# design 1

**src/rtl/spm_pkg.sv**
```systemverilog
// Shared definitions for the signed serial-parallel multiplier.
// Latency: n/a (types and constants only).
// Backpressure: n/a.
package spm_pkg;

  localparam int N_DEF  = 8;
  localparam int PW_DEF = 2 * N_DEF;
  localparam int CW_DEF = $clog2(PW_DEF) + 1;

  typedef enum logic [1:0] {
    IDLE = 2'd0,
    RUN  = 2'd1,
    DONE = 2'd2
  } state_t;

  // Bit counter width for an n-bit operand: enough to count 2n product bits.
  function automatic int cnt_width(input int n);
    return $clog2(2 * n) + 1;
  endfunction

endpackage

```
**src/rtl/spm_csa_cell.sv**
```systemverilog
// One carry-save column: full adder of (x_j & y_i), the neighbour sum and the own carry.
// Latency: sum/carry registered each enabled cycle; LSB cell exposes its sum combinationally.
// Backpressure: none; advances whenever en is high, cleared synchronously by clr.
module spm_csa_cell #(
  parameter bit LSB = 1'b0
) (
  input  logic clk,
  input  logic rst_n,
  input  logic clr,
  input  logic en,
  input  logic x_bit,
  input  logic y_bit,
  input  logic sum_in,
  output logic sum_out
);

  logic sum_q;
  logic carry_q;
  logic pp;
  logic sum_d;
  logic carry_d;

  assign pp      = x_bit & y_bit;
  assign sum_d   = pp ^ sum_in ^ carry_q;
  assign carry_d = (pp & sum_in) | (pp & carry_q) | (sum_in & carry_q);

  // The LSB column's sum is the product bit of this cycle; other columns hand
  // their registered sum to the column on their right.
  assign sum_out = LSB ? sum_d : sum_q;

  // Sum and carry state, cleared on start.
  always_ff @(posedge clk or negedge rst_n) begin
    if (!rst_n) begin
      sum_q   <= 1'b0;
      carry_q <= 1'b0;
    end else if (clr) begin
      sum_q   <= 1'b0;
      carry_q <= 1'b0;
    end else if (en) begin
      sum_q   <= sum_d;
      carry_q <= carry_d;
    end
  end

endmodule

```
**src/rtl/signed_spm.sv**
```systemverilog
// Signed NxN serial-parallel multiplier; Y fed LSB first, one product bit per clock.
// Latency: done and final P_reg on edge 2N after the start edge (16 cycles for N=8).
// Backpressure: Go ignored while running; result held with done until the next start.
// Optional: SPM_BUSY_EN adds a registered busy output, high exactly while running.
module signed_spm
  import spm_pkg::*;
#(
  parameter int N = N_DEF
) (
  input  logic           clk,
  input  logic           R,
  input  logic [N-1:0]   X,
  input  logic [N-1:0]   Y,
  input  logic           Go,
  output logic           done,
  output logic [2*N-1:0] P_reg
`ifdef SPM_BUSY_EN
  ,
  output logic           busy
`endif
);

  localparam int PW  = 2 * N;
  localparam int CW  = cnt_width(N);
  localparam int YIW = $clog2(N);
  localparam logic [CW-1:0] N_C    = CW'(N);
  localparam logic [CW-1:0] LAST_C = CW'(PW - 1);

  state_t        state;
  state_t        state_n;
  logic [N-1:0]  x_r;
  logic [N-1:0]  y_r;
  logic [CW-1:0] cnt;
  logic          y_bit;
  logic          start;
  logic          running;
  logic          last;
  logic [N-1:0]  sum_w;
  logic          busy_q;

  assign running = (state == RUN);
  assign start   = Go && !running;
  assign last    = running && (cnt == LAST_C);

  // Serial multiplier bit: Y bits first, then its sign bit repeated.
  always_comb begin
    y_bit = y_r[N-1];
    if (cnt < N_C) y_bit = y_r[cnt[YIW-1:0]];
  end

  // Carry-save columns. The MSB column takes its own registered sum as the
  // neighbour sum, which makes it stand in for every sign-extended column above it.
  for (genvar j = 0; j < N; j++) begin : g_cell
    spm_csa_cell #(
      .LSB (j == 0)
    ) u_cell (
      .clk     (clk),
      .rst_n   (R),
      .clr     (start),
      .en      (running),
      .x_bit   (x_r[j]),
      .y_bit   (y_bit),
      .sum_in  ((j == N - 1) ? sum_w[N-1] : sum_w[(j + 1) % N]),
      .sum_out (sum_w[j])
    );
  end

  // FSM state register.
  always_ff @(posedge clk or negedge R) begin
    if (!R) state <= IDLE;
    else    state <= state_n;
  end

  // Next-state logic: start from IDLE or DONE, finish after 2N product bits.
  always_comb begin
    state_n = state;
    case (state)
      IDLE:    if (Go)   state_n = RUN;
      RUN:     if (last) state_n = DONE;
      DONE:    if (Go)   state_n = RUN;
      default:           state_n = IDLE;
    endcase
  end

  // Operand latch, bit counter, product shifter and status flags.
  always_ff @(posedge clk or negedge R) begin
    if (!R) begin
      x_r    <= '0;
      y_r    <= '0;
      cnt    <= '0;
      P_reg  <= '0;
      done   <= 1'b0;
      busy_q <= 1'b0;
    end else if (start) begin
      x_r    <= X;
      y_r    <= Y;
      cnt    <= '0;
      P_reg  <= '0;
      done   <= 1'b0;
      busy_q <= 1'b1;
    end else if (running) begin
      P_reg <= {sum_w[0], P_reg[PW-1:1]};
      cnt   <= cnt + 1'b1;
      if (last) begin
        done   <= 1'b1;
        busy_q <= 1'b0;
      end
    end
  end

`ifdef SPM_BUSY_EN
  assign busy = busy_q;
`else
  logic unused_busy;
  assign unused_busy = busy_q;
`endif

endmodule

```
**config.mk**
```make
export PLATFORM = sky130hd
export DESIGN_NAME = signed_spm
export DESIGN_NICKNAME = d
export VERILOG_FILES = /design/src/rtl/spm_pkg.sv /design/src/rtl/spm_csa_cell.sv /design/src/rtl/signed_spm.sv
export SDC_FILE = /design/constraint.sdc
export NUM_CORES = 1
export LEC_CHECK = 0
export ABC_AREA = 1
export CORE_UTILIZATION = 42
export CTS_CLUSTER_SIZE = 20
export DETAILED_ROUTE_END_ITERATION = 10
export DONT_BUFFER_PORTS = 1
export MAX_ROUTING_LAYER = met4
export PLACE_DENSITY = 0.67
export SLEW_MARGIN = 0
export SYNTH_ARGS = -nofsm -noshare
export SYNTH_HDL_FRONTEND = slang
export SYNTH_HIERARCHICAL = 1
export SYNTH_SLANG_ARGS = --single-unit
```
**constraint.sdc**
```tcl
create_clock -name clk -period 4.9 [get_ports clk]
set_input_delay 0.98 -clock clk [delete_from_list [all_inputs] [get_ports clk]]
set_output_delay 0.98 -clock clk [all_outputs]
set_load 0.05 [all_outputs]
```
design_1/m1.png
Scale bar: 20 um. Supply wires on this layer in grey.
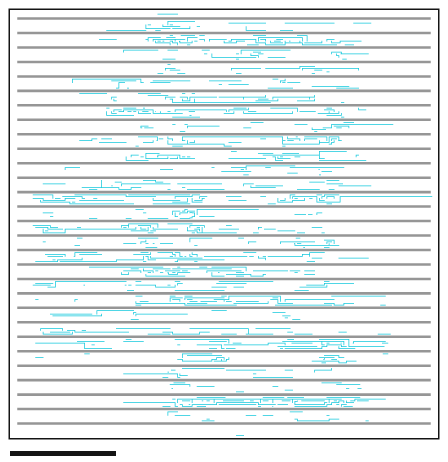
- share of all routed wire: 47%
- nets with wire on the layer: 298
- longest straight run: 30.8 um
- wire length on this layer: 2080 um
- main direction: horizontal

==> results.sh <==
# physical design summary
export IMPL_tns_ps=0
export IMPL_p_clk_share_pct=12.9
export IMPL_slew_headroom_pct=60.0
export IMPL_fillerInstances=583
export IMPL_p_leak_nw=1.39
export IMPL_arrival_ps=2260
export IMPL_grt_setup_unrepaired="no"
export IMPL_cts_hold_buf=0
export IMPL_buffer_area_share_pct=0
export IMPL_powerDensity_nw_per_um2=727
export IMPL_nNetsFinal=323
export IMPL_yosysWarnings=6
export IMPL_post_route_util_pct=45.8
export IMPL_ys_seq_elements=55
export IMPL_cpMostUsedCell="nand2_1"
export IMPL_finalCriticalPeriod_ps=2070
export IMPL_clkCellAreaFrac_pct=3.46
export IMPL_viasPerCell=4.77
export IMPL_clk_path_buf_depth=2
export IMPL_die_h_um=80.5
export IMPL_reg2reg_depth=11
export IMPL_clock_buffers=5
export IMPL_switchingPower_w=0.000935
export IMPL_synthMuxAreaShare_pct=0
export IMPL_async_reset_ff_share_pct=100
export IMPL_placedCellCount=362
export IMPL_dominant_cells="registers"
export IMPL_fin_skew_ps=4.94
export IMPL_routed_wl_um=4470
export IMPL_yosysCellCount=293
export IMPL_setup_viol=0
export IMPL_comb_share_pct=34.5
export IMPL_path_cells="inv_1, nand2_1, nand3_1, nand3_1, nand3_1, nand2_1, nand2_1, fa_1, inv_1, nand2_1, o21ai_0"
export IMPL_drt_pass1_iter_count=4
export IMPL_critPathCaptureType="flop"
export IMPL_buffers=0
export IMPL_synth_edff_count=0
export IMPL_dp_hpwl_um=2980
export IMPL_wl_per_cell_um=12.1
export IMPL_outcome="complete, no violations"
export IMPL_seqCellArea_um2=1380
export IMPL_total_power_w=0.00197
export IMPL_drtAntennaViolNets=0
export IMPL_drive_gt1_share_pct=8.14
design_1/m2.png
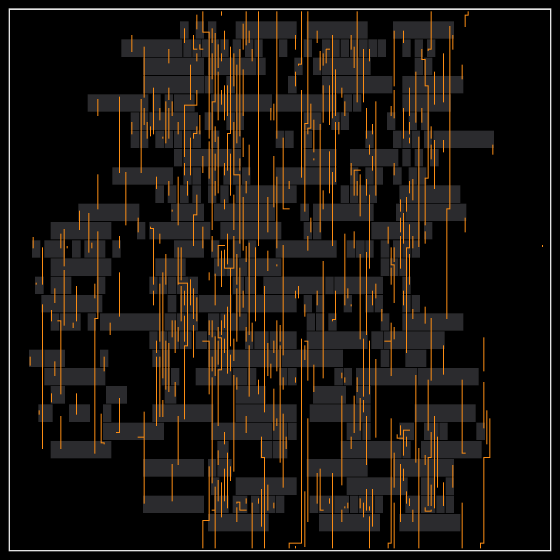
- wire length on this layer: 2100 um
- main direction: vertical
- share of all routed wire: 47%
- nets with wire on the layer: 251
- longest straight run: 34.9 um


# design 2

design_2/m1.png
Scale bar: 50 um. Supply wires on this layer in grey.
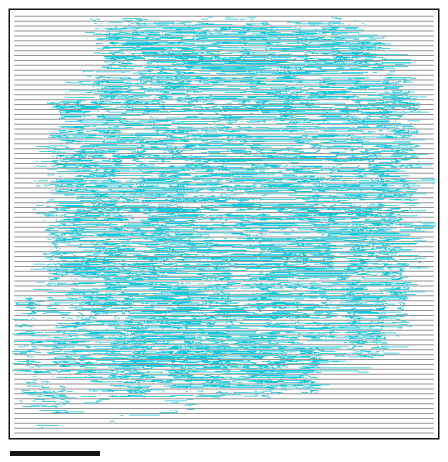
design_2/m2.png
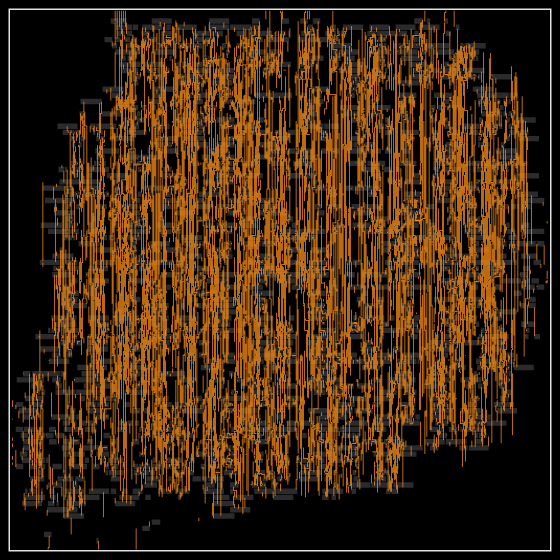
### config.mk
export PLATFORM = sky130hd
export DESIGN_NAME = free_list
export DESIGN_NICKNAME = d
export VERILOG_FILES = /design/src/rtl/free_list.sv
export SDC_FILE = /design/constraint.sdc
export NUM_CORES = 1
export LEC_CHECK = 0
export CAP_MARGIN = 20
export CORE_MARGIN = 2
export CORE_UTILIZATION = 35
export CTS_BUF_LIST = sky130_fd_sc_hd__clkbuf_16
export DETAILED_ROUTE_END_ITERATION = 6
export GPL_TIMING_DRIVEN = 1
export PLACE_DENSITY = 0.52
export SKIP_CTS_REPAIR_TIMING = 1
export SYNTH_ARGS = -nofsm -noshare
export SYNTH_HDL_FRONTEND = slang
export SYNTH_SLANG_ARGS = --single-unit
### constraint.sdc
create_clock -name clock -period 9.1 [get_ports clock]
set_input_delay 1.82 -clock clock [delete_from_list [all_inputs] [get_ports clock]]
set_output_delay 1.82 -clock clock [all_outputs]
set_load 0.01 [all_outputs]
### src/rtl/free_list.sv
// Circular free list of physical register tags for an N-way rename stage; squash restores in one cycle.
// Optional checking (sticky fl_error plus assertions) is enabled by defining FREELIST_CHECK_EN.
module free_list #(
  parameter int N_WAY      = 3,
  parameter int CDB_BITS   = 6,
  parameter int N_PHYS_REG = 64,
  parameter int N_ARCH_REG = 32,
  localparam int DEPTH     = N_PHYS_REG - N_ARCH_REG,
  localparam int PTR_BITS  = $clog2(DEPTH),
  localparam int CNT_BITS  = $clog2(DEPTH + 1)
) (
  input  logic                      clock,
  input  logic                      reset,
  input  logic [N_WAY-1:0]          alloc_req,
  output logic [N_WAY-1:0]          alloc_gnt,
  output logic [N_WAY*CDB_BITS-1:0] pr_freelist,
  output logic [CNT_BITS-1:0]       free_cnt,
  input  logic [N_WAY-1:0]          ret_valid,
  input  logic [N_WAY*CDB_BITS-1:0] ret_pr_old,
  input  logic                      squash,
  output logic                      fl_error
);

  logic [CDB_BITS-1:0] slot_q [DEPTH];
  logic [CDB_BITS-1:0] slot_d [DEPTH];
  logic [PTR_BITS-1:0] head_q, head_d;
  logic [PTR_BITS-1:0] tail_q, tail_d;
  logic [CNT_BITS-1:0] cnt_q, cnt_d;
  logic [CNT_BITS-1:0] n_alloc;
  logic [CNT_BITS-1:0] n_ret;

  function automatic logic [PTR_BITS-1:0] ptr_add(input logic [PTR_BITS-1:0] p,
                                                  input logic [CNT_BITS-1:0] k);
    logic [CNT_BITS:0] s;
    s = (CNT_BITS+1)'(p) + (CNT_BITS+1)'(k);
    if (s >= (CNT_BITS+1)'(DEPTH)) s = s - (CNT_BITS+1)'(DEPTH);
    return PTR_BITS'(s);
  endfunction

  // Handshake: alloc_req is a request per way; the tag on a way is consumed at the clock
  // edge exactly when alloc_gnt is high on that way (and no squash). A request without a
  // grant is a stall, retried by the requester. Retire pushes are unconditional.
  always_comb begin
    alloc_gnt   = '0;
    pr_freelist = '0;
    n_alloc     = '0;
    n_ret       = '0;
    for (int i = 0; i < N_WAY; i++) begin
      alloc_gnt[i] = alloc_req[i] && (CNT_BITS'(i) < cnt_q);
      pr_freelist[i*CDB_BITS +: CDB_BITS] = slot_q[ptr_add(head_q, CNT_BITS'(i))];
      if (alloc_gnt[i]) n_alloc = n_alloc + CNT_BITS'(1);
      if (ret_valid[i]) n_ret = n_ret + CNT_BITS'(1);
    end
  end

  assign free_cnt = cnt_q;

  always_comb begin
    slot_d = slot_q;
    for (int i = 0; i < N_WAY; i++) begin
      if (CNT_BITS'(i) < n_ret)
        slot_d[ptr_add(tail_q, CNT_BITS'(i))] = ret_pr_old[i*CDB_BITS +: CDB_BITS];
    end
    tail_d = ptr_add(tail_q, n_ret);
    // Slots [tail, head) still hold the in-flight tags, so pulling head back to the
    // post-retire tail frees exactly every register outside the architectural map.
    if (squash) begin
      head_d = tail_d;
      cnt_d  = CNT_BITS'(DEPTH);
    end else begin
      head_d = ptr_add(head_q, n_alloc);
      cnt_d  = cnt_q - n_alloc + n_ret;
    end
  end

  always_ff @(posedge clock or posedge reset) begin
    if (reset) begin
      for (int i = 0; i < DEPTH; i++) slot_q[i] <= CDB_BITS'(N_ARCH_REG + i);
      head_q <= '0;
      tail_q <= '0;
      cnt_q  <= CNT_BITS'(DEPTH);
    end else begin
      slot_q <= slot_d;
      head_q <= head_d;
      tail_q <= tail_d;
      cnt_q  <= cnt_d;
    end
  end

`ifdef FREELIST_CHECK_EN
  logic err_q, err_d;
  logic overfill, bad_alloc, bad_ret;

  function automatic logic is_thermo(input logic [N_WAY-1:0] x);
    return (x & (x + N_WAY'(1))) == '0;
  endfunction

  always_comb begin
    overfill  = ((CNT_BITS+1)'(cnt_q) + (CNT_BITS+1)'(n_ret)) > (CNT_BITS+1)'(DEPTH);
    bad_alloc = !is_thermo(alloc_req);
    bad_ret   = !is_thermo(ret_valid);
    err_d     = err_q | overfill | bad_alloc | bad_ret;
  end

  always_ff @(posedge clock or posedge reset) begin
    if (reset) err_q <= 1'b0;
    else       err_q <= err_d;
  end

  always @(posedge clock) begin
    a_squash_reset: assert (!(squash && reset)) else $error("free_list: squash during reset");
    if (!reset) begin
      a_overfill:  assert (!overfill)  else $error("free_list: retire push beyond capacity");
      a_alloc_th:  assert (!bad_alloc) else $error("free_list: alloc_req not thermometer");
      a_ret_th:    assert (!bad_ret)   else $error("free_list: ret_valid not thermometer");
    end
  end

  assign fl_error = err_q;
`else
  assign fl_error = 1'b0;
`endif

endmodule

==> results.sh <==
# physical design summary
export IMPL_root_buffer="clkbuf_16"
export IMPL_avgSynthCellArea_um2=9.30
export IMPL_nNetsFinal=2020
export IMPL_outcome="complete, no violations"
export IMPL_inverters=27
export IMPL_period_used_pct=67.2
export IMPL_cts_made_buffers=28
export IMPL_pre_cts_slack_ps=3580
export IMPL_yosys_area_top_type="mux4_2"
export IMPL_total_power_w=0.00993
export IMPL_die_width_um=237
export IMPL_nWellTaps=696
export IMPL_synth_cell_type_count=75
export IMPL_cts_sink_count=208
export IMPL_yosys_stat_seqShare_pct=28.0
export IMPL_tool_warnings=32
export IMPL_drive_gt1_share_pct=27.7
export IMPL_dieArea_um2=56400
export IMPL_crit_type="reg -> out"
export IMPL_switchingPower_w=0.00482
export IMPL_clk_path_buf_depth=3
export IMPL_crit_fanout=48
export IMPL_viasPerCell=7.09
export IMPL_worstSetupEndpoint="pr_freelist[7]"
export IMPL_fillerInstances=5338
export IMPL_top_register="slot_q"
export IMPL_worstHoldPathType="reg -> reg"
export IMPL_adder_share_pct=1.90
export IMPL_timing_rr_end="free_cnt[5]"
export IMPL_initialDrtViolationCount=3054
export IMPL_arrival_ps=4300
export IMPL_clock_buffers=28
export IMPL_io_buffers=53
export IMPL_cts_tree="built"
export IMPL_yosysCellCount=2050
export IMPL_power_leader="combinational logic"
export IMPL_crit_required_ps=7280
export IMPL_min_from="slot_q[83]"
export IMPL_top_usage_layer="met2"
export IMPL_vias=19034
export IMPL_ff_type="dfstp_2"
export IMPL_netlist_instances=2050
export IMPL_drv_slew=0
export IMPL_grtUsageMet1_pct=46.0
export IMPL_path_clk_slew_ps=60
export IMPL_area_growth_syn_to_layout_pct=9.62
export IMPL_cp_depth=6
export IMPL_clkCellAreaFrac_pct=4.19
export IMPL_seqCellArea_um2=5350
export IMPL_async_reset_ff_share_pct=100
export IMPL_grt_pass1_wl_um=138000
export IMPL_synth_cellmix_compoundShare_pct=18.7
export IMPL_dominant_cells="logic gates"
export IMPL_wl_met1_um=38300
export IMPL_core_region_area_um2=53800
export IMPL_p_sw_share_pct=48.5
export IMPL_largest_reg_flops=192
export IMPL_fin_skew_ps=29.2
export IMPL_comb_power_w=0.00630
export IMPL_drt_pass1_iter_count=7
export IMPL_setup_viol=0
export IMPL_cp_top_family="adder cells"
export IMPL_hold_end="slot_q[83]"
## Picture notes: design_2/m1.png
- main direction: horizontal
- nets with wire on the layer: 1898
- wire length on this layer: 38.3 mm

## Picture notes: design_2/m2.png
- main direction: vertical
- nets with wire on the layer: 1645
- share of all routed wire: 42%


# design 3

### src/rtl/tim_ctrl.sv
// rtl/tim_ctrl.sv - timer control block: register file, IDLE/LOAD/RUN sequencer, update interrupt
// Optional feature: define TIM_CTRL_PRELOAD_EN to buffer PSC/ARR writes made during RUN until the next tim_done.
module tim_ctrl #(
  parameter int ADDR_W = 3
) (
  input  logic              clk,
  input  logic              reset,
  input  logic              bus_wr,
  input  logic              bus_rd,
  input  logic [ADDR_W-1:0] bus_addr,
  input  logic [31:0]       bus_wdata,
  output logic [31:0]       bus_rdata,
  output logic              bus_ack,
  input  logic [15:0]       tim_cnt,
  input  logic              tim_done,
  output logic              timer_en,
  output logic [15:0]       tim_psc,
  output logic [15:0]       tim_arr,
  output logic              countdown,
  output logic              irq
);

  typedef enum logic [1:0] {
    IDLE = 2'd0,
    LOAD = 2'd1,
    RUN  = 2'd2
  } state_t;

  localparam logic [ADDR_W-1:0] A_CTRL   = ADDR_W'(0);
  localparam logic [ADDR_W-1:0] A_PSC    = ADDR_W'(1);
  localparam logic [ADDR_W-1:0] A_ARR    = ADDR_W'(2);
  localparam logic [ADDR_W-1:0] A_CNT    = ADDR_W'(3);
  localparam logic [ADDR_W-1:0] A_STATUS = ADDR_W'(4);

  state_t      state, state_nxt;
  logic [3:0]  ctrl_q, ctrl_nxt;
  logic [15:0] psc_q, arr_q;
  logic        uif_q, uif_nxt;

  logic wr_ctrl, wr_psc, wr_arr, wr_status, done_run;

  assign wr_ctrl   = bus_wr && (bus_addr == A_CTRL);
  assign wr_psc    = bus_wr && (bus_addr == A_PSC);
  assign wr_arr    = bus_wr && (bus_addr == A_ARR);
  assign wr_status = bus_wr && (bus_addr == A_STATUS);
  assign done_run  = tim_done && (state == RUN);

  // Next CTRL value; a one-shot period end clears EN after any same-cycle write.
  always_comb begin
    ctrl_nxt = ctrl_q;
    if (wr_ctrl)
      ctrl_nxt = bus_wdata[3:0];
    if (done_run && ctrl_q[1])
      ctrl_nxt[0] = 1'b0;
  end

  // Set has priority over the W1C clear.
  always_comb begin
    uif_nxt = uif_q;
    if (wr_status && bus_wdata[0])
      uif_nxt = 1'b0;
    if (done_run)
      uif_nxt = 1'b1;
  end

  always_comb begin
    state_nxt = state;
    case (state)
      IDLE:    if (wr_ctrl && bus_wdata[0]) state_nxt = LOAD;
      LOAD:    state_nxt = ctrl_nxt[0] ? RUN : IDLE;
      RUN:     if (!ctrl_nxt[0]) state_nxt = IDLE;
      default: state_nxt = IDLE;
    endcase
  end

  always_ff @(posedge clk or negedge reset) begin
    if (!reset) begin
      state  <= IDLE;
      ctrl_q <= 4'd0;
      uif_q  <= 1'b0;
      psc_q  <= 16'd0;
      arr_q  <= 16'd0;
    end else begin
      state  <= state_nxt;
      ctrl_q <= ctrl_nxt;
      uif_q  <= uif_nxt;
      if (wr_psc) psc_q <= bus_wdata[15:0];
      if (wr_arr) arr_q <= bus_wdata[15:0];
    end
  end

  always_ff @(posedge clk or negedge reset) begin
    if (!reset) begin
      tim_psc <= 16'd0;
      tim_arr <= 16'd0;
    end else begin
`ifdef TIM_CTRL_PRELOAD_EN
      if ((state == LOAD) || done_run) begin
        tim_psc <= psc_q;
        tim_arr <= arr_q;
      end
`else
      if (wr_psc)
        tim_psc <= bus_wdata[15:0];
      else if (state == LOAD)
        tim_psc <= psc_q;
      if (wr_arr)
        tim_arr <= bus_wdata[15:0];
      else if (state == LOAD)
        tim_arr <= arr_q;
`endif
    end
  end

  always_ff @(posedge clk or negedge reset) begin
    if (!reset) begin
      bus_rdata <= 32'd0;
      bus_ack   <= 1'b0;
    end else begin
      bus_ack <= bus_wr | bus_rd;
      if (bus_rd) begin
        case (bus_addr)
          A_CTRL:   bus_rdata <= {28'd0, ctrl_q};
          A_PSC:    bus_rdata <= {16'd0, psc_q};
          A_ARR:    bus_rdata <= {16'd0, arr_q};
          A_CNT:    bus_rdata <= {16'd0, tim_cnt};
          A_STATUS: bus_rdata <= {31'd0, uif_q};
          default:  bus_rdata <= 32'd0;
        endcase
      end
    end
  end

  // Decoded from asynchronously reset state so reset drops these without a clock.
  assign timer_en  = (state == RUN);
  assign countdown = ctrl_q[3];
  assign irq       = uif_q & ctrl_q[2];

endmodule

### config.mk
export PLATFORM = sky130hd
export DESIGN_NAME = tim_ctrl
export DESIGN_NICKNAME = d
export VERILOG_FILES = /design/src/rtl/tim_ctrl.sv
export SDC_FILE = /design/constraint.sdc
export NUM_CORES = 1
export LEC_CHECK = 0
export CORE_MARGIN = 2
export CORE_UTILIZATION = 35
export DETAILED_ROUTE_END_ITERATION = 10
export SYNTH_ARGS = -nofsm -noshare
export SYNTH_HDL_FRONTEND = slang
export SYNTH_SLANG_ARGS = --single-unit
### constraint.sdc
create_clock -name clk -period 2.9 [get_ports clk]
set_input_delay 0.29 -clock clk [delete_from_list [all_inputs] [get_ports clk]]
set_output_delay 0.29 -clock clk [all_outputs]
set_load 0.005 [all_outputs]
design_3/m1.png
Scale bar: 20 um. Supply wires on this layer in grey.
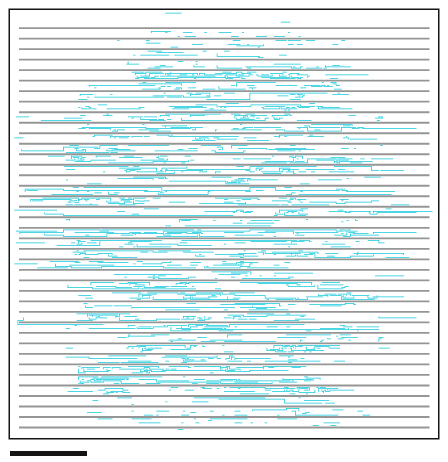
- wire length on this layer: 4670 um
- nets with wire on the layer: 445
- longest straight run: 43.9 um
- main direction: horizontal

==> results.sh <==
# physical design summary
export IMPL_combGateArea_um2=1540
export IMPL_netlist_instances=377
export IMPL_synthSimpleGateAreaFrac_pct=12.9
export IMPL_outcome="complete, no violations"
export IMPL_reg2reg_depth=4
export IMPL_gr_usage_met3_pct=2.95
export IMPL_die_width_um=111
export IMPL_switchingPower_w=0.000923
export IMPL_nNetsFinal=526
export IMPL_tightest_slew_ps=945
export IMPL_met2WireLength_um=4880
export IMPL_cp_start_kind="flop"
export IMPL_clkCellAreaFrac_pct=5.37
export IMPL_cp_top_family="buffers and inverters"
export IMPL_grt_max_degree=45
export IMPL_insertion_delay_ps=330
export IMPL_cts_tree="built"
export IMPL_tns_ps=0
export IMPL_fp_util_pct=36.3
export IMPL_yosysWarnings=0
export IMPL_critPathCaptureType="output pin"
export IMPL_pwr_share_seq_pct=47.0
export IMPL_top_usage_layer="met2"
export IMPL_xor_share_pct=0
export IMPL_cts_setup_buffers=0
export IMPL_p_leak_nw=2.59
export IMPL_powerDensity_nw_per_um2=655
design_3/m2.png
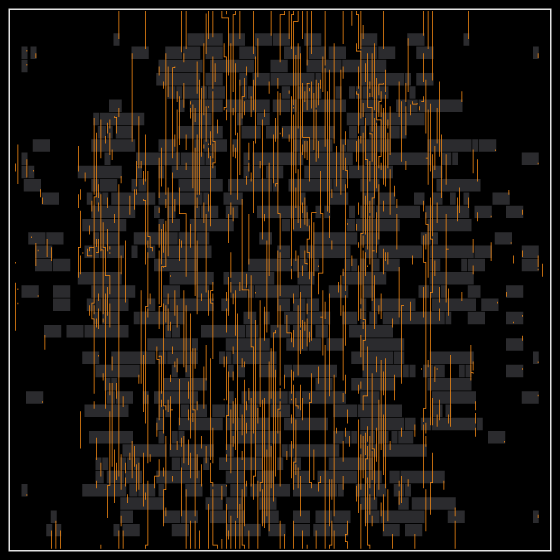
- wire length on this layer: 4880 um
- share of all routed wire: 48%
- nets with wire on the layer: 420
- main direction: vertical


# design 4

## src/rtl/lifo_stack.sv

```systemverilog
// Parametrised LIFO stack with status flags, combinational top-of-stack peek,
// error pulses, push+pop exchange and synchronous clear.
module lifo_stack #(
  parameter  int WIDTH = 8,
  parameter  int DEPTH = 256,
  localparam int CW    = $clog2(DEPTH + 1)
) (
  input  logic             clk,
  input  logic             reset,
  input  logic             clr,
  input  logic             push,
  input  logic             pop,
  input  logic [WIDTH-1:0] din,
  output logic [WIDTH-1:0] dout,
  output logic             dout_valid,
  output logic [WIDTH-1:0] top,
  output logic [CW-1:0]    count,
  output logic             full,
  output logic             empty,
  output logic             overflow,
  output logic             underflow
);

  localparam int AW = $clog2(DEPTH);

  logic [WIDTH-1:0] mem [DEPTH];

  logic [CW-1:0]    count_reg, count_next;
  logic [WIDTH-1:0] dout_reg, dout_next;
  logic             dout_valid_reg, dout_valid_next;
  logic             overflow_reg, overflow_next;
  logic             underflow_reg, underflow_next;

  logic [AW-1:0]    top_idx;
  logic [AW-1:0]    push_idx;
  logic [AW-1:0]    wr_idx;
  logic             wr_en;
  logic [WIDTH-1:0] top_word;
  logic             full_int;
  logic             empty_int;

  // top_idx wraps when empty; every use of it is qualified by empty_int.
  assign top_idx   = AW'(count_reg - CW'(1));
  assign push_idx  = AW'(count_reg);
  assign full_int  = (count_reg == CW'(DEPTH));
  assign empty_int = (count_reg == '0);
  assign top_word  = mem[top_idx];

  always_comb begin
    count_next      = count_reg;
    dout_next       = dout_reg;
    dout_valid_next = 1'b0;
    overflow_next   = 1'b0;
    underflow_next  = 1'b0;
    wr_en           = 1'b0;
    wr_idx          = push_idx;

    if (clr) begin
      count_next = '0;
    end else begin
      case ({push, pop})
        2'b10: begin
          if (full_int) begin
            overflow_next = 1'b1;
          end else begin
            wr_en      = 1'b1;
            count_next = count_reg + CW'(1);
          end
        end
        2'b01: begin
          if (empty_int) begin
            underflow_next = 1'b1;
          end else begin
            dout_next       = top_word;
            dout_valid_next = 1'b1;
            count_next      = count_reg - CW'(1);
          end
        end
        2'b11: begin
          // Exchange replaces the top in place, so it never overflows even when full.
          if (empty_int) begin
            wr_en          = 1'b1;
            count_next     = CW'(1);
            underflow_next = 1'b1;
          end else begin
            wr_en           = 1'b1;
            wr_idx          = top_idx;
            dout_next       = top_word;
            dout_valid_next = 1'b1;
          end
        end
        default: begin
        end
      endcase
    end
  end

  always_ff @(posedge clk or posedge reset) begin
    if (reset) begin
      count_reg      <= '0;
      dout_reg       <= '0;
      dout_valid_reg <= 1'b0;
      overflow_reg   <= 1'b0;
      underflow_reg  <= 1'b0;
    end else begin
      count_reg      <= count_next;
      dout_reg       <= dout_next;
      dout_valid_reg <= dout_valid_next;
      overflow_reg   <= overflow_next;
      underflow_reg  <= underflow_next;
    end
  end

  // Storage is intentionally left out of reset; occupancy is tracked by count_reg.
  always_ff @(posedge clk) begin
    if (wr_en) begin
      mem[wr_idx] <= din;
    end
  end

  assign dout       = dout_reg;
  assign dout_valid = dout_valid_reg;
  assign count      = count_reg;
  assign full       = full_int;
  assign empty      = empty_int;
  assign top        = empty_int ? '0 : top_word;
  assign overflow   = overflow_reg;
  assign underflow  = underflow_reg;

endmodule
```

## config.mk

```make
export PLATFORM = sky130hd
export DESIGN_NAME = lifo_stack
export DESIGN_NICKNAME = d
export VERILOG_FILES = /design/src/rtl/lifo_stack.sv
export SDC_FILE = /design/constraint.sdc
export NUM_CORES = 2
export LEC_CHECK = 0
export ABC_AREA = 0
export CORE_MARGIN = 3
export CORE_UTILIZATION = 29
export DETAILED_ROUTE_END_ITERATION = 7
export GPL_TIMING_DRIVEN = 0
export PLACE_DENSITY = 0.54
export SYNTH_ARGS = -nofsm -noshare
export SYNTH_HDL_FRONTEND = slang
export SYNTH_SLANG_ARGS = --single-unit
export TNS_END_PERCENT = 50
```

## constraint.sdc

```tcl
create_clock -name clk -period 7.1 [get_ports clk]
set_clock_uncertainty 0.15 [all_clocks]
set_input_delay 1.42 -clock clk [delete_from_list [all_inputs] [get_ports clk]]
set_output_delay 1.42 -clock clk [all_outputs]
set_load 0.01 [all_outputs]
```

design_4/m1.png
Scale bar: 200 um. Supply wires on this layer in grey.
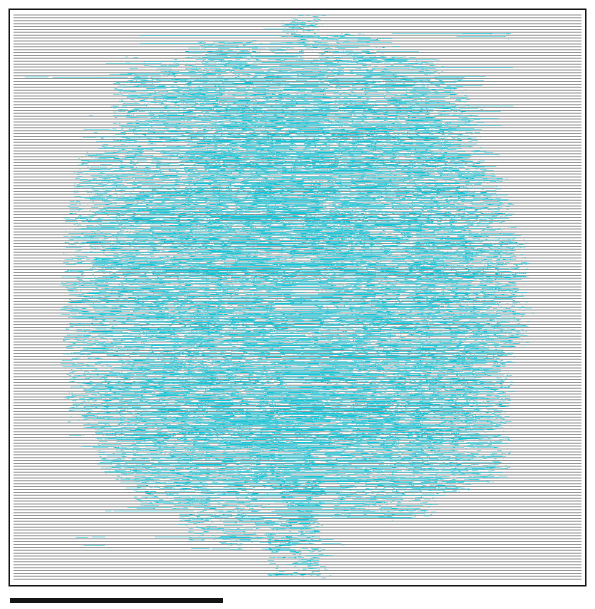
- main direction: horizontal
- longest straight run: 207 um

==> results.sh <==
# physical design summary
export IMPL_outcome="complete, but fails checks"
export IMPL_violations="capacitance limit, setup timing"
export IMPL_root_buffer="clkbuf_16"
export IMPL_ys_seq_elements=2068
export IMPL_arrival_ps=5740
export IMPL_yosys_cell_count_top_type="edfxtp_1"
export IMPL_post_route_util_pct=35.8
export IMPL_timing_final_ws_setup_ps=-212
export IMPL_crit_fanout=10
export IMPL_rrSetupSlack_ps=530
export IMPL_combGateArea_um2=20600
export IMPL_critPathLaunch="count[0]"
export IMPL_clk_path_buf_depth=3
export IMPL_fin_area_um2=101000
export IMPL_cts_made_buffers=211
export IMPL_viasPerCell=6.01
export IMPL_finalHoldViolations=0
export IMPL_seqCellArea_um2=62000
export IMPL_drt_pass1_iter_count=8
export IMPL_comb_share_pct=20.3
export IMPL_cp_start_kind="flop"
export IMPL_gr_usage_met3_pct=10.7
export IMPL_grtUsageMet1_pct=34.2
export IMPL_cp_top_family="buffers and inverters"
export IMPL_routabilityCongestion=1.08
export IMPL_crit_required_ps=5530
export IMPL_routed_wl_um=416000
export IMPL_ff_count=2068
export IMPL_hold_depth=2
export IMPL_clock_fmax_mhz=137
export IMPL_synth_cell_type_count=89
export IMPL_tns_ps=-924
export IMPL_path_cells="buf_4, buf_4, buf_4, buf_6, nor2_4, buf_8, clkbuf_4, a31oi_1, nand4_1, a2111oi_4, nor3_2, a22oi_2, nor2b_1, buf_2"
export IMPL_area_growth_syn_to_layout_pct=22.4
export IMPL_tightest_slew_ps=1490
export IMPL_nNetsFinal=5292
export IMPL_cts_hold_buf=0
export IMPL_grt_max_degree=149
export IMPL_grtUsageMet2_pct=39.2
export IMPL_remaining_drc_errors=0
export IMPL_io_buffers=41
export IMPL_cts_resized=753
export IMPL_drtAntennaViolNets=0
export IMPL_yosys_top_cells_count="edfxtp_1 (2048), nand2_1 (673), mux4_2 (291)"
export IMPL_cts_sink_count=2068
export IMPL_cts_setup_buffers=170
export IMPL_adder_share_pct=0.0302
export IMPL_top_layer_used="met5"
export IMPL_max_cap_violations=1
export IMPL_setup_viol=8
export IMPL_fin_cells=9232
export IMPL_grt_usage_pct=27.8
export IMPL_whs_ps=344
export IMPL_ff_type="edfxtp_1"
export IMPL_most_common_layout_cells="edfxtp_1 (2048), nand2_1 (666), mux4_2 (291)"
export IMPL_grt_setup_unrepaired="yes"
export IMPL_inverters=16
design_4/m2.png
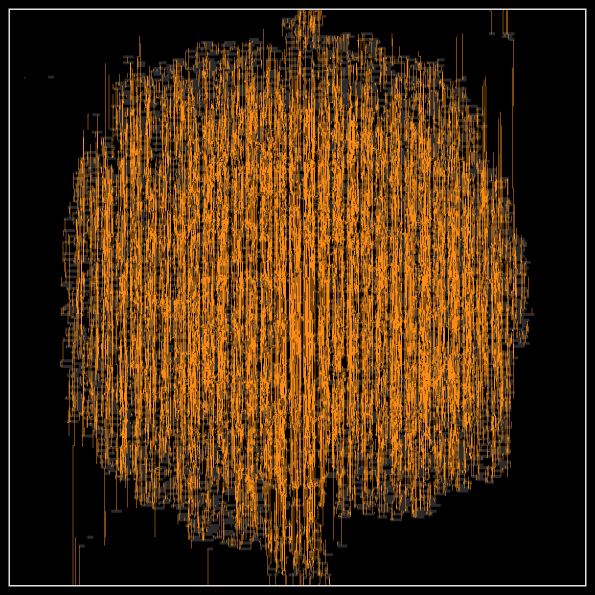
- main direction: vertical
- nets with wire on the layer: 4646
- wire length on this layer: 173 mm


# design 5

design_5/m1.png
Scale bar: 20 um. Supply wires on this layer in grey.
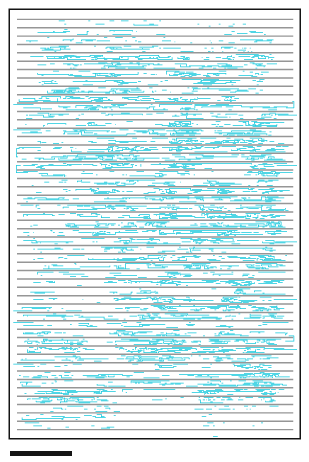
design_5/m2.png
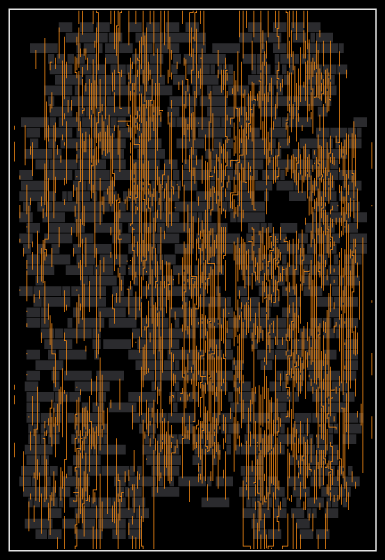
File: src/rtl/cmos_capture_pipe.sv
// Pixel-capture engine for parallel CMOS sensors (OV7670 class).
// Synchronises the raw sensor pins into clk and assembles multi-beat pixels.
// Applies a crop window and power-of-two decimation, then presents kept
// pixels on a single-entry valid/ready output register with sof/eol markers.
module cmos_capture_pipe #(
   parameter int DATA_W        = 8,
   parameter int BYTES_PER_PIX = 2,
   parameter int X_BITS        = 11,
   parameter int Y_BITS        = 10,
   parameter int SYNC_STAGES   = 2,
   parameter int VSYNC_POL     = 1
) (
   input  logic                            clk,
   input  logic                            rst,
   input  logic                            enable,
   input  logic [X_BITS-1:0]               crop_x0,
   input  logic [X_BITS-1:0]               crop_x1,
   input  logic [Y_BITS-1:0]               crop_y0,
   input  logic [Y_BITS-1:0]               crop_y1,
   input  logic [1:0]                      decim_x,
   input  logic [1:0]                      decim_y,
   input  logic                            cmos_pclk,
   input  logic                            cmos_href,
   input  logic                            cmos_vsync,
   input  logic [DATA_W-1:0]               cmos_db,
   output logic [DATA_W*BYTES_PER_PIX-1:0] pix_data,
   output logic                            pix_valid,
   input  logic                            pix_ready,
   output logic                            pix_sof,
   output logic                            pix_eol,
   output logic                            overflow,
   input  logic                            overflow_clr,
   output logic [15:0]                     frame_count,
   output logic                            busy
);

   localparam int PIX_W = DATA_W * BYTES_PER_PIX;
   localparam logic [1:0] LAST_BEAT = 2'(BYTES_PER_PIX - 1);

   typedef enum logic {IDLE, ACTIVE} state_t;

   // Synchroniser chains; data travels alongside pclk so both arrive aligned
   logic [SYNC_STAGES-1:0]             pclk_sync_q, href_sync_q, vsync_sync_q;
   logic [SYNC_STAGES-1:0][DATA_W-1:0] db_sync_q;
   logic                               pclk_prev_q, href_prev_q, vact_prev_q;

   state_t              state_q, state_d;
   logic [X_BITS-1:0]   x_q, x_d;
   logic [Y_BITS-1:0]   y_q, y_d;
   logic [1:0]          beat_q, beat_d;
   logic [PIX_W-1:0]    part_q, part_d;
   logic                sof_pend_q, sof_pend_d;
   logic [PIX_W-1:0]    pix_data_q, pix_data_d;
   logic                pix_valid_q, pix_valid_d;
   logic                pix_sof_q, pix_sof_d;
   logic                pix_eol_q, pix_eol_d;
   logic                overflow_q, overflow_d;
   logic [15:0]         frame_count_q, frame_count_d;

   logic                pclk_s, href_s, vact_s;
   logic [DATA_W-1:0]   db_s;
   logic                byte_strobe, href_rise, href_fall, fs, fe;
   logic                capture, complete, keep, load, drop, hs;
   logic [1:0]          beat_eff;
   logic [X_BITS-1:0]   x_eff, x_step, x_off;
   logic [Y_BITS-1:0]   y_step, y_off;
   logic                in_x, in_y, dec_x_ok, dec_y_ok, eol_calc;
   logic [PIX_W-1:0]    pix_asm;

   // Shift raw sensor pins through the synchroniser and keep last-stage history
   always_ff @(posedge clk) begin
      if (rst) begin
         pclk_sync_q  <= '0;
         href_sync_q  <= '0;
         vsync_sync_q <= '0;
         db_sync_q    <= '0;
         pclk_prev_q  <= 1'b0;
         href_prev_q  <= 1'b0;
         vact_prev_q  <= 1'b0;
      end else begin
         pclk_sync_q  <= {pclk_sync_q[SYNC_STAGES-2:0], cmos_pclk};
         href_sync_q  <= {href_sync_q[SYNC_STAGES-2:0], cmos_href};
         vsync_sync_q <= {vsync_sync_q[SYNC_STAGES-2:0], cmos_vsync};
         db_sync_q    <= {db_sync_q[SYNC_STAGES-2:0], cmos_db};
         pclk_prev_q  <= pclk_s;
         href_prev_q  <= href_s;
         vact_prev_q  <= vact_s;
      end
   end

   assign pclk_s      = pclk_sync_q[SYNC_STAGES-1];
   assign href_s      = href_sync_q[SYNC_STAGES-1];
   assign db_s        = db_sync_q[SYNC_STAGES-1];
   // vact_s is high while the sensor is in vertical blanking
   assign vact_s      = (VSYNC_POL != 0) ? vsync_sync_q[SYNC_STAGES-1] : ~vsync_sync_q[SYNC_STAGES-1];
   assign byte_strobe = pclk_s & ~pclk_prev_q & href_s;
   assign href_rise   = href_s & ~href_prev_q;
   assign href_fall   = ~href_s & href_prev_q;
   assign fs          = vact_prev_q & ~vact_s;
   assign fe          = ~vact_prev_q & vact_s;

   // A line start coinciding with a strobe must see cleared counters
   assign beat_eff = href_rise ? 2'd0 : beat_q;
   assign x_eff    = href_rise ? '0 : x_q;

   assign capture  = (state_q == ACTIVE) & byte_strobe;
   assign complete = capture & (beat_eff == LAST_BEAT);

   // Crop window and decimation phase relative to the window origin
   assign x_step   = X_BITS'(1) << decim_x;
   assign y_step   = Y_BITS'(1) << decim_y;
   assign x_off    = x_eff - crop_x0;
   assign y_off    = y_q - crop_y0;
   assign in_x     = (x_eff >= crop_x0) && (x_eff <= crop_x1);
   assign in_y     = (y_q >= crop_y0) && (y_q <= crop_y1);
   assign dec_x_ok = (x_off & (x_step - X_BITS'(1))) == '0;
   assign dec_y_ok = (y_off & (y_step - Y_BITS'(1))) == '0;
   assign keep     = complete & in_x & in_y & dec_x_ok & dec_y_ok;
   assign eol_calc = ({1'b0, x_eff} + {1'b0, x_step}) > {1'b0, crop_x1};

   // Output register either accepts a new pixel or the pixel is lost
   assign hs   = pix_valid_q & pix_ready;
   assign load = keep & (~pix_valid_q | hs);
   assign drop = keep & pix_valid_q & ~hs;

   // Drop the current beat into its slot; first beat lands most-significant
   always_comb begin
      pix_asm = part_q;
      for (int s = 0; s < BYTES_PER_PIX; s++) begin
         if (beat_eff == 2'(BYTES_PER_PIX - 1 - s)) begin
            pix_asm[s*DATA_W +: DATA_W] = db_s;
         end
      end
   end

   // Frame FSM, line/pixel counters, output register and status next-state
   always_comb begin
      state_d       = state_q;
      x_d           = x_q;
      y_d           = y_q;
      beat_d        = beat_q;
      part_d        = part_q;
      sof_pend_d    = sof_pend_q;
      pix_data_d    = pix_data_q;
      pix_valid_d   = pix_valid_q;
      pix_sof_d     = pix_sof_q;
      pix_eol_d     = pix_eol_q;
      overflow_d    = overflow_q;
      frame_count_d = frame_count_q;
      case (state_q)
         IDLE: begin
            if (fs && enable) begin
               state_d    = ACTIVE;
               x_d        = '0;
               y_d        = '0;
               beat_d     = 2'd0;
               sof_pend_d = 1'b1;
            end
         end
         ACTIVE: begin
            if (href_rise) begin
               x_d    = '0;
               beat_d = 2'd0;
            end
            if (href_fall) begin
               y_d = y_q + Y_BITS'(1);
            end
            if (capture) begin
               part_d = pix_asm;
               if (beat_eff == LAST_BEAT) begin
                  beat_d = 2'd0;
                  x_d    = x_eff + X_BITS'(1);
               end else begin
                  beat_d = beat_eff + 2'd1;
               end
            end
            if (fe) begin
               state_d       = IDLE;
               frame_count_d = frame_count_q + 16'd1;
            end
         end
         default: state_d = IDLE;
      endcase
      if (load) begin
         pix_data_d  = pix_asm;
         pix_sof_d   = sof_pend_q;
         pix_eol_d   = eol_calc;
         pix_valid_d = 1'b1;
      end else if (hs) begin
         pix_valid_d = 1'b0;
      end
      if (load || drop) begin
         sof_pend_d = 1'b0;
      end
      if (drop) begin
         overflow_d = 1'b1;
      end else if (overflow_clr) begin
         overflow_d = 1'b0;
      end
   end

   // State and datapath registers
   always_ff @(posedge clk) begin
      if (rst) begin
         state_q       <= IDLE;
         x_q           <= '0;
         y_q           <= '0;
         beat_q        <= 2'd0;
         part_q        <= '0;
         sof_pend_q    <= 1'b0;
         pix_data_q    <= '0;
         pix_valid_q   <= 1'b0;
         pix_sof_q     <= 1'b0;
         pix_eol_q     <= 1'b0;
         overflow_q    <= 1'b0;
         frame_count_q <= 16'd0;
      end else begin
         state_q       <= state_d;
         x_q           <= x_d;
         y_q           <= y_d;
         beat_q        <= beat_d;
         part_q        <= part_d;
         sof_pend_q    <= sof_pend_d;
         pix_data_q    <= pix_data_d;
         pix_valid_q   <= pix_valid_d;
         pix_sof_q     <= pix_sof_d;
         pix_eol_q     <= pix_eol_d;
         overflow_q    <= overflow_d;
         frame_count_q <= frame_count_d;
      end
   end

   assign pix_data    = pix_data_q;
   assign pix_valid   = pix_valid_q;
   assign pix_sof     = pix_sof_q;
   assign pix_eol     = pix_eol_q;
   assign overflow    = overflow_q;
   assign frame_count = frame_count_q;
   assign busy        = (state_q != IDLE);

endmodule

File: config.mk
export PLATFORM = sky130hd
export DESIGN_NAME = cmos_capture_pipe
export DESIGN_NICKNAME = d
export VERILOG_FILES = /design/src/rtl/cmos_capture_pipe.sv
export SDC_FILE = /design/constraint.sdc
export NUM_CORES = 1
export LEC_CHECK = 0
export ABC_AREA = 0
export CORE_ASPECT_RATIO = 1.5
export CORE_MARGIN = 2
export CORE_UTILIZATION = 53
export CTS_CLUSTER_DIAMETER = 200
export DETAILED_ROUTE_END_ITERATION = 7
export PLACE_DENSITY = 0.79
export RECOVER_POWER = 25
export SLEW_MARGIN = 20
export SYNTH_ARGS = -nofsm -noshare
export SYNTH_HDL_FRONTEND = slang
export SYNTH_SLANG_ARGS = --single-unit
export TNS_END_PERCENT = 100
File: constraint.sdc
create_clock -name clk -period 3.99 [get_ports clk]
set_clock_uncertainty 0.05 [all_clocks]
set_input_delay 0.798 -clock clk [delete_from_list [all_inputs] [get_ports clk]]
set_output_delay 0.798 -clock clk [all_outputs]
set_load 0.05 [all_outputs]
==> results.sh <==
# physical design summary
export IMPL_slowest_stage="clkdlybuf4s50_1"
export IMPL_rrSetupSlack_ps=370
export IMPL_synth_top_cells_by_area="dfxtp_1 (32%), ha_1 (11%), nor2_1 (5.1%), nor2b_1 (4.6%), mux2i_1 (4.2%)"
export IMPL_antenna_found_initial=0
export IMPL_fin_area_um2=7910
export IMPL_root_buffer="clkbuf_16"
export IMPL_slew_headroom_pct=28.8
export IMPL_p_clk_share_pct=40.2
export IMPL_critPathCaptureType="flop"
export IMPL_clk_path_buf_depth=2
export IMPL_htreeDepth=3
export IMPL_comb_cells=585
export IMPL_dominant_cells="logic gates"
export IMPL_wl_per_cell_um=15.4
export IMPL_reg2reg_depth=14
export IMPL_total_power_w=0.00209
export IMPL_outcome="complete, no violations"
export IMPL_drt_pass1_iter_count=5
export IMPL_met2WireLength_um=8750
export IMPL_grt_max_degree=92
export IMPL_inverters=61
export IMPL_grt_setup_unrepaired="no"
export IMPL_row_count=49
export IMPL_insertion_delay_ps=340
export IMPL_combinationalPowerShare_pct=10.1
export IMPL_switchingPower_w=0.000466
export IMPL_synth_area_um2=6440
export IMPL_yosys_area_top_type="dfxtp_1"
export IMPL_path_clk_slew_ps=70
export IMPL_lay_top_count="dfxtp_1"
export IMPL_top_usage_layer="met2"
export IMPL_grt_pass1_wl_um=26300
export IMPL_combGateArea_um2=4010
export IMPL_ff_count=102
## Picture notes: design_5/m1.png
- longest straight run: 27.1 um
- main direction: horizontal

## Picture notes: design_5/m2.png
- share of all routed wire: 55%
- main direction: vertical


# design 6

[src/rtl/node_endpoint_if.sv]
// node_endpoint_if: host send/receive and router core handshake signals of one processor node.
interface node_endpoint_if;
  logic        Host_Send_Valid;
  logic        Host_Send_Ready;
  logic [3:0]  Host_Send_Dest;
  logic        Host_Send_Ack_Req;
  logic [23:0] Host_Send_Payload;
  logic        Send_Err;
  logic [28:0] Packet_From_Node;
  logic        Packet_From_Node_Valid;
  logic        Core_Load_Ack;
  logic [23:0] Packet_To_Node;
  logic        Packet_To_Node_Valid;
  logic [23:0] Host_Rcv_Payload;
  logic        Host_Rcv_Valid;
  logic        Host_Rcv_Ready;
  logic        Rx_Overflow;
  logic        Ack_Timeout;
  logic [7:0]  Tx_Count;
  logic [7:0]  Rx_Count;
  modport slave (
    input  Host_Send_Valid, Host_Send_Dest, Host_Send_Ack_Req, Host_Send_Payload,
    input  Core_Load_Ack, Packet_To_Node, Packet_To_Node_Valid, Host_Rcv_Ready,
    output Host_Send_Ready, Send_Err, Packet_From_Node, Packet_From_Node_Valid,
    output Host_Rcv_Payload, Host_Rcv_Valid, Rx_Overflow, Ack_Timeout, Tx_Count, Rx_Count
  );
  modport master (
    output Host_Send_Valid, Host_Send_Dest, Host_Send_Ack_Req, Host_Send_Payload,
    output Core_Load_Ack, Packet_To_Node, Packet_To_Node_Valid, Host_Rcv_Ready,
    input  Host_Send_Ready, Send_Err, Packet_From_Node, Packet_From_Node_Valid,
    input  Host_Rcv_Payload, Host_Rcv_Valid, Rx_Overflow, Ack_Timeout, Tx_Count, Rx_Count
  );
endinterface

[src/rtl/node_endpoint.sv]
// node_endpoint: node side of the router core handshake with TX/RX FIFOs; NODE_STATS_EN adds saturating Tx/Rx counters.
module node_endpoint #(
  parameter logic [3:0] OUR_ADDRESS = 4'd0,
  parameter int TX_DEPTH = 4,
  parameter int RX_DEPTH = 4,
  parameter int ACK_TIMEOUT = 255
) (
  input logic Clk_R,
  input logic Rst_n,
  node_endpoint_if.slave nif
);
  localparam int TW = $clog2(TX_DEPTH);
  localparam int RW = $clog2(RX_DEPTH);
  localparam int TP = TW + 1;
  localparam int RP = RW + 1;
  typedef enum logic [1:0] {IDLE, PRESENT, GAP} tx_state_e;
  tx_state_e state_q, state_d;
  logic [28:0] tx_mem_q [TX_DEPTH];
  logic [28:0] tx_mem_d [TX_DEPTH];
  logic [23:0] rx_mem_q [RX_DEPTH];
  logic [23:0] rx_mem_d [RX_DEPTH];
  logic [TW:0] tx_wr_q, tx_wr_d, tx_rd_q, tx_rd_d;
  logic [RW:0] rx_wr_q, rx_wr_d, rx_rd_q, rx_rd_d;
  logic [7:0] timer_q, timer_d;
  logic send_err_q, send_err_d, rx_ovf_q, rx_ovf_d, ack_to_q, ack_to_d;
  logic tx_empty, tx_full, tx_accept, tx_push, tx_pop, in_present, acked, expired;
  logic rx_empty, rx_full, rx_pop, rx_push;
  assign tx_empty = tx_wr_q == tx_rd_q;
  assign tx_full = (tx_wr_q[TW] != tx_rd_q[TW]) && (tx_wr_q[TW-1:0] == tx_rd_q[TW-1:0]);
  assign rx_empty = rx_wr_q == rx_rd_q;
  assign rx_full = (rx_wr_q[RW] != rx_rd_q[RW]) && (rx_wr_q[RW-1:0] == rx_rd_q[RW-1:0]);
  assign tx_accept = nif.Host_Send_Valid && !tx_full;
  assign tx_push = tx_accept && nif.Host_Send_Dest != OUR_ADDRESS;
  assign in_present = state_q == PRESENT;
  assign acked = in_present && nif.Core_Load_Ack;
  // timer counts completed PRESENT cycles, so the last allowed cycle is ACK_TIMEOUT-1
  assign expired = in_present && !nif.Core_Load_Ack && timer_q == 8'(ACK_TIMEOUT - 1);
  assign tx_pop = acked || expired;
  assign rx_pop = !rx_empty && nif.Host_Rcv_Ready;
  assign rx_push = nif.Packet_To_Node_Valid && (!rx_full || rx_pop);
  always_comb begin
    state_d = state_q;
    case (state_q)
      IDLE:    state_d = tx_empty ? IDLE : PRESENT;
      PRESENT: state_d = tx_pop ? GAP : PRESENT;
      default: state_d = IDLE;
    endcase
    timer_d = (in_present && !tx_pop) ? timer_q + 8'd1 : 8'd0;
    tx_wr_d = tx_wr_q + TP'(tx_push);
    tx_rd_d = tx_rd_q + TP'(tx_pop);
    rx_wr_d = rx_wr_q + RP'(rx_push);
    rx_rd_d = rx_rd_q + RP'(rx_pop);
    tx_mem_d = tx_mem_q;
    if (tx_push) tx_mem_d[tx_wr_q[TW-1:0]] = {nif.Host_Send_Dest, nif.Host_Send_Ack_Req, nif.Host_Send_Payload};
    rx_mem_d = rx_mem_q;
    if (rx_push) rx_mem_d[rx_wr_q[RW-1:0]] = nif.Packet_To_Node;
    send_err_d = tx_accept && nif.Host_Send_Dest == OUR_ADDRESS;
    rx_ovf_d = rx_ovf_q || (nif.Packet_To_Node_Valid && !rx_push);
    ack_to_d = ack_to_q || expired;
  end
  always_ff @(posedge Clk_R) begin
    if (!Rst_n) begin
      state_q <= IDLE;
      timer_q <= '0;
      tx_wr_q <= '0;
      tx_rd_q <= '0;
      rx_wr_q <= '0;
      rx_rd_q <= '0;
      tx_mem_q <= '{default: '0};
      rx_mem_q <= '{default: '0};
      send_err_q <= 1'b0;
      rx_ovf_q <= 1'b0;
      ack_to_q <= 1'b0;
    end else begin
      state_q <= state_d;
      timer_q <= timer_d;
      tx_wr_q <= tx_wr_d;
      tx_rd_q <= tx_rd_d;
      rx_wr_q <= rx_wr_d;
      rx_rd_q <= rx_rd_d;
      tx_mem_q <= tx_mem_d;
      rx_mem_q <= rx_mem_d;
      send_err_q <= send_err_d;
      rx_ovf_q <= rx_ovf_d;
      ack_to_q <= ack_to_d;
    end
  end
  assign nif.Host_Send_Ready = !tx_full;
  assign nif.Send_Err = send_err_q;
  assign nif.Packet_From_Node_Valid = in_present;
  assign nif.Packet_From_Node = in_present ? tx_mem_q[tx_rd_q[TW-1:0]] : '0;
  assign nif.Host_Rcv_Valid = !rx_empty;
  assign nif.Host_Rcv_Payload = rx_mem_q[rx_rd_q[RW-1:0]];
  assign nif.Rx_Overflow = rx_ovf_q;
  assign nif.Ack_Timeout = ack_to_q;
`ifdef NODE_STATS_EN
  logic [7:0] tx_cnt_q, tx_cnt_d, rx_cnt_q, rx_cnt_d;
  always_comb begin
    tx_cnt_d = tx_cnt_q + 8'(acked && tx_cnt_q != 8'hFF);
    rx_cnt_d = rx_cnt_q + 8'(rx_push && rx_cnt_q != 8'hFF);
  end
  always_ff @(posedge Clk_R) begin
    if (!Rst_n) begin
      tx_cnt_q <= '0;
      rx_cnt_q <= '0;
    end else begin
      tx_cnt_q <= tx_cnt_d;
      rx_cnt_q <= rx_cnt_d;
    end
  end
  assign nif.Tx_Count = tx_cnt_q;
  assign nif.Rx_Count = rx_cnt_q;
`else
  assign nif.Tx_Count = '0;
  assign nif.Rx_Count = '0;
`endif
endmodule

[src/flat_wrapper.sv]
// flat-port wrapper written by rule: the top's interface ports become plain ports
module node_endpoint_flat 
#(
  parameter logic [3:0] OUR_ADDRESS = 4'd0,
  parameter int TX_DEPTH = 4,
  parameter int RX_DEPTH = 4,
  parameter int ACK_TIMEOUT = 255
)
  (Clk_R, Rst_n, nif_Host_Send_Valid, nif_Host_Send_Dest, nif_Host_Send_Ack_Req, nif_Host_Send_Payload, nif_Core_Load_Ack, nif_Packet_To_Node, nif_Packet_To_Node_Valid, nif_Host_Rcv_Ready, nif_Host_Send_Ready, nif_Send_Err, nif_Packet_From_Node, nif_Packet_From_Node_Valid, nif_Host_Rcv_Payload, nif_Host_Rcv_Valid, nif_Rx_Overflow, nif_Ack_Timeout, nif_Tx_Count, nif_Rx_Count);
  node_endpoint_if nif_i ();
  input logic Clk_R;
  input logic Rst_n;
  input wire logic [$bits(nif_i.Host_Send_Valid)-1:0] nif_Host_Send_Valid;
  input wire logic [$bits(nif_i.Host_Send_Dest)-1:0] nif_Host_Send_Dest;
  input wire logic [$bits(nif_i.Host_Send_Ack_Req)-1:0] nif_Host_Send_Ack_Req;
  input wire logic [$bits(nif_i.Host_Send_Payload)-1:0] nif_Host_Send_Payload;
  input wire logic [$bits(nif_i.Core_Load_Ack)-1:0] nif_Core_Load_Ack;
  input wire logic [$bits(nif_i.Packet_To_Node)-1:0] nif_Packet_To_Node;
  input wire logic [$bits(nif_i.Packet_To_Node_Valid)-1:0] nif_Packet_To_Node_Valid;
  input wire logic [$bits(nif_i.Host_Rcv_Ready)-1:0] nif_Host_Rcv_Ready;
  output wire logic [$bits(nif_i.Host_Send_Ready)-1:0] nif_Host_Send_Ready;
  output wire logic [$bits(nif_i.Send_Err)-1:0] nif_Send_Err;
  output wire logic [$bits(nif_i.Packet_From_Node)-1:0] nif_Packet_From_Node;
  output wire logic [$bits(nif_i.Packet_From_Node_Valid)-1:0] nif_Packet_From_Node_Valid;
  output wire logic [$bits(nif_i.Host_Rcv_Payload)-1:0] nif_Host_Rcv_Payload;
  output wire logic [$bits(nif_i.Host_Rcv_Valid)-1:0] nif_Host_Rcv_Valid;
  output wire logic [$bits(nif_i.Rx_Overflow)-1:0] nif_Rx_Overflow;
  output wire logic [$bits(nif_i.Ack_Timeout)-1:0] nif_Ack_Timeout;
  output wire logic [$bits(nif_i.Tx_Count)-1:0] nif_Tx_Count;
  output wire logic [$bits(nif_i.Rx_Count)-1:0] nif_Rx_Count;
  assign nif_i.Host_Send_Valid = nif_Host_Send_Valid;
  assign nif_i.Host_Send_Dest = nif_Host_Send_Dest;
  assign nif_i.Host_Send_Ack_Req = nif_Host_Send_Ack_Req;
  assign nif_i.Host_Send_Payload = nif_Host_Send_Payload;
  assign nif_i.Core_Load_Ack = nif_Core_Load_Ack;
  assign nif_i.Packet_To_Node = nif_Packet_To_Node;
  assign nif_i.Packet_To_Node_Valid = nif_Packet_To_Node_Valid;
  assign nif_i.Host_Rcv_Ready = nif_Host_Rcv_Ready;
  assign nif_Host_Send_Ready = nif_i.Host_Send_Ready;
  assign nif_Send_Err = nif_i.Send_Err;
  assign nif_Packet_From_Node = nif_i.Packet_From_Node;
  assign nif_Packet_From_Node_Valid = nif_i.Packet_From_Node_Valid;
  assign nif_Host_Rcv_Payload = nif_i.Host_Rcv_Payload;
  assign nif_Host_Rcv_Valid = nif_i.Host_Rcv_Valid;
  assign nif_Rx_Overflow = nif_i.Rx_Overflow;
  assign nif_Ack_Timeout = nif_i.Ack_Timeout;
  assign nif_Tx_Count = nif_i.Tx_Count;
  assign nif_Rx_Count = nif_i.Rx_Count;
  node_endpoint #(.OUR_ADDRESS(OUR_ADDRESS), .TX_DEPTH(TX_DEPTH), .RX_DEPTH(RX_DEPTH), .ACK_TIMEOUT(ACK_TIMEOUT)) u_core (.Clk_R(Clk_R), .Rst_n(Rst_n), .nif(nif_i));
endmodule
[config.mk]
export PLATFORM = sky130hd
export DESIGN_NAME = node_endpoint_flat
export DESIGN_NICKNAME = d
export VERILOG_FILES = /design/src/rtl/node_endpoint_if.sv /design/src/rtl/node_endpoint.sv /design/src/flat_wrapper.sv
export SDC_FILE = /design/constraint.sdc
export NUM_CORES = 1
export LEC_CHECK = 0
export CORE_AREA = 2 2 145 147
export CTS_CLUSTER_DIAMETER = 60
export DETAILED_ROUTE_END_ITERATION = 10
export DIE_AREA = 0 0 147 149
export HOLD_SLACK_MARGIN = 0.1
export PLACE_DENSITY = 0.78
export SLEW_MARGIN = 20
export SYNTH_ARGS = -nofsm -noshare
export SYNTH_HDL_FRONTEND = slang
export SYNTH_SLANG_ARGS = --single-unit
[constraint.sdc]
create_clock -name Clk_R -period 1.8 [get_ports Clk_R]
set_input_delay 0.18 -clock Clk_R [delete_from_list [all_inputs] [get_ports Clk_R]]
set_output_delay 0.18 -clock Clk_R [all_outputs]
set_load 0.01 [all_outputs]
==> results.sh <==
# physical design summary
export IMPL_adder_share_pct=1.25
export IMPL_clock_fmax_mhz=441
export IMPL_violations="setup timing"
export IMPL_setup_viol=272
export IMPL_outcome="complete, but fails checks"
export IMPL_dominant_cells="logic gates"
export IMPL_sh_seq_area_pct=31.3
export IMPL_fillerInstances=1200
export IMPL_cp_top_family="buffers and inverters"
export IMPL_wl_met1_um=12200
export IMPL_hold_depth=3
export IMPL_cp_depth=12
export IMPL_whs_ps=166
export IMPL_comb_cells=664
export IMPL_synthMuxAreaShare_pct=23.5
export IMPL_timing_final_ws_setup_ps=-465
design_6/congestion_map.png
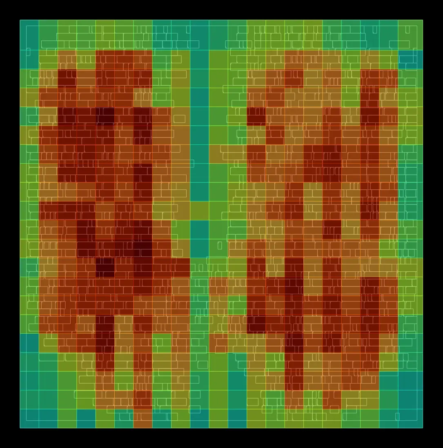
grt peak-use layer: met2
global-route met3 utilization: 4.22%


# design 7

design_7/m1.png
Scale bar: 50 um. Supply wires on this layer in grey.
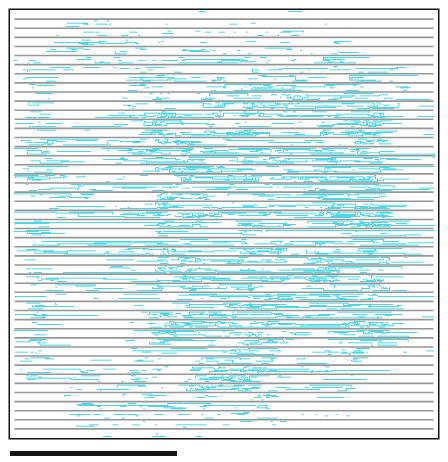
design_7/m2.png
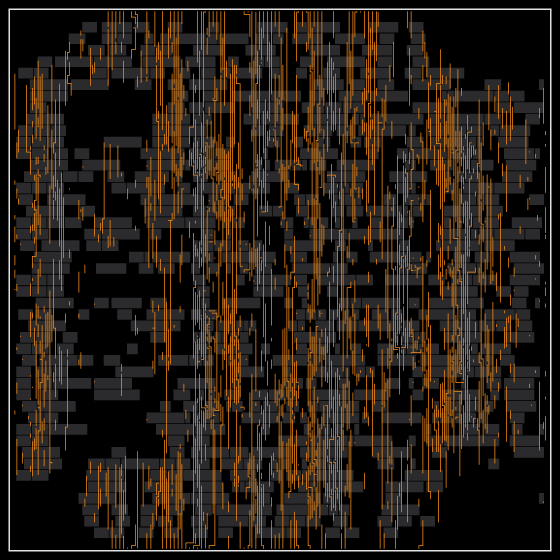
===== src/rtl/load_store_unit_if.sv =====
// Core request/response and word-memory signals of the load/store unit.
// master = core/memory environment side, slave = the load/store unit.
interface load_store_unit_if;
    logic        req_valid;
    logic        req_ready;
    logic        req_write;
    logic [2:0]  req_funct3;
    logic [31:0] req_address;
    logic [31:0] req_wdata;
    logic        resp_valid;
    logic [31:0] resp_rdata;
    logic        resp_error;
    logic        mem_read;
    logic        mem_write;
    logic [2:0]  mem_option;
    logic [31:0] mem_address;
    logic [31:0] mem_wdata;
    logic [31:0] mem_rdata;

    modport master (
        output req_valid, req_write, req_funct3, req_address, req_wdata, mem_rdata,
        input  req_ready, resp_valid, resp_rdata, resp_error,
        input  mem_read, mem_write, mem_option, mem_address, mem_wdata
    );

    modport slave (
        input  req_valid, req_write, req_funct3, req_address, req_wdata, mem_rdata,
        output req_ready, resp_valid, resp_rdata, resp_error,
        output mem_read, mem_write, mem_option, mem_address, mem_wdata
    );
endinterface


===== src/rtl/load_store_unit.sv =====
// RISC-V style load/store unit over a word-only memory; sub-word stores use read-modify-write.
// Define LSU_MISALIGN_TRAP_EN to reject misaligned accesses instead of aligning them down.
module load_store_unit (
    input  logic              clk,
    input  logic              reset,
    load_store_unit_if.slave  bus
);

    typedef enum logic [1:0] {IDLE, READ, WRITE, RESP} state_t;

    state_t      state, state_nxt;
    logic        write_q;
    logic [2:0]  funct3_q;
    logic [31:0] addr_q;
    logic [31:0] wdata_q;
    logic [31:0] word_q;
    logic        error_q;

    logic        accept;
    logic        f3_legal;
    logic        misaligned;
    logic        acc_error;
    logic [31:0] acc_address;

    function automatic logic [31:0] load_extract(input logic [31:0] word,
                                                 input logic [2:0]  f3,
                                                 input logic [1:0]  lane);
        logic [7:0]  b;
        logic [15:0] h;
        case (lane)
            2'd0:    b = word[7:0];
            2'd1:    b = word[15:8];
            2'd2:    b = word[23:16];
            default: b = word[31:24];
        endcase
        h = lane[1] ? word[31:16] : word[15:0];
        case (f3)
            3'b000:  return {{24{b[7]}}, b};
            3'b001:  return {{16{h[15]}}, h};
            3'b100:  return {24'd0, b};
            3'b101:  return {16'd0, h};
            default: return word;
        endcase
    endfunction

    function automatic logic [31:0] store_merge(input logic [31:0] word,
                                                input logic [31:0] wd,
                                                input logic [2:0]  f3,
                                                input logic [1:0]  lane);
        logic [31:0] r;
        r = word;
        case (f3[1:0])
            2'b00: begin
                case (lane)
                    2'd0:    r[7:0]   = wd[7:0];
                    2'd1:    r[15:8]  = wd[7:0];
                    2'd2:    r[23:16] = wd[7:0];
                    default: r[31:24] = wd[7:0];
                endcase
            end
            2'b01: begin
                if (lane[1]) r[31:16] = wd[15:0];
                else         r[15:0]  = wd[15:0];
            end
            default: r = wd;
        endcase
        return r;
    endfunction

    assign accept = bus.req_valid && (state == IDLE);

    always_comb begin
        f3_legal = 1'b0;
        case (bus.req_funct3)
            3'b000, 3'b001, 3'b010: f3_legal = 1'b1;
            3'b100, 3'b101:         f3_legal = !bus.req_write;
            default:                f3_legal = 1'b0;
        endcase
        misaligned = ((bus.req_funct3[1:0] == 2'b01) && bus.req_address[0]) ||
                     ((bus.req_funct3[1:0] == 2'b10) && (bus.req_address[1:0] != 2'b00));
`ifdef LSU_MISALIGN_TRAP_EN
        acc_error   = !f3_legal || misaligned;
        acc_address = bus.req_address;
`else
        acc_error   = !f3_legal;
        acc_address = bus.req_address;
        // Misaligned accesses are forced down to natural alignment.
        if (bus.req_funct3[1:0] == 2'b01)
            acc_address[0] = 1'b0;
        else if (bus.req_funct3[1:0] == 2'b10)
            acc_address[1:0] = 2'b00;
`endif
    end

    always_ff @(posedge clk or posedge reset) begin
        if (reset) state <= IDLE;
        else       state <= state_nxt;
    end

    always_ff @(posedge clk or posedge reset) begin
        if (reset) begin
            write_q  <= 1'b0;
            funct3_q <= 3'd0;
            addr_q   <= 32'd0;
            wdata_q  <= 32'd0;
            word_q   <= 32'd0;
            error_q  <= 1'b0;
        end else begin
            if (accept) begin
                write_q  <= bus.req_write;
                funct3_q <= bus.req_funct3;
                addr_q   <= acc_address;
                wdata_q  <= bus.req_wdata;
                error_q  <= acc_error;
            end
            if (state == READ)
                word_q <= bus.mem_rdata;
        end
    end

    always_comb begin
        state_nxt       = state;
        bus.req_ready   = 1'b0;
        bus.mem_read    = 1'b0;
        bus.mem_write   = 1'b0;
        bus.mem_wdata   = 32'd0;
        bus.resp_valid  = 1'b0;
        bus.resp_error  = 1'b0;
        bus.resp_rdata  = 32'd0;
        bus.mem_option  = 3'b010;
        bus.mem_address = {addr_q[31:2], 2'b00};
        case (state)
            IDLE: begin
                bus.req_ready = 1'b1;
                if (accept) begin
                    if (acc_error)
                        state_nxt = RESP;
                    else if (bus.req_write && (bus.req_funct3[1:0] == 2'b10))
                        state_nxt = WRITE;
                    else
                        state_nxt = READ;
                end
            end
            READ: begin
                bus.mem_read = 1'b1;
                state_nxt    = write_q ? WRITE : RESP;
            end
            WRITE: begin
                bus.mem_write = 1'b1;
                bus.mem_wdata = store_merge(word_q, wdata_q, funct3_q, addr_q[1:0]);
                state_nxt     = RESP;
            end
            RESP: begin
                bus.resp_valid = 1'b1;
                bus.resp_error = error_q;
                if (!write_q && !error_q)
                    bus.resp_rdata = load_extract(word_q, funct3_q, addr_q[1:0]);
                state_nxt = IDLE;
            end
            default: state_nxt = IDLE;
        endcase
    end

endmodule

===== src/flat_wrapper.sv =====
// flat-port wrapper written by rule: the top's interface ports become plain ports
module load_store_unit_flat 
  (clk, reset, bus_req_valid, bus_req_write, bus_req_funct3, bus_req_address, bus_req_wdata, bus_mem_rdata, bus_req_ready, bus_resp_valid, bus_resp_rdata, bus_resp_error, bus_mem_read, bus_mem_write, bus_mem_option, bus_mem_address, bus_mem_wdata);
  load_store_unit_if bus_i ();
  input  logic clk;
  input  logic reset;
  input wire logic [$bits(bus_i.req_valid)-1:0] bus_req_valid;
  input wire logic [$bits(bus_i.req_write)-1:0] bus_req_write;
  input wire logic [$bits(bus_i.req_funct3)-1:0] bus_req_funct3;
  input wire logic [$bits(bus_i.req_address)-1:0] bus_req_address;
  input wire logic [$bits(bus_i.req_wdata)-1:0] bus_req_wdata;
  input wire logic [$bits(bus_i.mem_rdata)-1:0] bus_mem_rdata;
  output wire logic [$bits(bus_i.req_ready)-1:0] bus_req_ready;
  output wire logic [$bits(bus_i.resp_valid)-1:0] bus_resp_valid;
  output wire logic [$bits(bus_i.resp_rdata)-1:0] bus_resp_rdata;
  output wire logic [$bits(bus_i.resp_error)-1:0] bus_resp_error;
  output wire logic [$bits(bus_i.mem_read)-1:0] bus_mem_read;
  output wire logic [$bits(bus_i.mem_write)-1:0] bus_mem_write;
  output wire logic [$bits(bus_i.mem_option)-1:0] bus_mem_option;
  output wire logic [$bits(bus_i.mem_address)-1:0] bus_mem_address;
  output wire logic [$bits(bus_i.mem_wdata)-1:0] bus_mem_wdata;
  assign bus_i.req_valid = bus_req_valid;
  assign bus_i.req_write = bus_req_write;
  assign bus_i.req_funct3 = bus_req_funct3;
  assign bus_i.req_address = bus_req_address;
  assign bus_i.req_wdata = bus_req_wdata;
  assign bus_i.mem_rdata = bus_mem_rdata;
  assign bus_req_ready = bus_i.req_ready;
  assign bus_resp_valid = bus_i.resp_valid;
  assign bus_resp_rdata = bus_i.resp_rdata;
  assign bus_resp_error = bus_i.resp_error;
  assign bus_mem_read = bus_i.mem_read;
  assign bus_mem_write = bus_i.mem_write;
  assign bus_mem_option = bus_i.mem_option;
  assign bus_mem_address = bus_i.mem_address;
  assign bus_mem_wdata = bus_i.mem_wdata;
  load_store_unit u_core (.clk(clk), .reset(reset), .bus(bus_i));
endmodule

===== config.mk =====
export PLATFORM = sky130hd
export DESIGN_NAME = load_store_unit_flat
export DESIGN_NICKNAME = d
export VERILOG_FILES = /design/src/rtl/load_store_unit_if.sv /design/src/rtl/load_store_unit.sv /design/src/flat_wrapper.sv
export SDC_FILE = /design/constraint.sdc
export NUM_CORES = 1
export LEC_CHECK = 0
export CAP_MARGIN = 30
export CORE_UTILIZATION = 38
export CTS_CLUSTER_DIAMETER = 60
export DETAILED_ROUTE_END_ITERATION = 6
export PLACE_DENSITY = 0.69
export REMOVE_ABC_BUFFERS = 1
export SLEW_MARGIN = 20
export SYNTH_ARGS = -nofsm -noshare
export SYNTH_HDL_FRONTEND = slang
export SYNTH_SLANG_ARGS = --single-unit
export TNS_END_PERCENT = 50

===== constraint.sdc =====
create_clock -name clk -period 3.6 [get_ports clk]
set_input_delay 0.36 -clock clk [delete_from_list [all_inputs] [get_ports clk]]
set_output_delay 0.36 -clock clk [all_outputs]
set_load 0.1 [all_outputs]

==> results.sh <==
# physical design summary
export IMPL_buffers=215
export IMPL_avgSynthCellArea_um2=10.3
export IMPL_met3_length_um=1630
export IMPL_slew_headroom_pct=33.8
export IMPL_tightest_slew_ps=990
export IMPL_nNetsFinal=845
export IMPL_antenna_found_initial=0
export IMPL_grt_pass1_wl_um=28800
export IMPL_finalCriticalPeriod_ps=2990
export IMPL_top_layer_used="met4"
export IMPL_synthSimpleGateAreaFrac_pct=10.9
export IMPL_fillerInstances=1295
export IMPL_row_count=45
export IMPL_grt_usage_pct=23.3
export IMPL_tns_ps=0
export IMPL_max_cap_violations=0
export IMPL_met2WireLength_um=8800
export IMPL_grtUsageMet1_pct=29.6
export IMPL_grt_setup_unrepaired="no"
export IMPL_outcome="complete, no violations"
export IMPL_grtUsageMet2_pct=37.6
export IMPL_top_area_share_pct=42.8
export IMPL_synth_cellmix_compoundShare_pct=16.3
export IMPL_core_region_area_um2=15300
export IMPL_crit_fanout=20
export IMPL_comb_cells=387
export IMPL_synthMuxAreaShare_pct=20.0
export IMPL_nWellTaps=211
export IMPL_drtAntennaViolNets=0
export IMPL_cts_setup_buffers=0
export IMPL_fin_area_um2=8790
export IMPL_crit_buf_inv=1
export IMPL_period_used_pct=83.1
export IMPL_slowest_stage="o21ai_1"
export IMPL_worstHoldPathType="in -> async"
export IMPL_cp_top_family="AND-OR/OR-AND gates"
export IMPL_synth_area_um2=6020
export IMPL_dominant_cells="logic gates"
export IMPL_yosys_stat_seqShare_pct=42.8
export IMPL_path_clk_slew_ps=70
export IMPL_htreeDepth=3
export IMPL_yosys_cell_count_top_type="dfrtp_1"
export IMPL_drive_gt1_share_pct=28.8
export IMPL_crit_type="reg -> out"
export IMPL_timing_final_ws_setup_ps=607
export IMPL_area_growth_syn_to_layout_pct=46.1
export IMPL_arrival_ps=2630
export IMPL_cts_resized=0
export IMPL_gr_total_overflow=0
export IMPL_vias=5133
export IMPL_routed_wl_um=18700
export IMPL_dieArea_um2=16300
export IMPL_critPathCaptureType="output pin"
export IMPL_synth_top_cells_by_area="dfrtp_1 (43%), mux2_2 (18%), buf_4 (4.4%), nor2b_1 (4.1%), nand2_1 (3.9%)"
export IMPL_yosysWarnings=0
export IMPL_diodes=0
export IMPL_comb_share_pct=33.2
export IMPL_pre_cts_slack_ps=1020
export IMPL_synth_edff_count=0
export IMPL_dpl_cell_area_um2=8470
export IMPL_clk_path_buf_depth=2
export IMPL_wl_met1_um=7720
## Picture notes: design_7/m1.png
- main direction: horizontal
- nets with wire on the layer: 700

## Picture notes: design_7/m2.png
- nets with wire on the layer: 737
- wire length on this layer: 8800 um
- share of all routed wire: 47%


# design 8

design_8/m1.png
Scale bar: 50 um. Supply wires on this layer in grey.
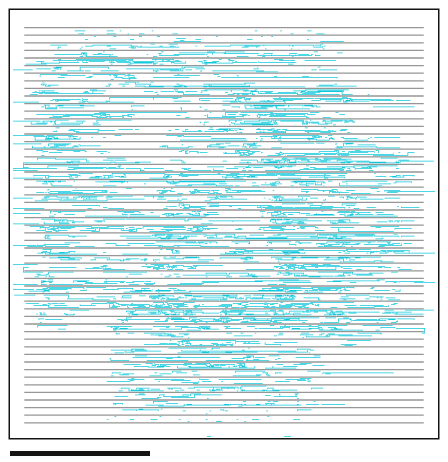
design_8/m2.png
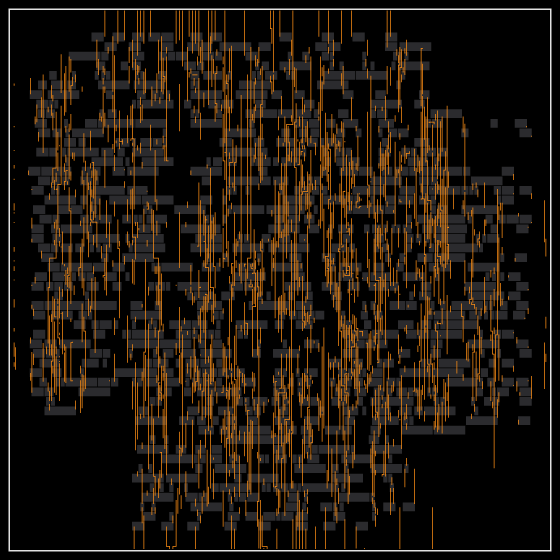
--- config.mk ---
export PLATFORM = sky130hd
export DESIGN_NAME = seq_multiplier
export DESIGN_NICKNAME = d
export VERILOG_FILES = /design/src/rtl/mul_pkg.sv /design/src/rtl/mul_addsub.sv /design/src/rtl/seq_multiplier.sv
export SDC_FILE = /design/constraint.sdc
export NUM_CORES = 1
export LEC_CHECK = 0
export CAP_MARGIN = 10
export CELL_PAD_IN_SITES_DETAIL_PLACEMENT = 0
export CELL_PAD_IN_SITES_GLOBAL_PLACEMENT = 2
export CORE_MARGIN = 5
export CORE_UTILIZATION = 34
export DETAILED_ROUTE_END_ITERATION = 12
export PLACE_DENSITY = 0.88
export SYNTH_ARGS = -nofsm -noshare
export SYNTH_HDL_FRONTEND = slang
export SYNTH_SLANG_ARGS = --single-unit
--- constraint.sdc ---
create_clock -name clk -period 8.3 [get_ports clk]
set_input_delay 0.83 -clock clk [delete_from_list [all_inputs] [get_ports clk]]
set_output_delay 0.83 -clock clk [all_outputs]
set_load 0.005 [all_outputs]
--- src/rtl/mul_pkg.sv ---
// Shared definitions for the iterative shift-add multiplier: FSM state
// encoding, operand-mode constants and the step-counter width helper.
package mul_pkg;

  typedef enum logic [1:0] {
    IDLE = 2'd0,
    CALC = 2'd1,
    DONE = 2'd2
  } state_t;

  localparam logic MODE_UNSIGNED = 1'b0;
  localparam logic MODE_SIGNED   = 1'b1;

  // Width needed to count 0..w inclusive.
  function automatic int cnt_width(input int w);
    return $clog2(w + 1);
  endfunction

endpackage

--- src/rtl/mul_addsub.sv ---
// Combinational add/subtract used for one multiplier step.
// The operands are one bit wider than the multiplier operands, so adding or
// subtracting a sign-extended multiplicand never overflows. cout is the carry
// out of the full-width add; it only has meaning when sub=0.
module mul_addsub #(
  parameter int DW = 33
) (
  input  logic [DW-1:0] a,
  input  logic [DW-1:0] b,
  input  logic          sub,
  output logic [DW-1:0] sum,
  output logic          cout
);

  logic [DW-1:0] b_eff_s;

  // Two's-complement subtract: invert b and inject a carry-in of one.
  always_comb begin
    b_eff_s = b;
    if (sub) begin
      b_eff_s = ~b;
    end else begin
      b_eff_s = b;
    end
    {cout, sum} = {1'b0, a} + {1'b0, b_eff_s} + {{DW{1'b0}}, sub};
  end

endmodule

--- src/rtl/seq_multiplier.sv ---
// Iterative shift-add multiplier, WIDTH x WIDTH -> 2*WIDTH bits.
// One add/shift step per clock; signed or unsigned chosen per operation.
// Handshake: Busy while iterating, Rdy while a result is presented on Prod.
// Optional build macro MUL_ZERO_BYPASS_EN: when defined, a load with a zero
// operand skips the iteration and presents a zero product one cycle later.
module seq_multiplier
  import mul_pkg::*;
#(
  parameter int WIDTH = 32
) (
  input  logic                 clk,
  input  logic                 rst_n,
  input  logic                 Run,
  input  logic                 Signed,
  input  logic [WIDTH-1:0]     Mult,
  input  logic [WIDTH-1:0]     Mul,
  output logic [2*WIDTH-1:0]   Prod,
  output logic                 Rdy,
  output logic                 Busy
);

  localparam int CNT_W = cnt_width(WIDTH);
  localparam logic [CNT_W-1:0] LAST_STEP = CNT_W'(WIDTH - 1);
  localparam logic [CNT_W-1:0] CNT_ONE   = CNT_W'(1);

  state_t           state_r;
  logic [CNT_W-1:0] cnt_r;
  logic [WIDTH:0]   mcand_r;
  logic [WIDTH:0]   hi_r;
  logic [WIDTH-1:0] lo_r;
  logic             mode_r;
  logic             rdy_r;
  logic             busy_r;

  logic             last_s;
  logic             sub_s;
  logic [WIDTH:0]   as_sum_s;
  logic             as_cout_s;
  logic [WIDTH:0]   step_hi_s;
  logic             step_carry_s;
  logic             step_msb_s;
  logic [WIDTH:0]   mcand_ext_s;

`ifdef MUL_ZERO_BYPASS_EN
  logic             zero_op_s;

  // Detect a zero operand at load time so the iteration can be skipped.
  always_comb begin
    zero_op_s = 1'b0;
    if ((Mult == {WIDTH{1'b0}}) || (Mul == {WIDTH{1'b0}})) begin
      zero_op_s = 1'b1;
    end else begin
      zero_op_s = 1'b0;
    end
  end
`endif

  // The final step of a signed operation weighs the multiplier MSB negatively.
  always_comb begin
    last_s = (cnt_r == LAST_STEP);
    sub_s  = 1'b0;
    if ((mode_r == MODE_SIGNED) && last_s) begin
      sub_s = 1'b1;
    end else begin
      sub_s = 1'b0;
    end
  end

  mul_addsub #(
    .DW(WIDTH + 1)
  ) u_addsub (
    .a    (hi_r),
    .b    (mcand_r),
    .sub  (sub_s),
    .sum  (as_sum_s),
    .cout (as_cout_s)
  );

  // Select the pre-shift high half and the bit shifted into its MSB.
  always_comb begin
    step_hi_s    = hi_r;
    step_carry_s = 1'b0;
    step_msb_s   = 1'b0;
    if (lo_r[0]) begin
      step_hi_s    = as_sum_s;
      step_carry_s = as_cout_s;
    end else begin
      step_hi_s    = hi_r;
      step_carry_s = 1'b0;
    end
    if (mode_r == MODE_SIGNED) begin
      step_msb_s = step_hi_s[WIDTH];
    end else begin
      step_msb_s = step_carry_s;
    end
  end

  // Extend the multiplicand by one bit according to the requested mode.
  always_comb begin
    mcand_ext_s = {1'b0, Mult};
    if (Signed == MODE_SIGNED) begin
      mcand_ext_s = {Mult[WIDTH-1], Mult};
    end else begin
      mcand_ext_s = {1'b0, Mult};
    end
  end

  // Control FSM and datapath registers; Rdy/Busy are registered here.
  always_ff @(posedge clk or negedge rst_n) begin
    if (!rst_n) begin
      state_r <= IDLE;
      cnt_r   <= {CNT_W{1'b0}};
      mcand_r <= {(WIDTH + 1){1'b0}};
      hi_r    <= {(WIDTH + 1){1'b0}};
      lo_r    <= {WIDTH{1'b0}};
      mode_r  <= MODE_UNSIGNED;
      rdy_r   <= 1'b0;
      busy_r  <= 1'b0;
    end else begin
      case (state_r)
        IDLE, DONE: begin
          if (Run) begin
            mcand_r <= mcand_ext_s;
            hi_r    <= {(WIDTH + 1){1'b0}};
            lo_r    <= Mul;
            mode_r  <= Signed;
            cnt_r   <= {CNT_W{1'b0}};
            rdy_r   <= 1'b0;
`ifdef MUL_ZERO_BYPASS_EN
            if (zero_op_s) begin
              lo_r    <= {WIDTH{1'b0}};
              state_r <= DONE;
              busy_r  <= 1'b0;
            end else begin
              state_r <= CALC;
              busy_r  <= 1'b1;
            end
`else
            state_r <= CALC;
            busy_r  <= 1'b1;
`endif
          end else if (state_r == DONE) begin
            rdy_r  <= 1'b1;
            busy_r <= 1'b0;
          end else begin
            rdy_r  <= 1'b0;
            busy_r <= 1'b0;
          end
        end
        CALC: begin
          hi_r  <= {step_msb_s, step_hi_s[WIDTH:1]};
          lo_r  <= {step_hi_s[0], lo_r[WIDTH-1:1]};
          cnt_r <= cnt_r + CNT_ONE;
          if (last_s) begin
            state_r <= DONE;
            rdy_r   <= 1'b1;
            busy_r  <= 1'b0;
          end else begin
            state_r <= CALC;
            rdy_r   <= 1'b0;
            busy_r  <= 1'b1;
          end
        end
        default: begin
          state_r <= IDLE;
          rdy_r   <= 1'b0;
          busy_r  <= 1'b0;
        end
      endcase
    end
  end

  // Product is only visible once the operation has completed.
  always_comb begin
    Prod = {(2 * WIDTH){1'b0}};
    if (state_r == DONE) begin
      Prod = {hi_r[WIDTH-1:0], lo_r};
    end else begin
      Prod = {(2 * WIDTH){1'b0}};
    end
  end

  assign Rdy  = rdy_r;
  assign Busy = busy_r;

endmodule
==> results.sh <==
# physical design summary
export IMPL_outcome="complete, no violations"
export IMPL_tool_warnings=27
export IMPL_combinationalPowerShare_pct=56.0
export IMPL_ys_seq_elements=109
export IMPL_dieArea_um2=23500
export IMPL_grt_pass1_vias=6147
export IMPL_lay_top_count="nand2_1"
export IMPL_clk_power_w=0.000429
export IMPL_top_layer_used="met5"
export IMPL_comb_power_w=0.00185
export IMPL_comb_share_pct=45.8
export IMPL_yosys_cell_count_top_type="nand2_1"
export IMPL_area_growth_syn_to_layout_pct=26.7
export IMPL_pwr_share_seq_pct=31.1
export IMPL_crit_fanout=16
export IMPL_crit_required_ps=8540
export IMPL_yosys_stat_seqShare_pct=39.1
export IMPL_synth_chip_area_um2=6970
export IMPL_grt_setup_unrepaired="no"
export IMPL_insertion_delay_ps=360
export IMPL_syn_nets=923
export IMPL_synthMuxAreaShare_pct=1.58
export IMPL_topCombFamilyByArea="simple AND/OR/NAND/NOR gates"
export IMPL_dominant_cells="logic gates"
export IMPL_buffers=143
export IMPL_rrSetupSlack_ps=3420
export IMPL_cts_setup_buffers=0
## Picture notes: design_8/m1.png
- wire length on this layer: 9480 um
- nets with wire on the layer: 904
- share of all routed wire: 48%
- longest straight run: 41.4 um

## Picture notes: design_8/m2.png
- longest straight run: 59.8 um
- nets with wire on the layer: 794
- wire length on this layer: 8530 um


# design 9

design_9/m1.png
Scale bar: 20 um. Supply wires on this layer in grey.
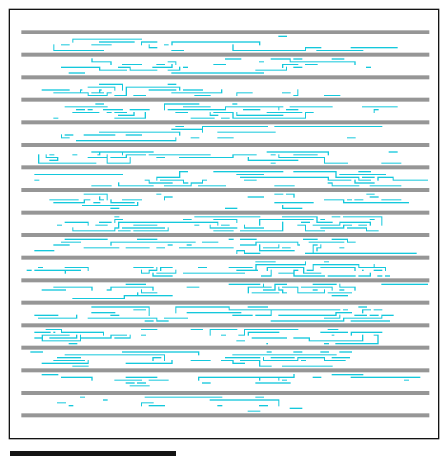
design_9/m2.png
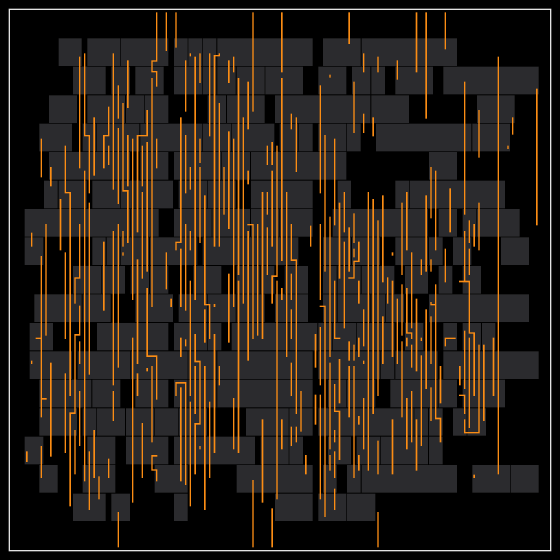
**src/rtl/alu_control_seq_if.sv**
```systemverilog
// ---------------------------------------------------------------------------
// alu_control_seq_if
// Bundles the request/issue signals between the main control unit (master)
// and the registered ALU control sequencer (slave).
//   controlrequest[2:0]  request class from main control
//   funct[5:0]           instruction funct field (used when class = 000)
//   in_valid             request present this cycle
//   in_ready             sequencer can accept (combinational)
//   flush                synchronous kill of issued op and any stall
//   OpALU[OP_W-1:0]      registered ALU op code
//   op_valid             OpALU valid this cycle (one pulse per accept)
//   illegal              pulses with op_valid when the request did not decode
//   busy                 multi-cycle MULT/DIV stall in progress
// ---------------------------------------------------------------------------
interface alu_control_seq_if #(
    parameter int OP_W = 4
);
    logic [2:0]      controlrequest;
    logic [5:0]      funct;
    logic            in_valid;
    logic            in_ready;
    logic            flush;
    logic [OP_W-1:0] OpALU;
    logic            op_valid;
    logic            illegal;
    logic            busy;

    modport master (
        output controlrequest, funct, in_valid, flush,
        input  in_ready, OpALU, op_valid, illegal, busy
    );

    modport slave (
        input  controlrequest, funct, in_valid, flush,
        output in_ready, OpALU, op_valid, illegal, busy
    );
endinterface

```
**src/rtl/alu_control_seq.sv**
```systemverilog
// ---------------------------------------------------------------------------
// alu_control_seq
// Registered ALU control decoder. Turns the main-control request class plus
// the funct field into an extended ALU op code, issued one cycle after the
// accepting edge. MULT and DIV hold off further requests for MUL_CYCLES /
// DIV_CYCLES cycles so that MFHI/MFLO naturally follow their completion.
//   clk    system clock, rising edge
//   rst_n  asynchronous active-low reset
//   bus    alu_control_seq_if.slave (request in, op code / status out)
// ---------------------------------------------------------------------------
module alu_control_seq #(
    parameter int OP_W       = 4,
    parameter int MUL_CYCLES = 4,
    parameter int DIV_CYCLES = 32,
    parameter int CNT_W      = 8
) (
    input  logic                clk,
    input  logic                rst_n,
    alu_control_seq_if.slave    bus
);

    typedef enum logic [3:0] {
        OP_NOP  = 4'b0000,
        OP_ADD  = 4'b0001,
        OP_SUB  = 4'b0010,
        OP_SLT  = 4'b0011,
        OP_AND  = 4'b0100,
        OP_OR   = 4'b0101,
        OP_XOR  = 4'b0110,
        OP_NOR  = 4'b0111,
        OP_SLL  = 4'b1000,
        OP_SRL  = 4'b1001,
        OP_SRA  = 4'b1010,
        OP_MULT = 4'b1011,
        OP_DIV  = 4'b1100,
        OP_MFHI = 4'b1101,
        OP_MFLO = 4'b1110
    } op_e;

    typedef enum logic {
        S_IDLE = 1'b0,
        S_BUSY = 1'b1
    } state_e;

    state_e           state_q, state_d;
    logic [CNT_W-1:0] cnt_q, cnt_d;
    op_e              op_q, op_d;
    logic             op_valid_q, op_valid_d;
    logic             illegal_q, illegal_d;

    op_e              dec_op;
    logic             dec_illegal;
    logic             accept;

    // Ready depends only on state and flush, never on the request itself,
    // so the upstream valid can safely depend on it.
    assign bus.in_ready = (state_q == S_IDLE) && !bus.flush;
    assign accept       = bus.in_valid && bus.in_ready;

    assign bus.busy     = (state_q == S_BUSY);
    assign bus.op_valid = op_valid_q;
    assign bus.illegal  = illegal_q;
    assign bus.OpALU    = OP_W'(op_q);   // upper bits beyond the 4-bit code are 0

    // Request decode.
    always_comb begin
        // NOTE: every variable written here gets a default first, so no path
        // leaves it unassigned and no latch is inferred.
        dec_op      = OP_NOP;
        dec_illegal = 1'b0;
        unique case (bus.controlrequest)
            3'b001:  dec_op = OP_ADD;
            3'b010:  dec_op = OP_SUB;
            3'b011:  dec_op = OP_SLT;
            3'b100:  dec_op = OP_AND;
            3'b101:  dec_op = OP_OR;
            3'b110:  dec_op = OP_XOR;
            3'b111:  dec_illegal = 1'b1;
            default: begin
                // Class 000: R-type, the funct field selects the op.
                case (bus.funct)
                    6'b100000: dec_op = OP_ADD;
                    6'b100010: dec_op = OP_SUB;
                    6'b101010: dec_op = OP_SLT;
                    6'b100100: dec_op = OP_AND;
                    6'b100101: dec_op = OP_OR;
                    6'b100110: dec_op = OP_XOR;
                    6'b100111: dec_op = OP_NOR;
                    6'b000000: dec_op = OP_SLL;
                    6'b000010: dec_op = OP_SRL;
                    6'b000011: dec_op = OP_SRA;
                    6'b011000: dec_op = OP_MULT;
                    6'b011010: dec_op = OP_DIV;
                    6'b010000: dec_op = OP_MFHI;
                    6'b010010: dec_op = OP_MFLO;
                    default:   dec_illegal = 1'b1;
                endcase
            end
        endcase
    end

    // Next-state and issue logic.
    always_comb begin
        state_d    = state_q;
        cnt_d      = cnt_q;
        op_d       = op_q;        // OpALU holds on idle cycles
        op_valid_d = 1'b0;
        illegal_d  = 1'b0;

        if (bus.flush) begin
            // Flush beats both a pending request and counter expiry.
            state_d = S_IDLE;
            cnt_d   = '0;
        end else begin
            if (accept) begin
                op_d       = dec_op;
                op_valid_d = 1'b1;
                illegal_d  = dec_illegal;
                if (dec_op == OP_MULT) begin
                    state_d = S_BUSY;
                    cnt_d   = CNT_W'(MUL_CYCLES);
                end else if (dec_op == OP_DIV) begin
                    state_d = S_BUSY;
                    cnt_d   = CNT_W'(DIV_CYCLES);
                end
            end
            // accept is impossible while BUSY, so the two branches never collide.
            if (state_q == S_BUSY) begin
                cnt_d = cnt_q - CNT_W'(1);
                if (cnt_q <= CNT_W'(1)) begin
                    state_d = S_IDLE;
                end
            end
        end
    end

    always_ff @(posedge clk or negedge rst_n) begin
        if (!rst_n) begin
            state_q    <= S_IDLE;
            cnt_q      <= '0;
            op_q       <= OP_NOP;
            op_valid_q <= 1'b0;
            illegal_q  <= 1'b0;
        end else begin
            // NOTE: non-blocking assignments so every register samples the
            // pre-edge values computed above, independent of statement order.
            state_q    <= state_d;
            cnt_q      <= cnt_d;
            op_q       <= op_d;
            op_valid_q <= op_valid_d;
            illegal_q  <= illegal_d;
        end
    end

endmodule

```
**src/flat_wrapper.sv**
```systemverilog
// flat-port wrapper written by rule: the top's interface ports become plain ports
module alu_control_seq_flat 
#(
    parameter int OP_W       = 4,
    parameter int MUL_CYCLES = 4,
    parameter int DIV_CYCLES = 32,
    parameter int CNT_W      = 8
)
  (clk, rst_n, bus_controlrequest, bus_funct, bus_in_valid, bus_flush, bus_in_ready, bus_OpALU, bus_op_valid, bus_illegal, bus_busy);
  alu_control_seq_if #(.OP_W(OP_W)) bus_i ();
  input  logic clk;
  input  logic rst_n;
  input wire logic [$bits(bus_i.controlrequest)-1:0] bus_controlrequest;
  input wire logic [$bits(bus_i.funct)-1:0] bus_funct;
  input wire logic [$bits(bus_i.in_valid)-1:0] bus_in_valid;
  input wire logic [$bits(bus_i.flush)-1:0] bus_flush;
  output wire logic [$bits(bus_i.in_ready)-1:0] bus_in_ready;
  output wire logic [$bits(bus_i.OpALU)-1:0] bus_OpALU;
  output wire logic [$bits(bus_i.op_valid)-1:0] bus_op_valid;
  output wire logic [$bits(bus_i.illegal)-1:0] bus_illegal;
  output wire logic [$bits(bus_i.busy)-1:0] bus_busy;
  assign bus_i.controlrequest = bus_controlrequest;
  assign bus_i.funct = bus_funct;
  assign bus_i.in_valid = bus_in_valid;
  assign bus_i.flush = bus_flush;
  assign bus_in_ready = bus_i.in_ready;
  assign bus_OpALU = bus_i.OpALU;
  assign bus_op_valid = bus_i.op_valid;
  assign bus_illegal = bus_i.illegal;
  assign bus_busy = bus_i.busy;
  alu_control_seq #(.OP_W(OP_W), .MUL_CYCLES(MUL_CYCLES), .DIV_CYCLES(DIV_CYCLES), .CNT_W(CNT_W)) u_core (.clk(clk), .rst_n(rst_n), .bus(bus_i));
endmodule
```
**config.mk**
```make
export PLATFORM = sky130hd
export DESIGN_NAME = alu_control_seq_flat
export DESIGN_NICKNAME = d
export VERILOG_FILES = /design/src/rtl/alu_control_seq_if.sv /design/src/rtl/alu_control_seq.sv /design/src/flat_wrapper.sv
export SDC_FILE = /design/constraint.sdc
export NUM_CORES = 1
export LEC_CHECK = 0
export CAP_MARGIN = 10
export CORE_UTILIZATION = 45
export CTS_CLUSTER_SIZE = 12
export DETAILED_ROUTE_END_ITERATION = 16
export HOLD_SLACK_MARGIN = 0.02
export PLACE_DENSITY_LB_ADDON = 0.1
export SYNTH_ARGS = -nofsm -noshare
export SYNTH_HDL_FRONTEND = slang
export SYNTH_SLANG_ARGS = --single-unit
```
**constraint.sdc**
```tcl
create_clock -name clk -period 1.8 [get_ports clk]
set_input_delay 0.27 -clock clk [delete_from_list [all_inputs] [get_ports clk]]
set_output_delay 0.27 -clock clk [all_outputs]
set_load 0.05 [all_outputs]
```
==> results.sh <==
# physical design summary
export IMPL_outcome="complete, no violations"
export IMPL_reg2reg_depth=5
export IMPL_die_h_um=51.6
export IMPL_synth_area_um2=1110
export IMPL_ff_type="dfrtp_1"
export IMPL_wl_met1_um=1300
export IMPL_cts_sink_count=15
export IMPL_powerDensity_nw_per_um2=502
export IMPL_max_cap_violations=0
export IMPL_crit_path_max_incr_delay_ps=300
export IMPL_post_route_util_pct=73.8
export IMPL_p_clk_share_pct=24.7
export IMPL_root_buffer="clkbuf_4"
export IMPL_yosys_top_cells_count="nand2_1 (19), dfrtp_1 (15), nor2_1 (13)"
export IMPL_yosys_cell_count_top_type="nand2_1"
export IMPL_seqCellArea_um2=377
export IMPL_grt_max_degree=16
export IMPL_nNetsFinal=195
export IMPL_met2WireLength_um=1610
export IMPL_top_register="u_core.cnt_q"
export IMPL_critPathCaptureType="flop"
export IMPL_fp_util_pct=48.7
export IMPL_pre_cts_slack_ps=-701
export IMPL_grt_pass1_vias=1082
export IMPL_yosysWarnings=0
export IMPL_p_sw_share_pct=33.7
export IMPL_comb_cells=99
export IMPL_buffer_area_share_pct=26.6
export IMPL_crit_required_ps=1990
Notes on design_9/m1.png above:
- main direction: horizontal
- nets with wire on the layer: 173
- share of all routed wire: 42%
- wire length on this layer: 1300 um
- longest straight run: 13.3 um

Notes on design_9/m2.png above:
- share of all routed wire: 52%
- nets with wire on the layer: 168
- wire length on this layer: 1610 um
- longest straight run: 39.8 um


# design 10

design_10/m1.png
Scale bar: 50 um. Supply wires on this layer in grey.
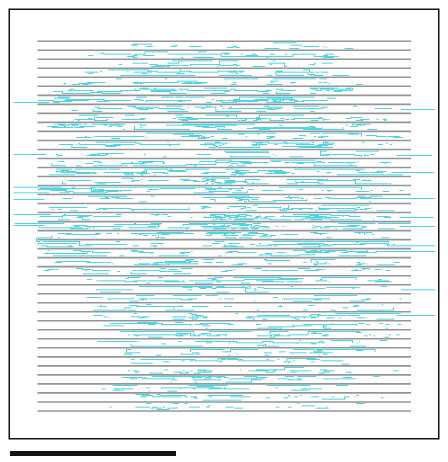
design_10/m2.png
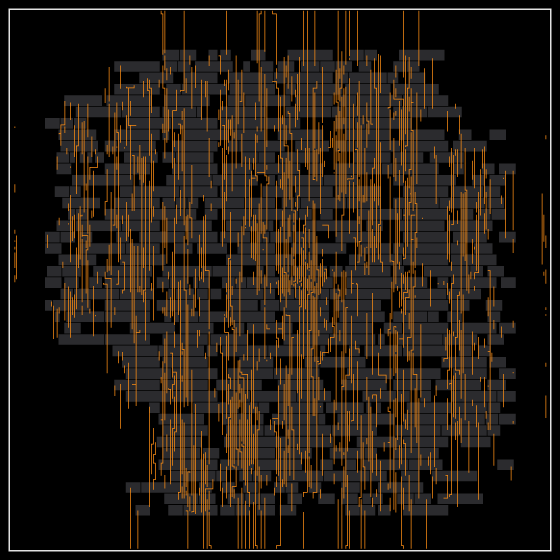
design_10/m3.png
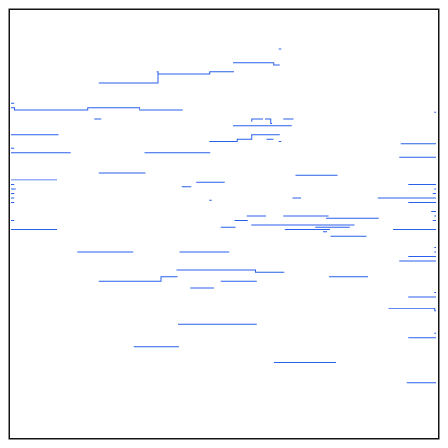
$ cat src/rtl/eoc_data_receiver.sv
// EOC data receiver: grants the congestion arbiter, stamps accepted words with a free-running
// TimeStamp and buffers them in a first-word fall-through FIFO. Optional stats: RX_STATS_EN.
`timescale 1ns/1ps

module eoc_data_receiver #(
    parameter int DEPTH = 4
) (
    input  logic        clk_40MHz,
    input  logic        rst_n,
    input  logic [26:0] data_eoc_arbiter,
    output logic        shake_hands_col,
    output logic [8:0]  TimeStamp,
    output logic [35:0] dout,
    output logic        dout_valid,
    input  logic        dout_ready
`ifdef RX_STATS_EN
    ,
    output logic [15:0] word_count
`endif
);

    localparam int AW = $clog2(DEPTH);
    localparam int CW = AW + 1;
    localparam logic [CW-1:0] FULL_CNT = CW'(DEPTH);

    logic [35:0]   r_mem [DEPTH];
    logic [AW-1:0] r_wr_ptr;
    logic [AW-1:0] r_rd_ptr;
    logic [CW-1:0] r_count;
    logic [8:0]    r_ts;
    logic          r_shake;

    logic          w_push;
    logic          w_pop;
    logic          w_valid;
    logic [CW-1:0] w_count_next;

    // A tag bit alone is not data; only a non-zero payload is accepted.
    assign w_push  = r_shake && (data_eoc_arbiter[26:1] != 26'd0);
    assign w_valid = (r_count != '0);
    assign w_pop   = w_valid && dout_ready;

    always_comb begin
        // NOTE: default first so every path assigns it; otherwise a latch is inferred.
        w_count_next = r_count;
        if (w_push && !w_pop) begin
            w_count_next = r_count + 1'b1;
        end else if (!w_push && w_pop) begin
            w_count_next = r_count - 1'b1;
        end
    end

    // NOTE: storage is deliberately left out of reset; the count guards every read of it.
    always_ff @(posedge clk_40MHz) begin
        if (w_push) begin
            r_mem[r_wr_ptr] <= {r_ts, data_eoc_arbiter};
        end
    end

    // NOTE: non-blocking assignments so every register samples pre-edge values.
    always_ff @(posedge clk_40MHz or negedge rst_n) begin
        if (!rst_n) begin
            r_wr_ptr <= '0;
            r_rd_ptr <= '0;
            r_count  <= '0;
            r_ts     <= '0;
            r_shake  <= 1'b0;
        end else begin
            r_ts    <= r_ts + 9'd1;
            r_count <= w_count_next;
            r_shake <= (w_count_next != FULL_CNT);
            if (w_push) begin
                r_wr_ptr <= r_wr_ptr + 1'b1;
            end
            if (w_pop) begin
                r_rd_ptr <= r_rd_ptr + 1'b1;
            end
        end
    end

`ifdef RX_STATS_EN
    logic [15:0] r_word_count;

    always_ff @(posedge clk_40MHz or negedge rst_n) begin
        if (!rst_n) begin
            r_word_count <= '0;
        end else if (w_push && (r_word_count != 16'hFFFF)) begin
            r_word_count <= r_word_count + 16'd1;
        end
    end

    assign word_count = r_word_count;
`endif

    assign shake_hands_col = r_shake;
    assign TimeStamp       = r_ts;
    assign dout_valid      = w_valid;
    assign dout            = w_valid ? r_mem[r_rd_ptr] : '0;

endmodule
$ cat config.mk
export PLATFORM = sky130hd
export DESIGN_NAME = eoc_data_receiver
export DESIGN_NICKNAME = d
export VERILOG_FILES = /design/src/rtl/eoc_data_receiver.sv
export SDC_FILE = /design/constraint.sdc
export NUM_CORES = 1
export LEC_CHECK = 0
export CORE_MARGIN = 8
export CORE_UTILIZATION = 50
export DETAILED_ROUTE_END_ITERATION = 16
export PLACE_DENSITY = 0.73
export SETUP_SLACK_MARGIN = 0.05
export SLEW_MARGIN = 20
export SYNTH_ARGS = -nofsm -noshare
export SYNTH_HDL_FRONTEND = slang
export SYNTH_SLANG_ARGS = --single-unit
$ cat constraint.sdc
create_clock -name clk_40MHz -period 2.2 [get_ports clk_40MHz]
set_input_delay 0.44 -clock clk_40MHz [delete_from_list [all_inputs] [get_ports clk_40MHz]]
set_output_delay 0.44 -clock clk_40MHz [all_outputs]
set_load 0.02 [all_outputs]
==> results.sh <==
# physical design summary
export IMPL_outcome="complete, but fails checks"
export IMPL_violations="setup timing"
export IMPL_top_register="r_mem"
export IMPL_drtAntennaViolNets=0
export IMPL_pwr_share_seq_pct=33.7
export IMPL_synth_cellmix_compoundShare_pct=1.13
export IMPL_buffer_area_share_pct=16.5
export IMPL_arrival_ps=1950
export IMPL_xor_share_pct=1.64
export IMPL_area_growth_syn_to_layout_pct=36.0
export IMPL_vdd_drop_max_mv=0.780
export IMPL_grt_usage_pct=17.4
export IMPL_root_buffer="clkbuf_16"
export IMPL_top_usage_layer="met2"
export IMPL_synth_edff_count=144
export IMPL_grtUsageMet1_pct=20.4
export IMPL_lay_top_count="edfxtp_1"
export IMPL_powerDensity_nw_per_um2=1610
export IMPL_setup_viol=36
export IMPL_inverters=5
export IMPL_met3_length_um=701
export IMPL_fp_util_pct=50.9
export IMPL_crit_path_max_incr_delay_ps=520
export IMPL_clock_buffers=21
export IMPL_netlist_instances=321
export IMPL_fillerInstances=798
export IMPL_yosys_stat_seqShare_pct=74.3
export IMPL_syn_nets=359
export IMPL_fin_cells=645
export IMPL_slowest_stage="mux4_2"
export IMPL_finalHoldViolations=0
export IMPL_yosys_cell_count_top_type="edfxtp_1"
export IMPL_grt_pass1_vias=3776
export IMPL_fin_area_um2=8700
export IMPL_wl_met1_um=5430
export IMPL_vias=3457
export IMPL_worstSetupEndpoint="dout[21]"
export IMPL_grt_pass1_wl_um=21300
export IMPL_row_count=41
export IMPL_synth_cell_type_count=35
export IMPL_cts_hold_buf=0
export IMPL_die_h_um=129
export IMPL_max_cap_violations=0
export IMPL_timing_rr_end="r_count[2]"
export IMPL_timing_final_ws_setup_ps=-188
export IMPL_ff_count=161
export IMPL_cp_start_kind="flop"
export IMPL_dpl_cell_area_um2=7800
export IMPL_synthSimpleGateAreaFrac_pct=7.04
export IMPL_gr_usage_met3_pct=5.46
export IMPL_cts_made_buffers=17
export IMPL_crit_fanout=7
export IMPL_remaining_drc_errors=0
export IMPL_synth_chip_area_um2=6400
export IMPL_crit_required_ps=1760
export IMPL_period_used_pct=109
export IMPL_finalCriticalPeriod_ps=2390
export IMPL_dominant_cells="registers"
export IMPL_critPathCaptureType="output pin"
export IMPL_comb_share_pct=19.5
export IMPL_p_clk_share_pct=20.5
export IMPL_tns_ps=-4250
export IMPL_yosysCellCount=321
export IMPL_placedCellCount=604
export IMPL_crit_type="reg -> out"
export IMPL_antenna_found_initial=0
export IMPL_tightest_slew_ps=433
export IMPL_cpMostUsedCell="buf_6"
About design_10/m1.png:
- share of all routed wire: 40%
- wire length on this layer: 5430 um

About design_10/m2.png:
- nets with wire on the layer: 458
- main direction: vertical

About design_10/m3.png:
- main direction: horizontal
- nets with wire on the layer: 60
- share of all routed wire: 5.1%


# design 11

## src/rtl/sign_narrow_16to6.sv

```systemverilog
// sign_narrow_16to6: narrows 16-bit two's-complement words to 6-bit signed
// immediates, flags out-of-range words, and buffers results in a small
// valid/ready output FIFO.
// Optional build macro: SIGN_NARROW_SATURATE_EN. When defined, an out-of-range
// word is clamped to -32/+31. Otherwise it is truncated to its low 6 bits.
module sign_narrow_16to6 #(
    parameter int unsigned DEPTH = 2,
    parameter int unsigned CNT_W = 8
) (
    input  logic                     clk,
    input  logic                     reset_n,
    input  logic                     in_valid,
    input  logic [15:0]              in_data,
    output logic                     in_ready,
    output logic                     out_valid,
    input  logic                     out_ready,
    output logic [5:0]               out_data,
    output logic                     out_ovf,
    output logic [CNT_W-1:0]         ovf_count,
    input  logic                     ovf_clr,
    output logic [$clog2(DEPTH):0]   fill
);

    localparam int unsigned PTR_W  = $clog2(DEPTH);
    localparam int unsigned FILL_W = PTR_W + 1;
    localparam int unsigned ENT_W  = 7;
    localparam logic [CNT_W-1:0] CNT_MAX = '1;

    // Each FIFO entry is {ovf, data[5:0]}
    logic [ENT_W-1:0]  mem_q [DEPTH];
    logic [PTR_W-1:0]  wptr_q, wptr_d;
    logic [PTR_W-1:0]  rptr_q, rptr_d;
    logic [FILL_W-1:0] fill_q, fill_d;
    logic [CNT_W-1:0]  cnt_q, cnt_d;

    logic              fits_c;
    logic [5:0]        narrow_c;
    logic              push_c;
    logic              pop_c;
    logic [ENT_W-1:0]  head_c;

    // Range check and narrowing of the incoming word
    always_comb begin
        fits_c   = (&in_data[15:5]) | ~(|in_data[15:5]);
        narrow_c = in_data[5:0];
`ifdef SIGN_NARROW_SATURATE_EN
        if (!fits_c) begin
            narrow_c = in_data[15] ? 6'b10_0000 : 6'b01_1111;
        end
`endif
    end

    // Handshake status derived from registered occupancy only
    always_comb begin
        in_ready  = (fill_q != FILL_W'(DEPTH));
        out_valid = (fill_q != FILL_W'(0));
        push_c    = in_valid && in_ready;
        pop_c     = out_valid && out_ready;
        head_c    = mem_q[rptr_q];
        out_data  = out_valid ? head_c[5:0] : 6'd0;
        out_ovf   = out_valid ? head_c[6]   : 1'b0;
        ovf_count = cnt_q;
        fill      = fill_q;
    end

    // Next-state for pointers, occupancy and the overflow counter
    always_comb begin
        wptr_d = wptr_q;
        rptr_d = rptr_q;
        fill_d = fill_q;
        cnt_d  = cnt_q;

        if (push_c) begin
            wptr_d = (wptr_q == PTR_W'(DEPTH - 1)) ? PTR_W'(0) : wptr_q + PTR_W'(1);
        end
        if (pop_c) begin
            rptr_d = (rptr_q == PTR_W'(DEPTH - 1)) ? PTR_W'(0) : rptr_q + PTR_W'(1);
        end

        case ({push_c, pop_c})
            2'b10:   fill_d = fill_q + FILL_W'(1);
            2'b01:   fill_d = fill_q - FILL_W'(1);
            default: fill_d = fill_q;
        endcase

        // Clear takes effect first, so a same-cycle overflow still counts once
        if (ovf_clr) begin
            cnt_d = (push_c && !fits_c) ? CNT_W'(1) : CNT_W'(0);
        end else if (push_c && !fits_c && (cnt_q != CNT_MAX)) begin
            cnt_d = cnt_q + CNT_W'(1);
        end
    end

    // Control state registers
    always_ff @(posedge clk or negedge reset_n) begin
        if (!reset_n) begin
            wptr_q <= '0;
            rptr_q <= '0;
            fill_q <= '0;
            cnt_q  <= '0;
        end else begin
            wptr_q <= wptr_d;
            rptr_q <= rptr_d;
            fill_q <= fill_d;
            cnt_q  <= cnt_d;
        end
    end

    // FIFO storage, written at the tail on an accepted word
    always_ff @(posedge clk or negedge reset_n) begin
        if (!reset_n) begin
            for (int i = 0; i < int'(DEPTH); i++) begin
                mem_q[i] <= '0;
            end
        end else if (push_c) begin
            mem_q[wptr_q] <= {~fits_c, narrow_c};
        end
    end

endmodule
```

## config.mk

```make
export PLATFORM = sky130hd
export DESIGN_NAME = sign_narrow_16to6
export DESIGN_NICKNAME = d
export VERILOG_FILES = /design/src/rtl/sign_narrow_16to6.sv
export SDC_FILE = /design/constraint.sdc
export NUM_CORES = 1
export LEC_CHECK = 0
export CORE_MARGIN = 5
export CORE_UTILIZATION = 36
export CTS_BUF_LIST = sky130_fd_sc_hd__clkbuf_16
export CTS_CLUSTER_SIZE = 30
export DETAILED_ROUTE_END_ITERATION = 10
export GPL_TIMING_DRIVEN = 0
export PLACE_DENSITY = 0.75
export SLEW_MARGIN = 10
export SYNTH_ARGS = -nofsm -noshare
export SYNTH_HDL_FRONTEND = slang
export SYNTH_SLANG_ARGS = --single-unit
```

## constraint.sdc

```tcl
create_clock -name clk -period 1.7 [get_ports clk]
set_input_delay 0.51 -clock clk [delete_from_list [all_inputs] [get_ports clk]]
set_output_delay 0.51 -clock clk [all_outputs]
set_load 0.02 [all_outputs]
```

design_11/m1.png
Scale bar: 20 um. Supply wires on this layer in grey.
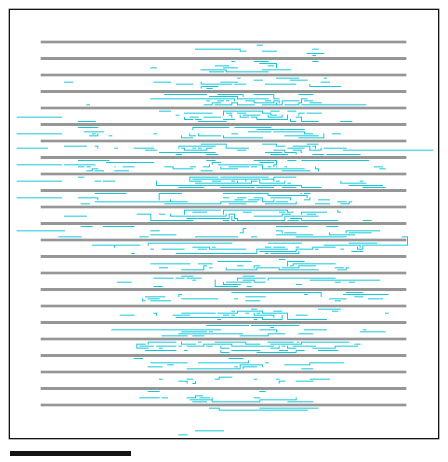
- longest straight run: 23.9 um
- share of all routed wire: 40%
- wire length on this layer: 1580 um

==> results.sh <==
# physical design summary
export IMPL_fin_skew_ps=1.53
export IMPL_timing_final_ws_setup_ps=-103
export IMPL_fillerInstances=292
export IMPL_p_leak_nw=0.981
export IMPL_fin_area_um2=2240
export IMPL_yosys_cell_count_top_type="dfrtp_1"
export IMPL_violations="setup timing"
export IMPL_routed_wl_um=3950
export IMPL_cpMostUsedCell="buf_6"
export IMPL_outcome="complete, but fails checks"
export IMPL_p_sw_share_pct=38.2
export IMPL_cp_top_family="buffers and inverters"
export IMPL_setup_viol=11
export IMPL_worstSetupEndpoint="out_ovf"
export IMPL_combGateArea_um2=852
export IMPL_ff_type="dfrtp_1"
export IMPL_synth_cell_type_count=35
design_11/m2.png
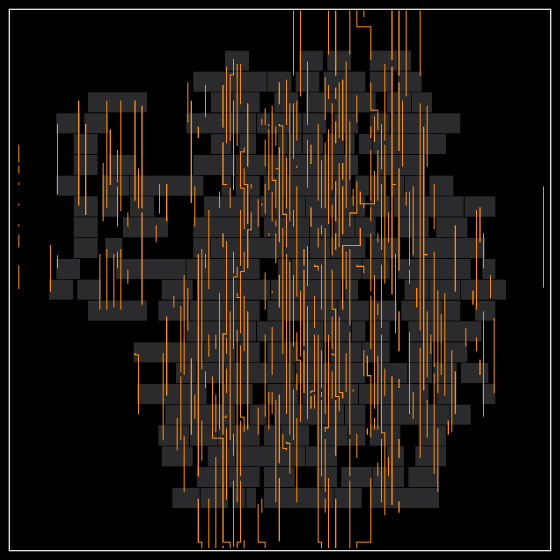
- longest straight run: 34.3 um
- share of all routed wire: 55%


# design 12

### config.mk
export PLATFORM = sky130hd
export DESIGN_NAME = serial_mag_comp
export DESIGN_NICKNAME = d
export VERILOG_FILES = /design/src/rtl/serial_mag_comp.sv
export SDC_FILE = /design/constraint.sdc
export NUM_CORES = 1
export LEC_CHECK = 0
export CAP_MARGIN = 0
export CORE_ASPECT_RATIO = 1.5
export CORE_MARGIN = 5
export CORE_UTILIZATION = 25
export DETAILED_ROUTE_END_ITERATION = 8
export PLACE_DENSITY_LB_ADDON = 0.3
export SLEW_MARGIN = 20
export SYNTH_ARGS = -nofsm -noshare
export SYNTH_HDL_FRONTEND = slang
export SYNTH_SLANG_ARGS = --single-unit
### constraint.sdc
create_clock -name clk -period 3.6 [get_ports clk]
set_input_delay 0.36 -clock clk [delete_from_list [all_inputs] [get_ports clk]]
set_output_delay 0.36 -clock clk [all_outputs]
set_load 0.01 [all_outputs]
### src/rtl/serial_mag_comp.sv
// ----------------------------------------------------------------------------
// serial_mag_comp
//
// Purpose:
//   Sequential unsigned magnitude comparator. Operands are latched on an
//   accepted start and compared MSB-first, one 2-bit slice per clock. The
//   compare stops at the first unequal slice, or after the last slice when
//   all slices are equal, and reports gt/lt/eq with a one-cycle done pulse.
//   WIDTH must be even and at least 2.
//
// Ports:
//   clk      - clock, all state updates on the rising edge
//   rst_n    - asynchronous active-low reset
//   start_i  - compare request, only looked at while idle
//   a_i      - operand A (unsigned), captured with an accepted start
//   b_i      - operand B (unsigned), captured with an accepted start
//   busy_o   - high while a compare is running or its result is presented
//   done_o   - one-cycle pulse marking a fresh result
//   gt_o     - A > B for the last completed compare
//   lt_o     - A < B for the last completed compare
//   eq_o     - A == B for the last completed compare
// ----------------------------------------------------------------------------
module serial_mag_comp #(
  parameter int WIDTH = 8
) (
  input  logic             clk,
  input  logic             rst_n,
  input  logic             start_i,
  input  logic [WIDTH-1:0] a_i,
  input  logic [WIDTH-1:0] b_i,
  output logic             busy_o,
  output logic             done_o,
  output logic             gt_o,
  output logic             lt_o,
  output logic             eq_o
);

  localparam int NSLICE = WIDTH / 2;
  localparam int CNT_W  = (NSLICE > 1) ? $clog2(NSLICE) : 1;

  localparam logic [CNT_W-1:0] LAST_SLICE = CNT_W'(NSLICE - 1);

  localparam logic [1:0] S_IDLE = 2'd0;
  localparam logic [1:0] S_CMP  = 2'd1;
  localparam logic [1:0] S_DONE = 2'd2;

  logic [1:0]       state_q, state_d;
  logic [WIDTH-1:0] a_sh_q,  a_sh_d;
  logic [WIDTH-1:0] b_sh_q,  b_sh_d;
  logic [CNT_W-1:0] cnt_q,   cnt_d;
  logic             gt_q,    gt_d;
  logic             lt_q,    lt_d;
  logic             eq_q,    eq_d;

  // Top slice of each shift register: the slice under evaluation this cycle.
  logic [1:0] slice_a;
  logic [1:0] slice_b;
  logic       slice_gt;
  logic       slice_lt;

  assign slice_a = a_sh_q[WIDTH-1 -: 2];
  assign slice_b = b_sh_q[WIDTH-1 -: 2];

  // 2-bit magnitude slice: equality is implied when neither gt nor lt.
  assign slice_gt = (slice_a[1] & ~slice_b[1]) |
                    ((slice_a[1] ~^ slice_b[1]) & slice_a[0] & ~slice_b[0]);
  assign slice_lt = (~slice_a[1] & slice_b[1]) |
                    ((slice_a[1] ~^ slice_b[1]) & ~slice_a[0] & slice_b[0]);

  // NOTE: every signal assigned here gets a default first, so no path can
  // leave a value unassigned and infer a latch.
  always_comb begin
    state_d = state_q;
    a_sh_d  = a_sh_q;
    b_sh_d  = b_sh_q;
    cnt_d   = cnt_q;
    gt_d    = gt_q;
    lt_d    = lt_q;
    eq_d    = eq_q;

    case (state_q)
      S_IDLE: begin
        if (start_i) begin
          a_sh_d  = a_i;
          b_sh_d  = b_i;
          cnt_d   = '0;
          state_d = S_CMP;
        end
      end

      S_CMP: begin
        a_sh_d = a_sh_q << 2;
        b_sh_d = b_sh_q << 2;
        if (slice_gt || slice_lt) begin
          // First differing slice decides the whole compare.
          gt_d    = slice_gt;
          lt_d    = slice_lt;
          eq_d    = 1'b0;
          state_d = S_DONE;
        end else if (cnt_q == LAST_SLICE) begin
          gt_d    = 1'b0;
          lt_d    = 1'b0;
          eq_d    = 1'b1;
          state_d = S_DONE;
        end else begin
          // Only advance while slices remain, so the counter never wraps.
          cnt_d = cnt_q + 1'b1;
        end
      end

      S_DONE: begin
        state_d = S_IDLE;
      end

      default: begin
        state_d = S_IDLE;
      end
    endcase
  end

  // NOTE: state registers use non-blocking assignments so every flop samples
  // the pre-edge values of the others. The operand shift registers are
  // ordinary flops and are cleared with everything else on reset.
  always_ff @(posedge clk or negedge rst_n) begin
    if (!rst_n) begin
      state_q <= S_IDLE;
      a_sh_q  <= '0;
      b_sh_q  <= '0;
      cnt_q   <= '0;
      gt_q    <= 1'b0;
      lt_q    <= 1'b0;
      eq_q    <= 1'b0;
    end else begin
      state_q <= state_d;
      a_sh_q  <= a_sh_d;
      b_sh_q  <= b_sh_d;
      cnt_q   <= cnt_d;
      gt_q    <= gt_d;
      lt_q    <= lt_d;
      eq_q    <= eq_d;
    end
  end

  assign busy_o = (state_q != S_IDLE);
  assign done_o = (state_q == S_DONE);
  assign gt_o   = gt_q;
  assign lt_o   = lt_q;
  assign eq_o   = eq_q;

endmodule

design_12/m1.png
Scale bar: 20 um. Supply wires on this layer in grey.
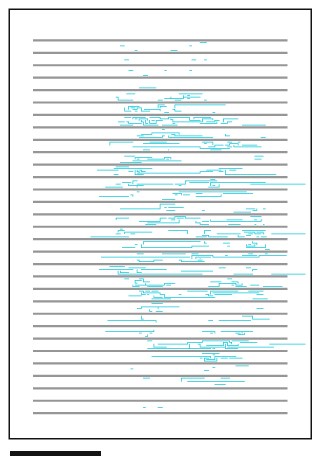
- share of all routed wire: 40%
- longest straight run: 19.3 um
- wire length on this layer: 1090 um
- main direction: horizontal

design_12/m3.png
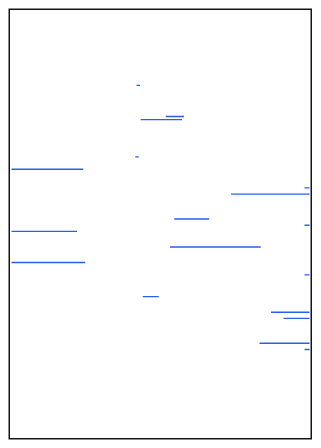
- main direction: horizontal
- share of all routed wire: 4.8%
- nets with wire on the layer: 16
- longest straight run: 19.6 um

==> results.sh <==
# physical design summary
export IMPL_outcome="complete, no violations"
export IMPL_rrSetupSlack_ps=1580
export IMPL_cts_resized=0
export IMPL_path_cells="nor2b_1, clkdlybuf4s50_1"
export IMPL_adder_share_pct=3.22
export IMPL_nNetsFinal=163
export IMPL_reg2reg_depth=3
export IMPL_crit_required_ps=3240
export IMPL_ios=24
export IMPL_drv_slew=0
export IMPL_initialDrtViolationCount=30
export IMPL_worstHoldPathType="in -> async"
export IMPL_yosys_area_top_type="dfrtp_1"
export IMPL_synth_cell_type_count=23
export IMPL_combGateArea_um2=547
export IMPL_ff_type="dfrtp_1"
export IMPL_comb_share_pct=36.7
export IMPL_timing_rr_end="gt_o"
export IMPL_gr_total_overflow=0
export IMPL_met2WireLength_um=1500
export IMPL_timing_final_ws_setup_ps=1410
export IMPL_powerDensity_nw_per_um2=752
export IMPL_fillerInstances=476
export IMPL_row_count=30
export IMPL_critPathCaptureType="output pin"
design_12/congestion_map.png
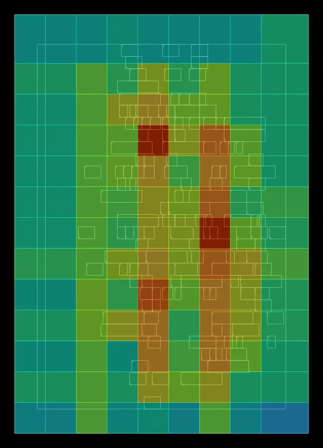
all-layer global routing usage: 9.75%
grt peak-use layer: met2
M1 GR Usage: 11.1%
post-layout util: 32.8%



==> gallery <==
Signal metal coverage by tile.
shot_01.png
26 x 26 tiles, from dark blue (low) to red (high), scaled to the fullest tile. Values are wire area over tile area, all layers added.
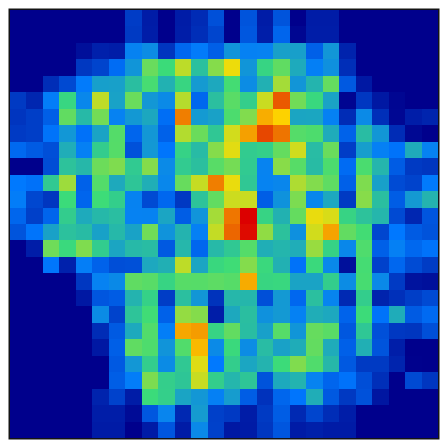
shot_02.png
14 x 14 tiles, from dark blue (low) to red (high), scaled to the fullest tile. Values are wire area over tile area, all layers added.
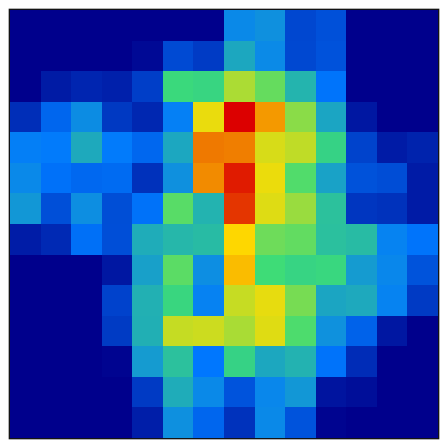
shot_03.png
22 x 22 tiles, from dark blue (low) to red (high), scaled to the fullest tile. Values are wire area over tile area, all layers added.
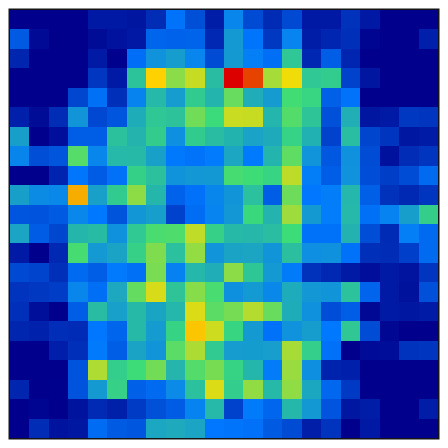
shot_04.png
13 x 19 tiles, from dark blue (low) to red (high), scaled to the fullest tile. Values are wire area over tile area, all layers added.
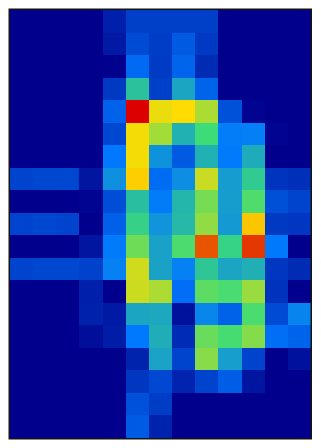
shot_05.png
16 x 16 tiles, from dark blue (low) to red (high), scaled to the fullest tile. Values are wire area over tile area, all layers added.
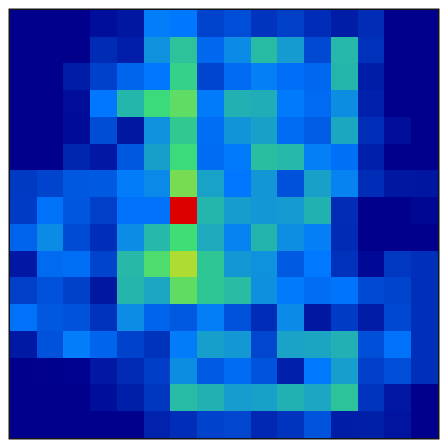
shot_06.png
10 x 10 tiles, from dark blue (low) to red (high), scaled to the fullest tile. Values are wire area over tile area, all layers added.
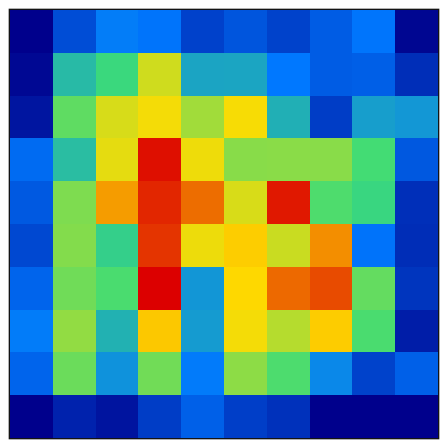
- shot_06.png = design 9
- shot_03.png = design 3
- shot_04.png = design 12
- shot_01.png = design 10
- shot_05.png = design 1
- shot_02.png = design 11


==> screenshots <==
Metal 4.
Supply wires on this layer in grey.
Plate I
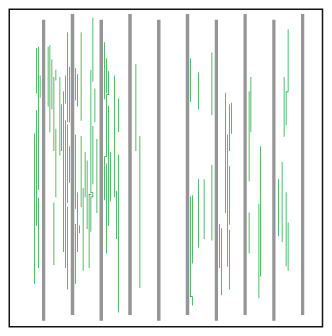
Plate II
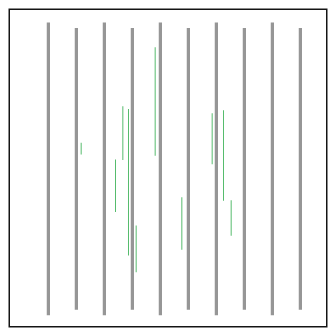
Plate III
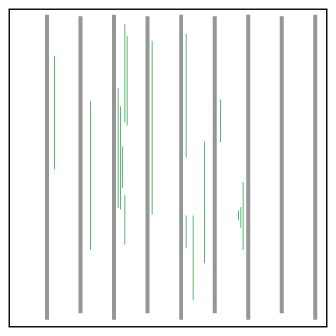
Plate IV
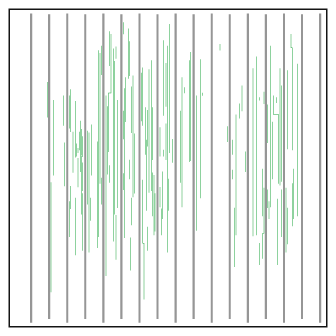
Plate V
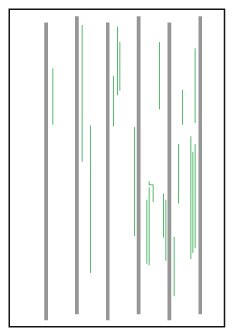
Plate VI
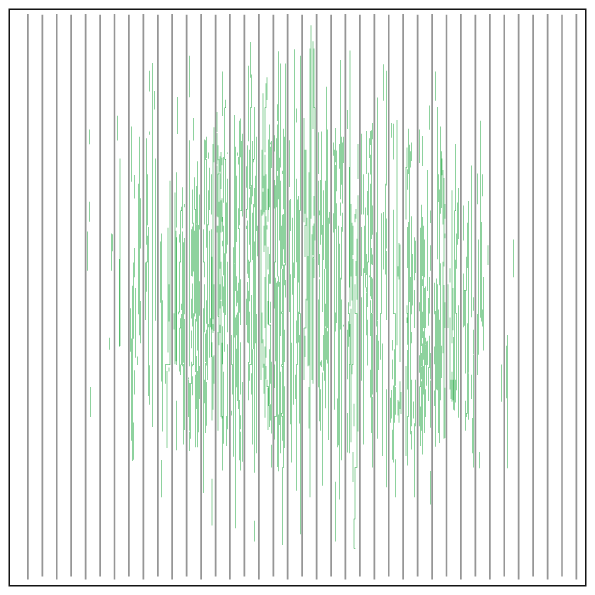
- design 6 = Plate I
- design 8 = Plate II
- design 4 = Plate VI
- design 2 = Plate IV
- design 7 = Plate III
- design 5 = Plate V

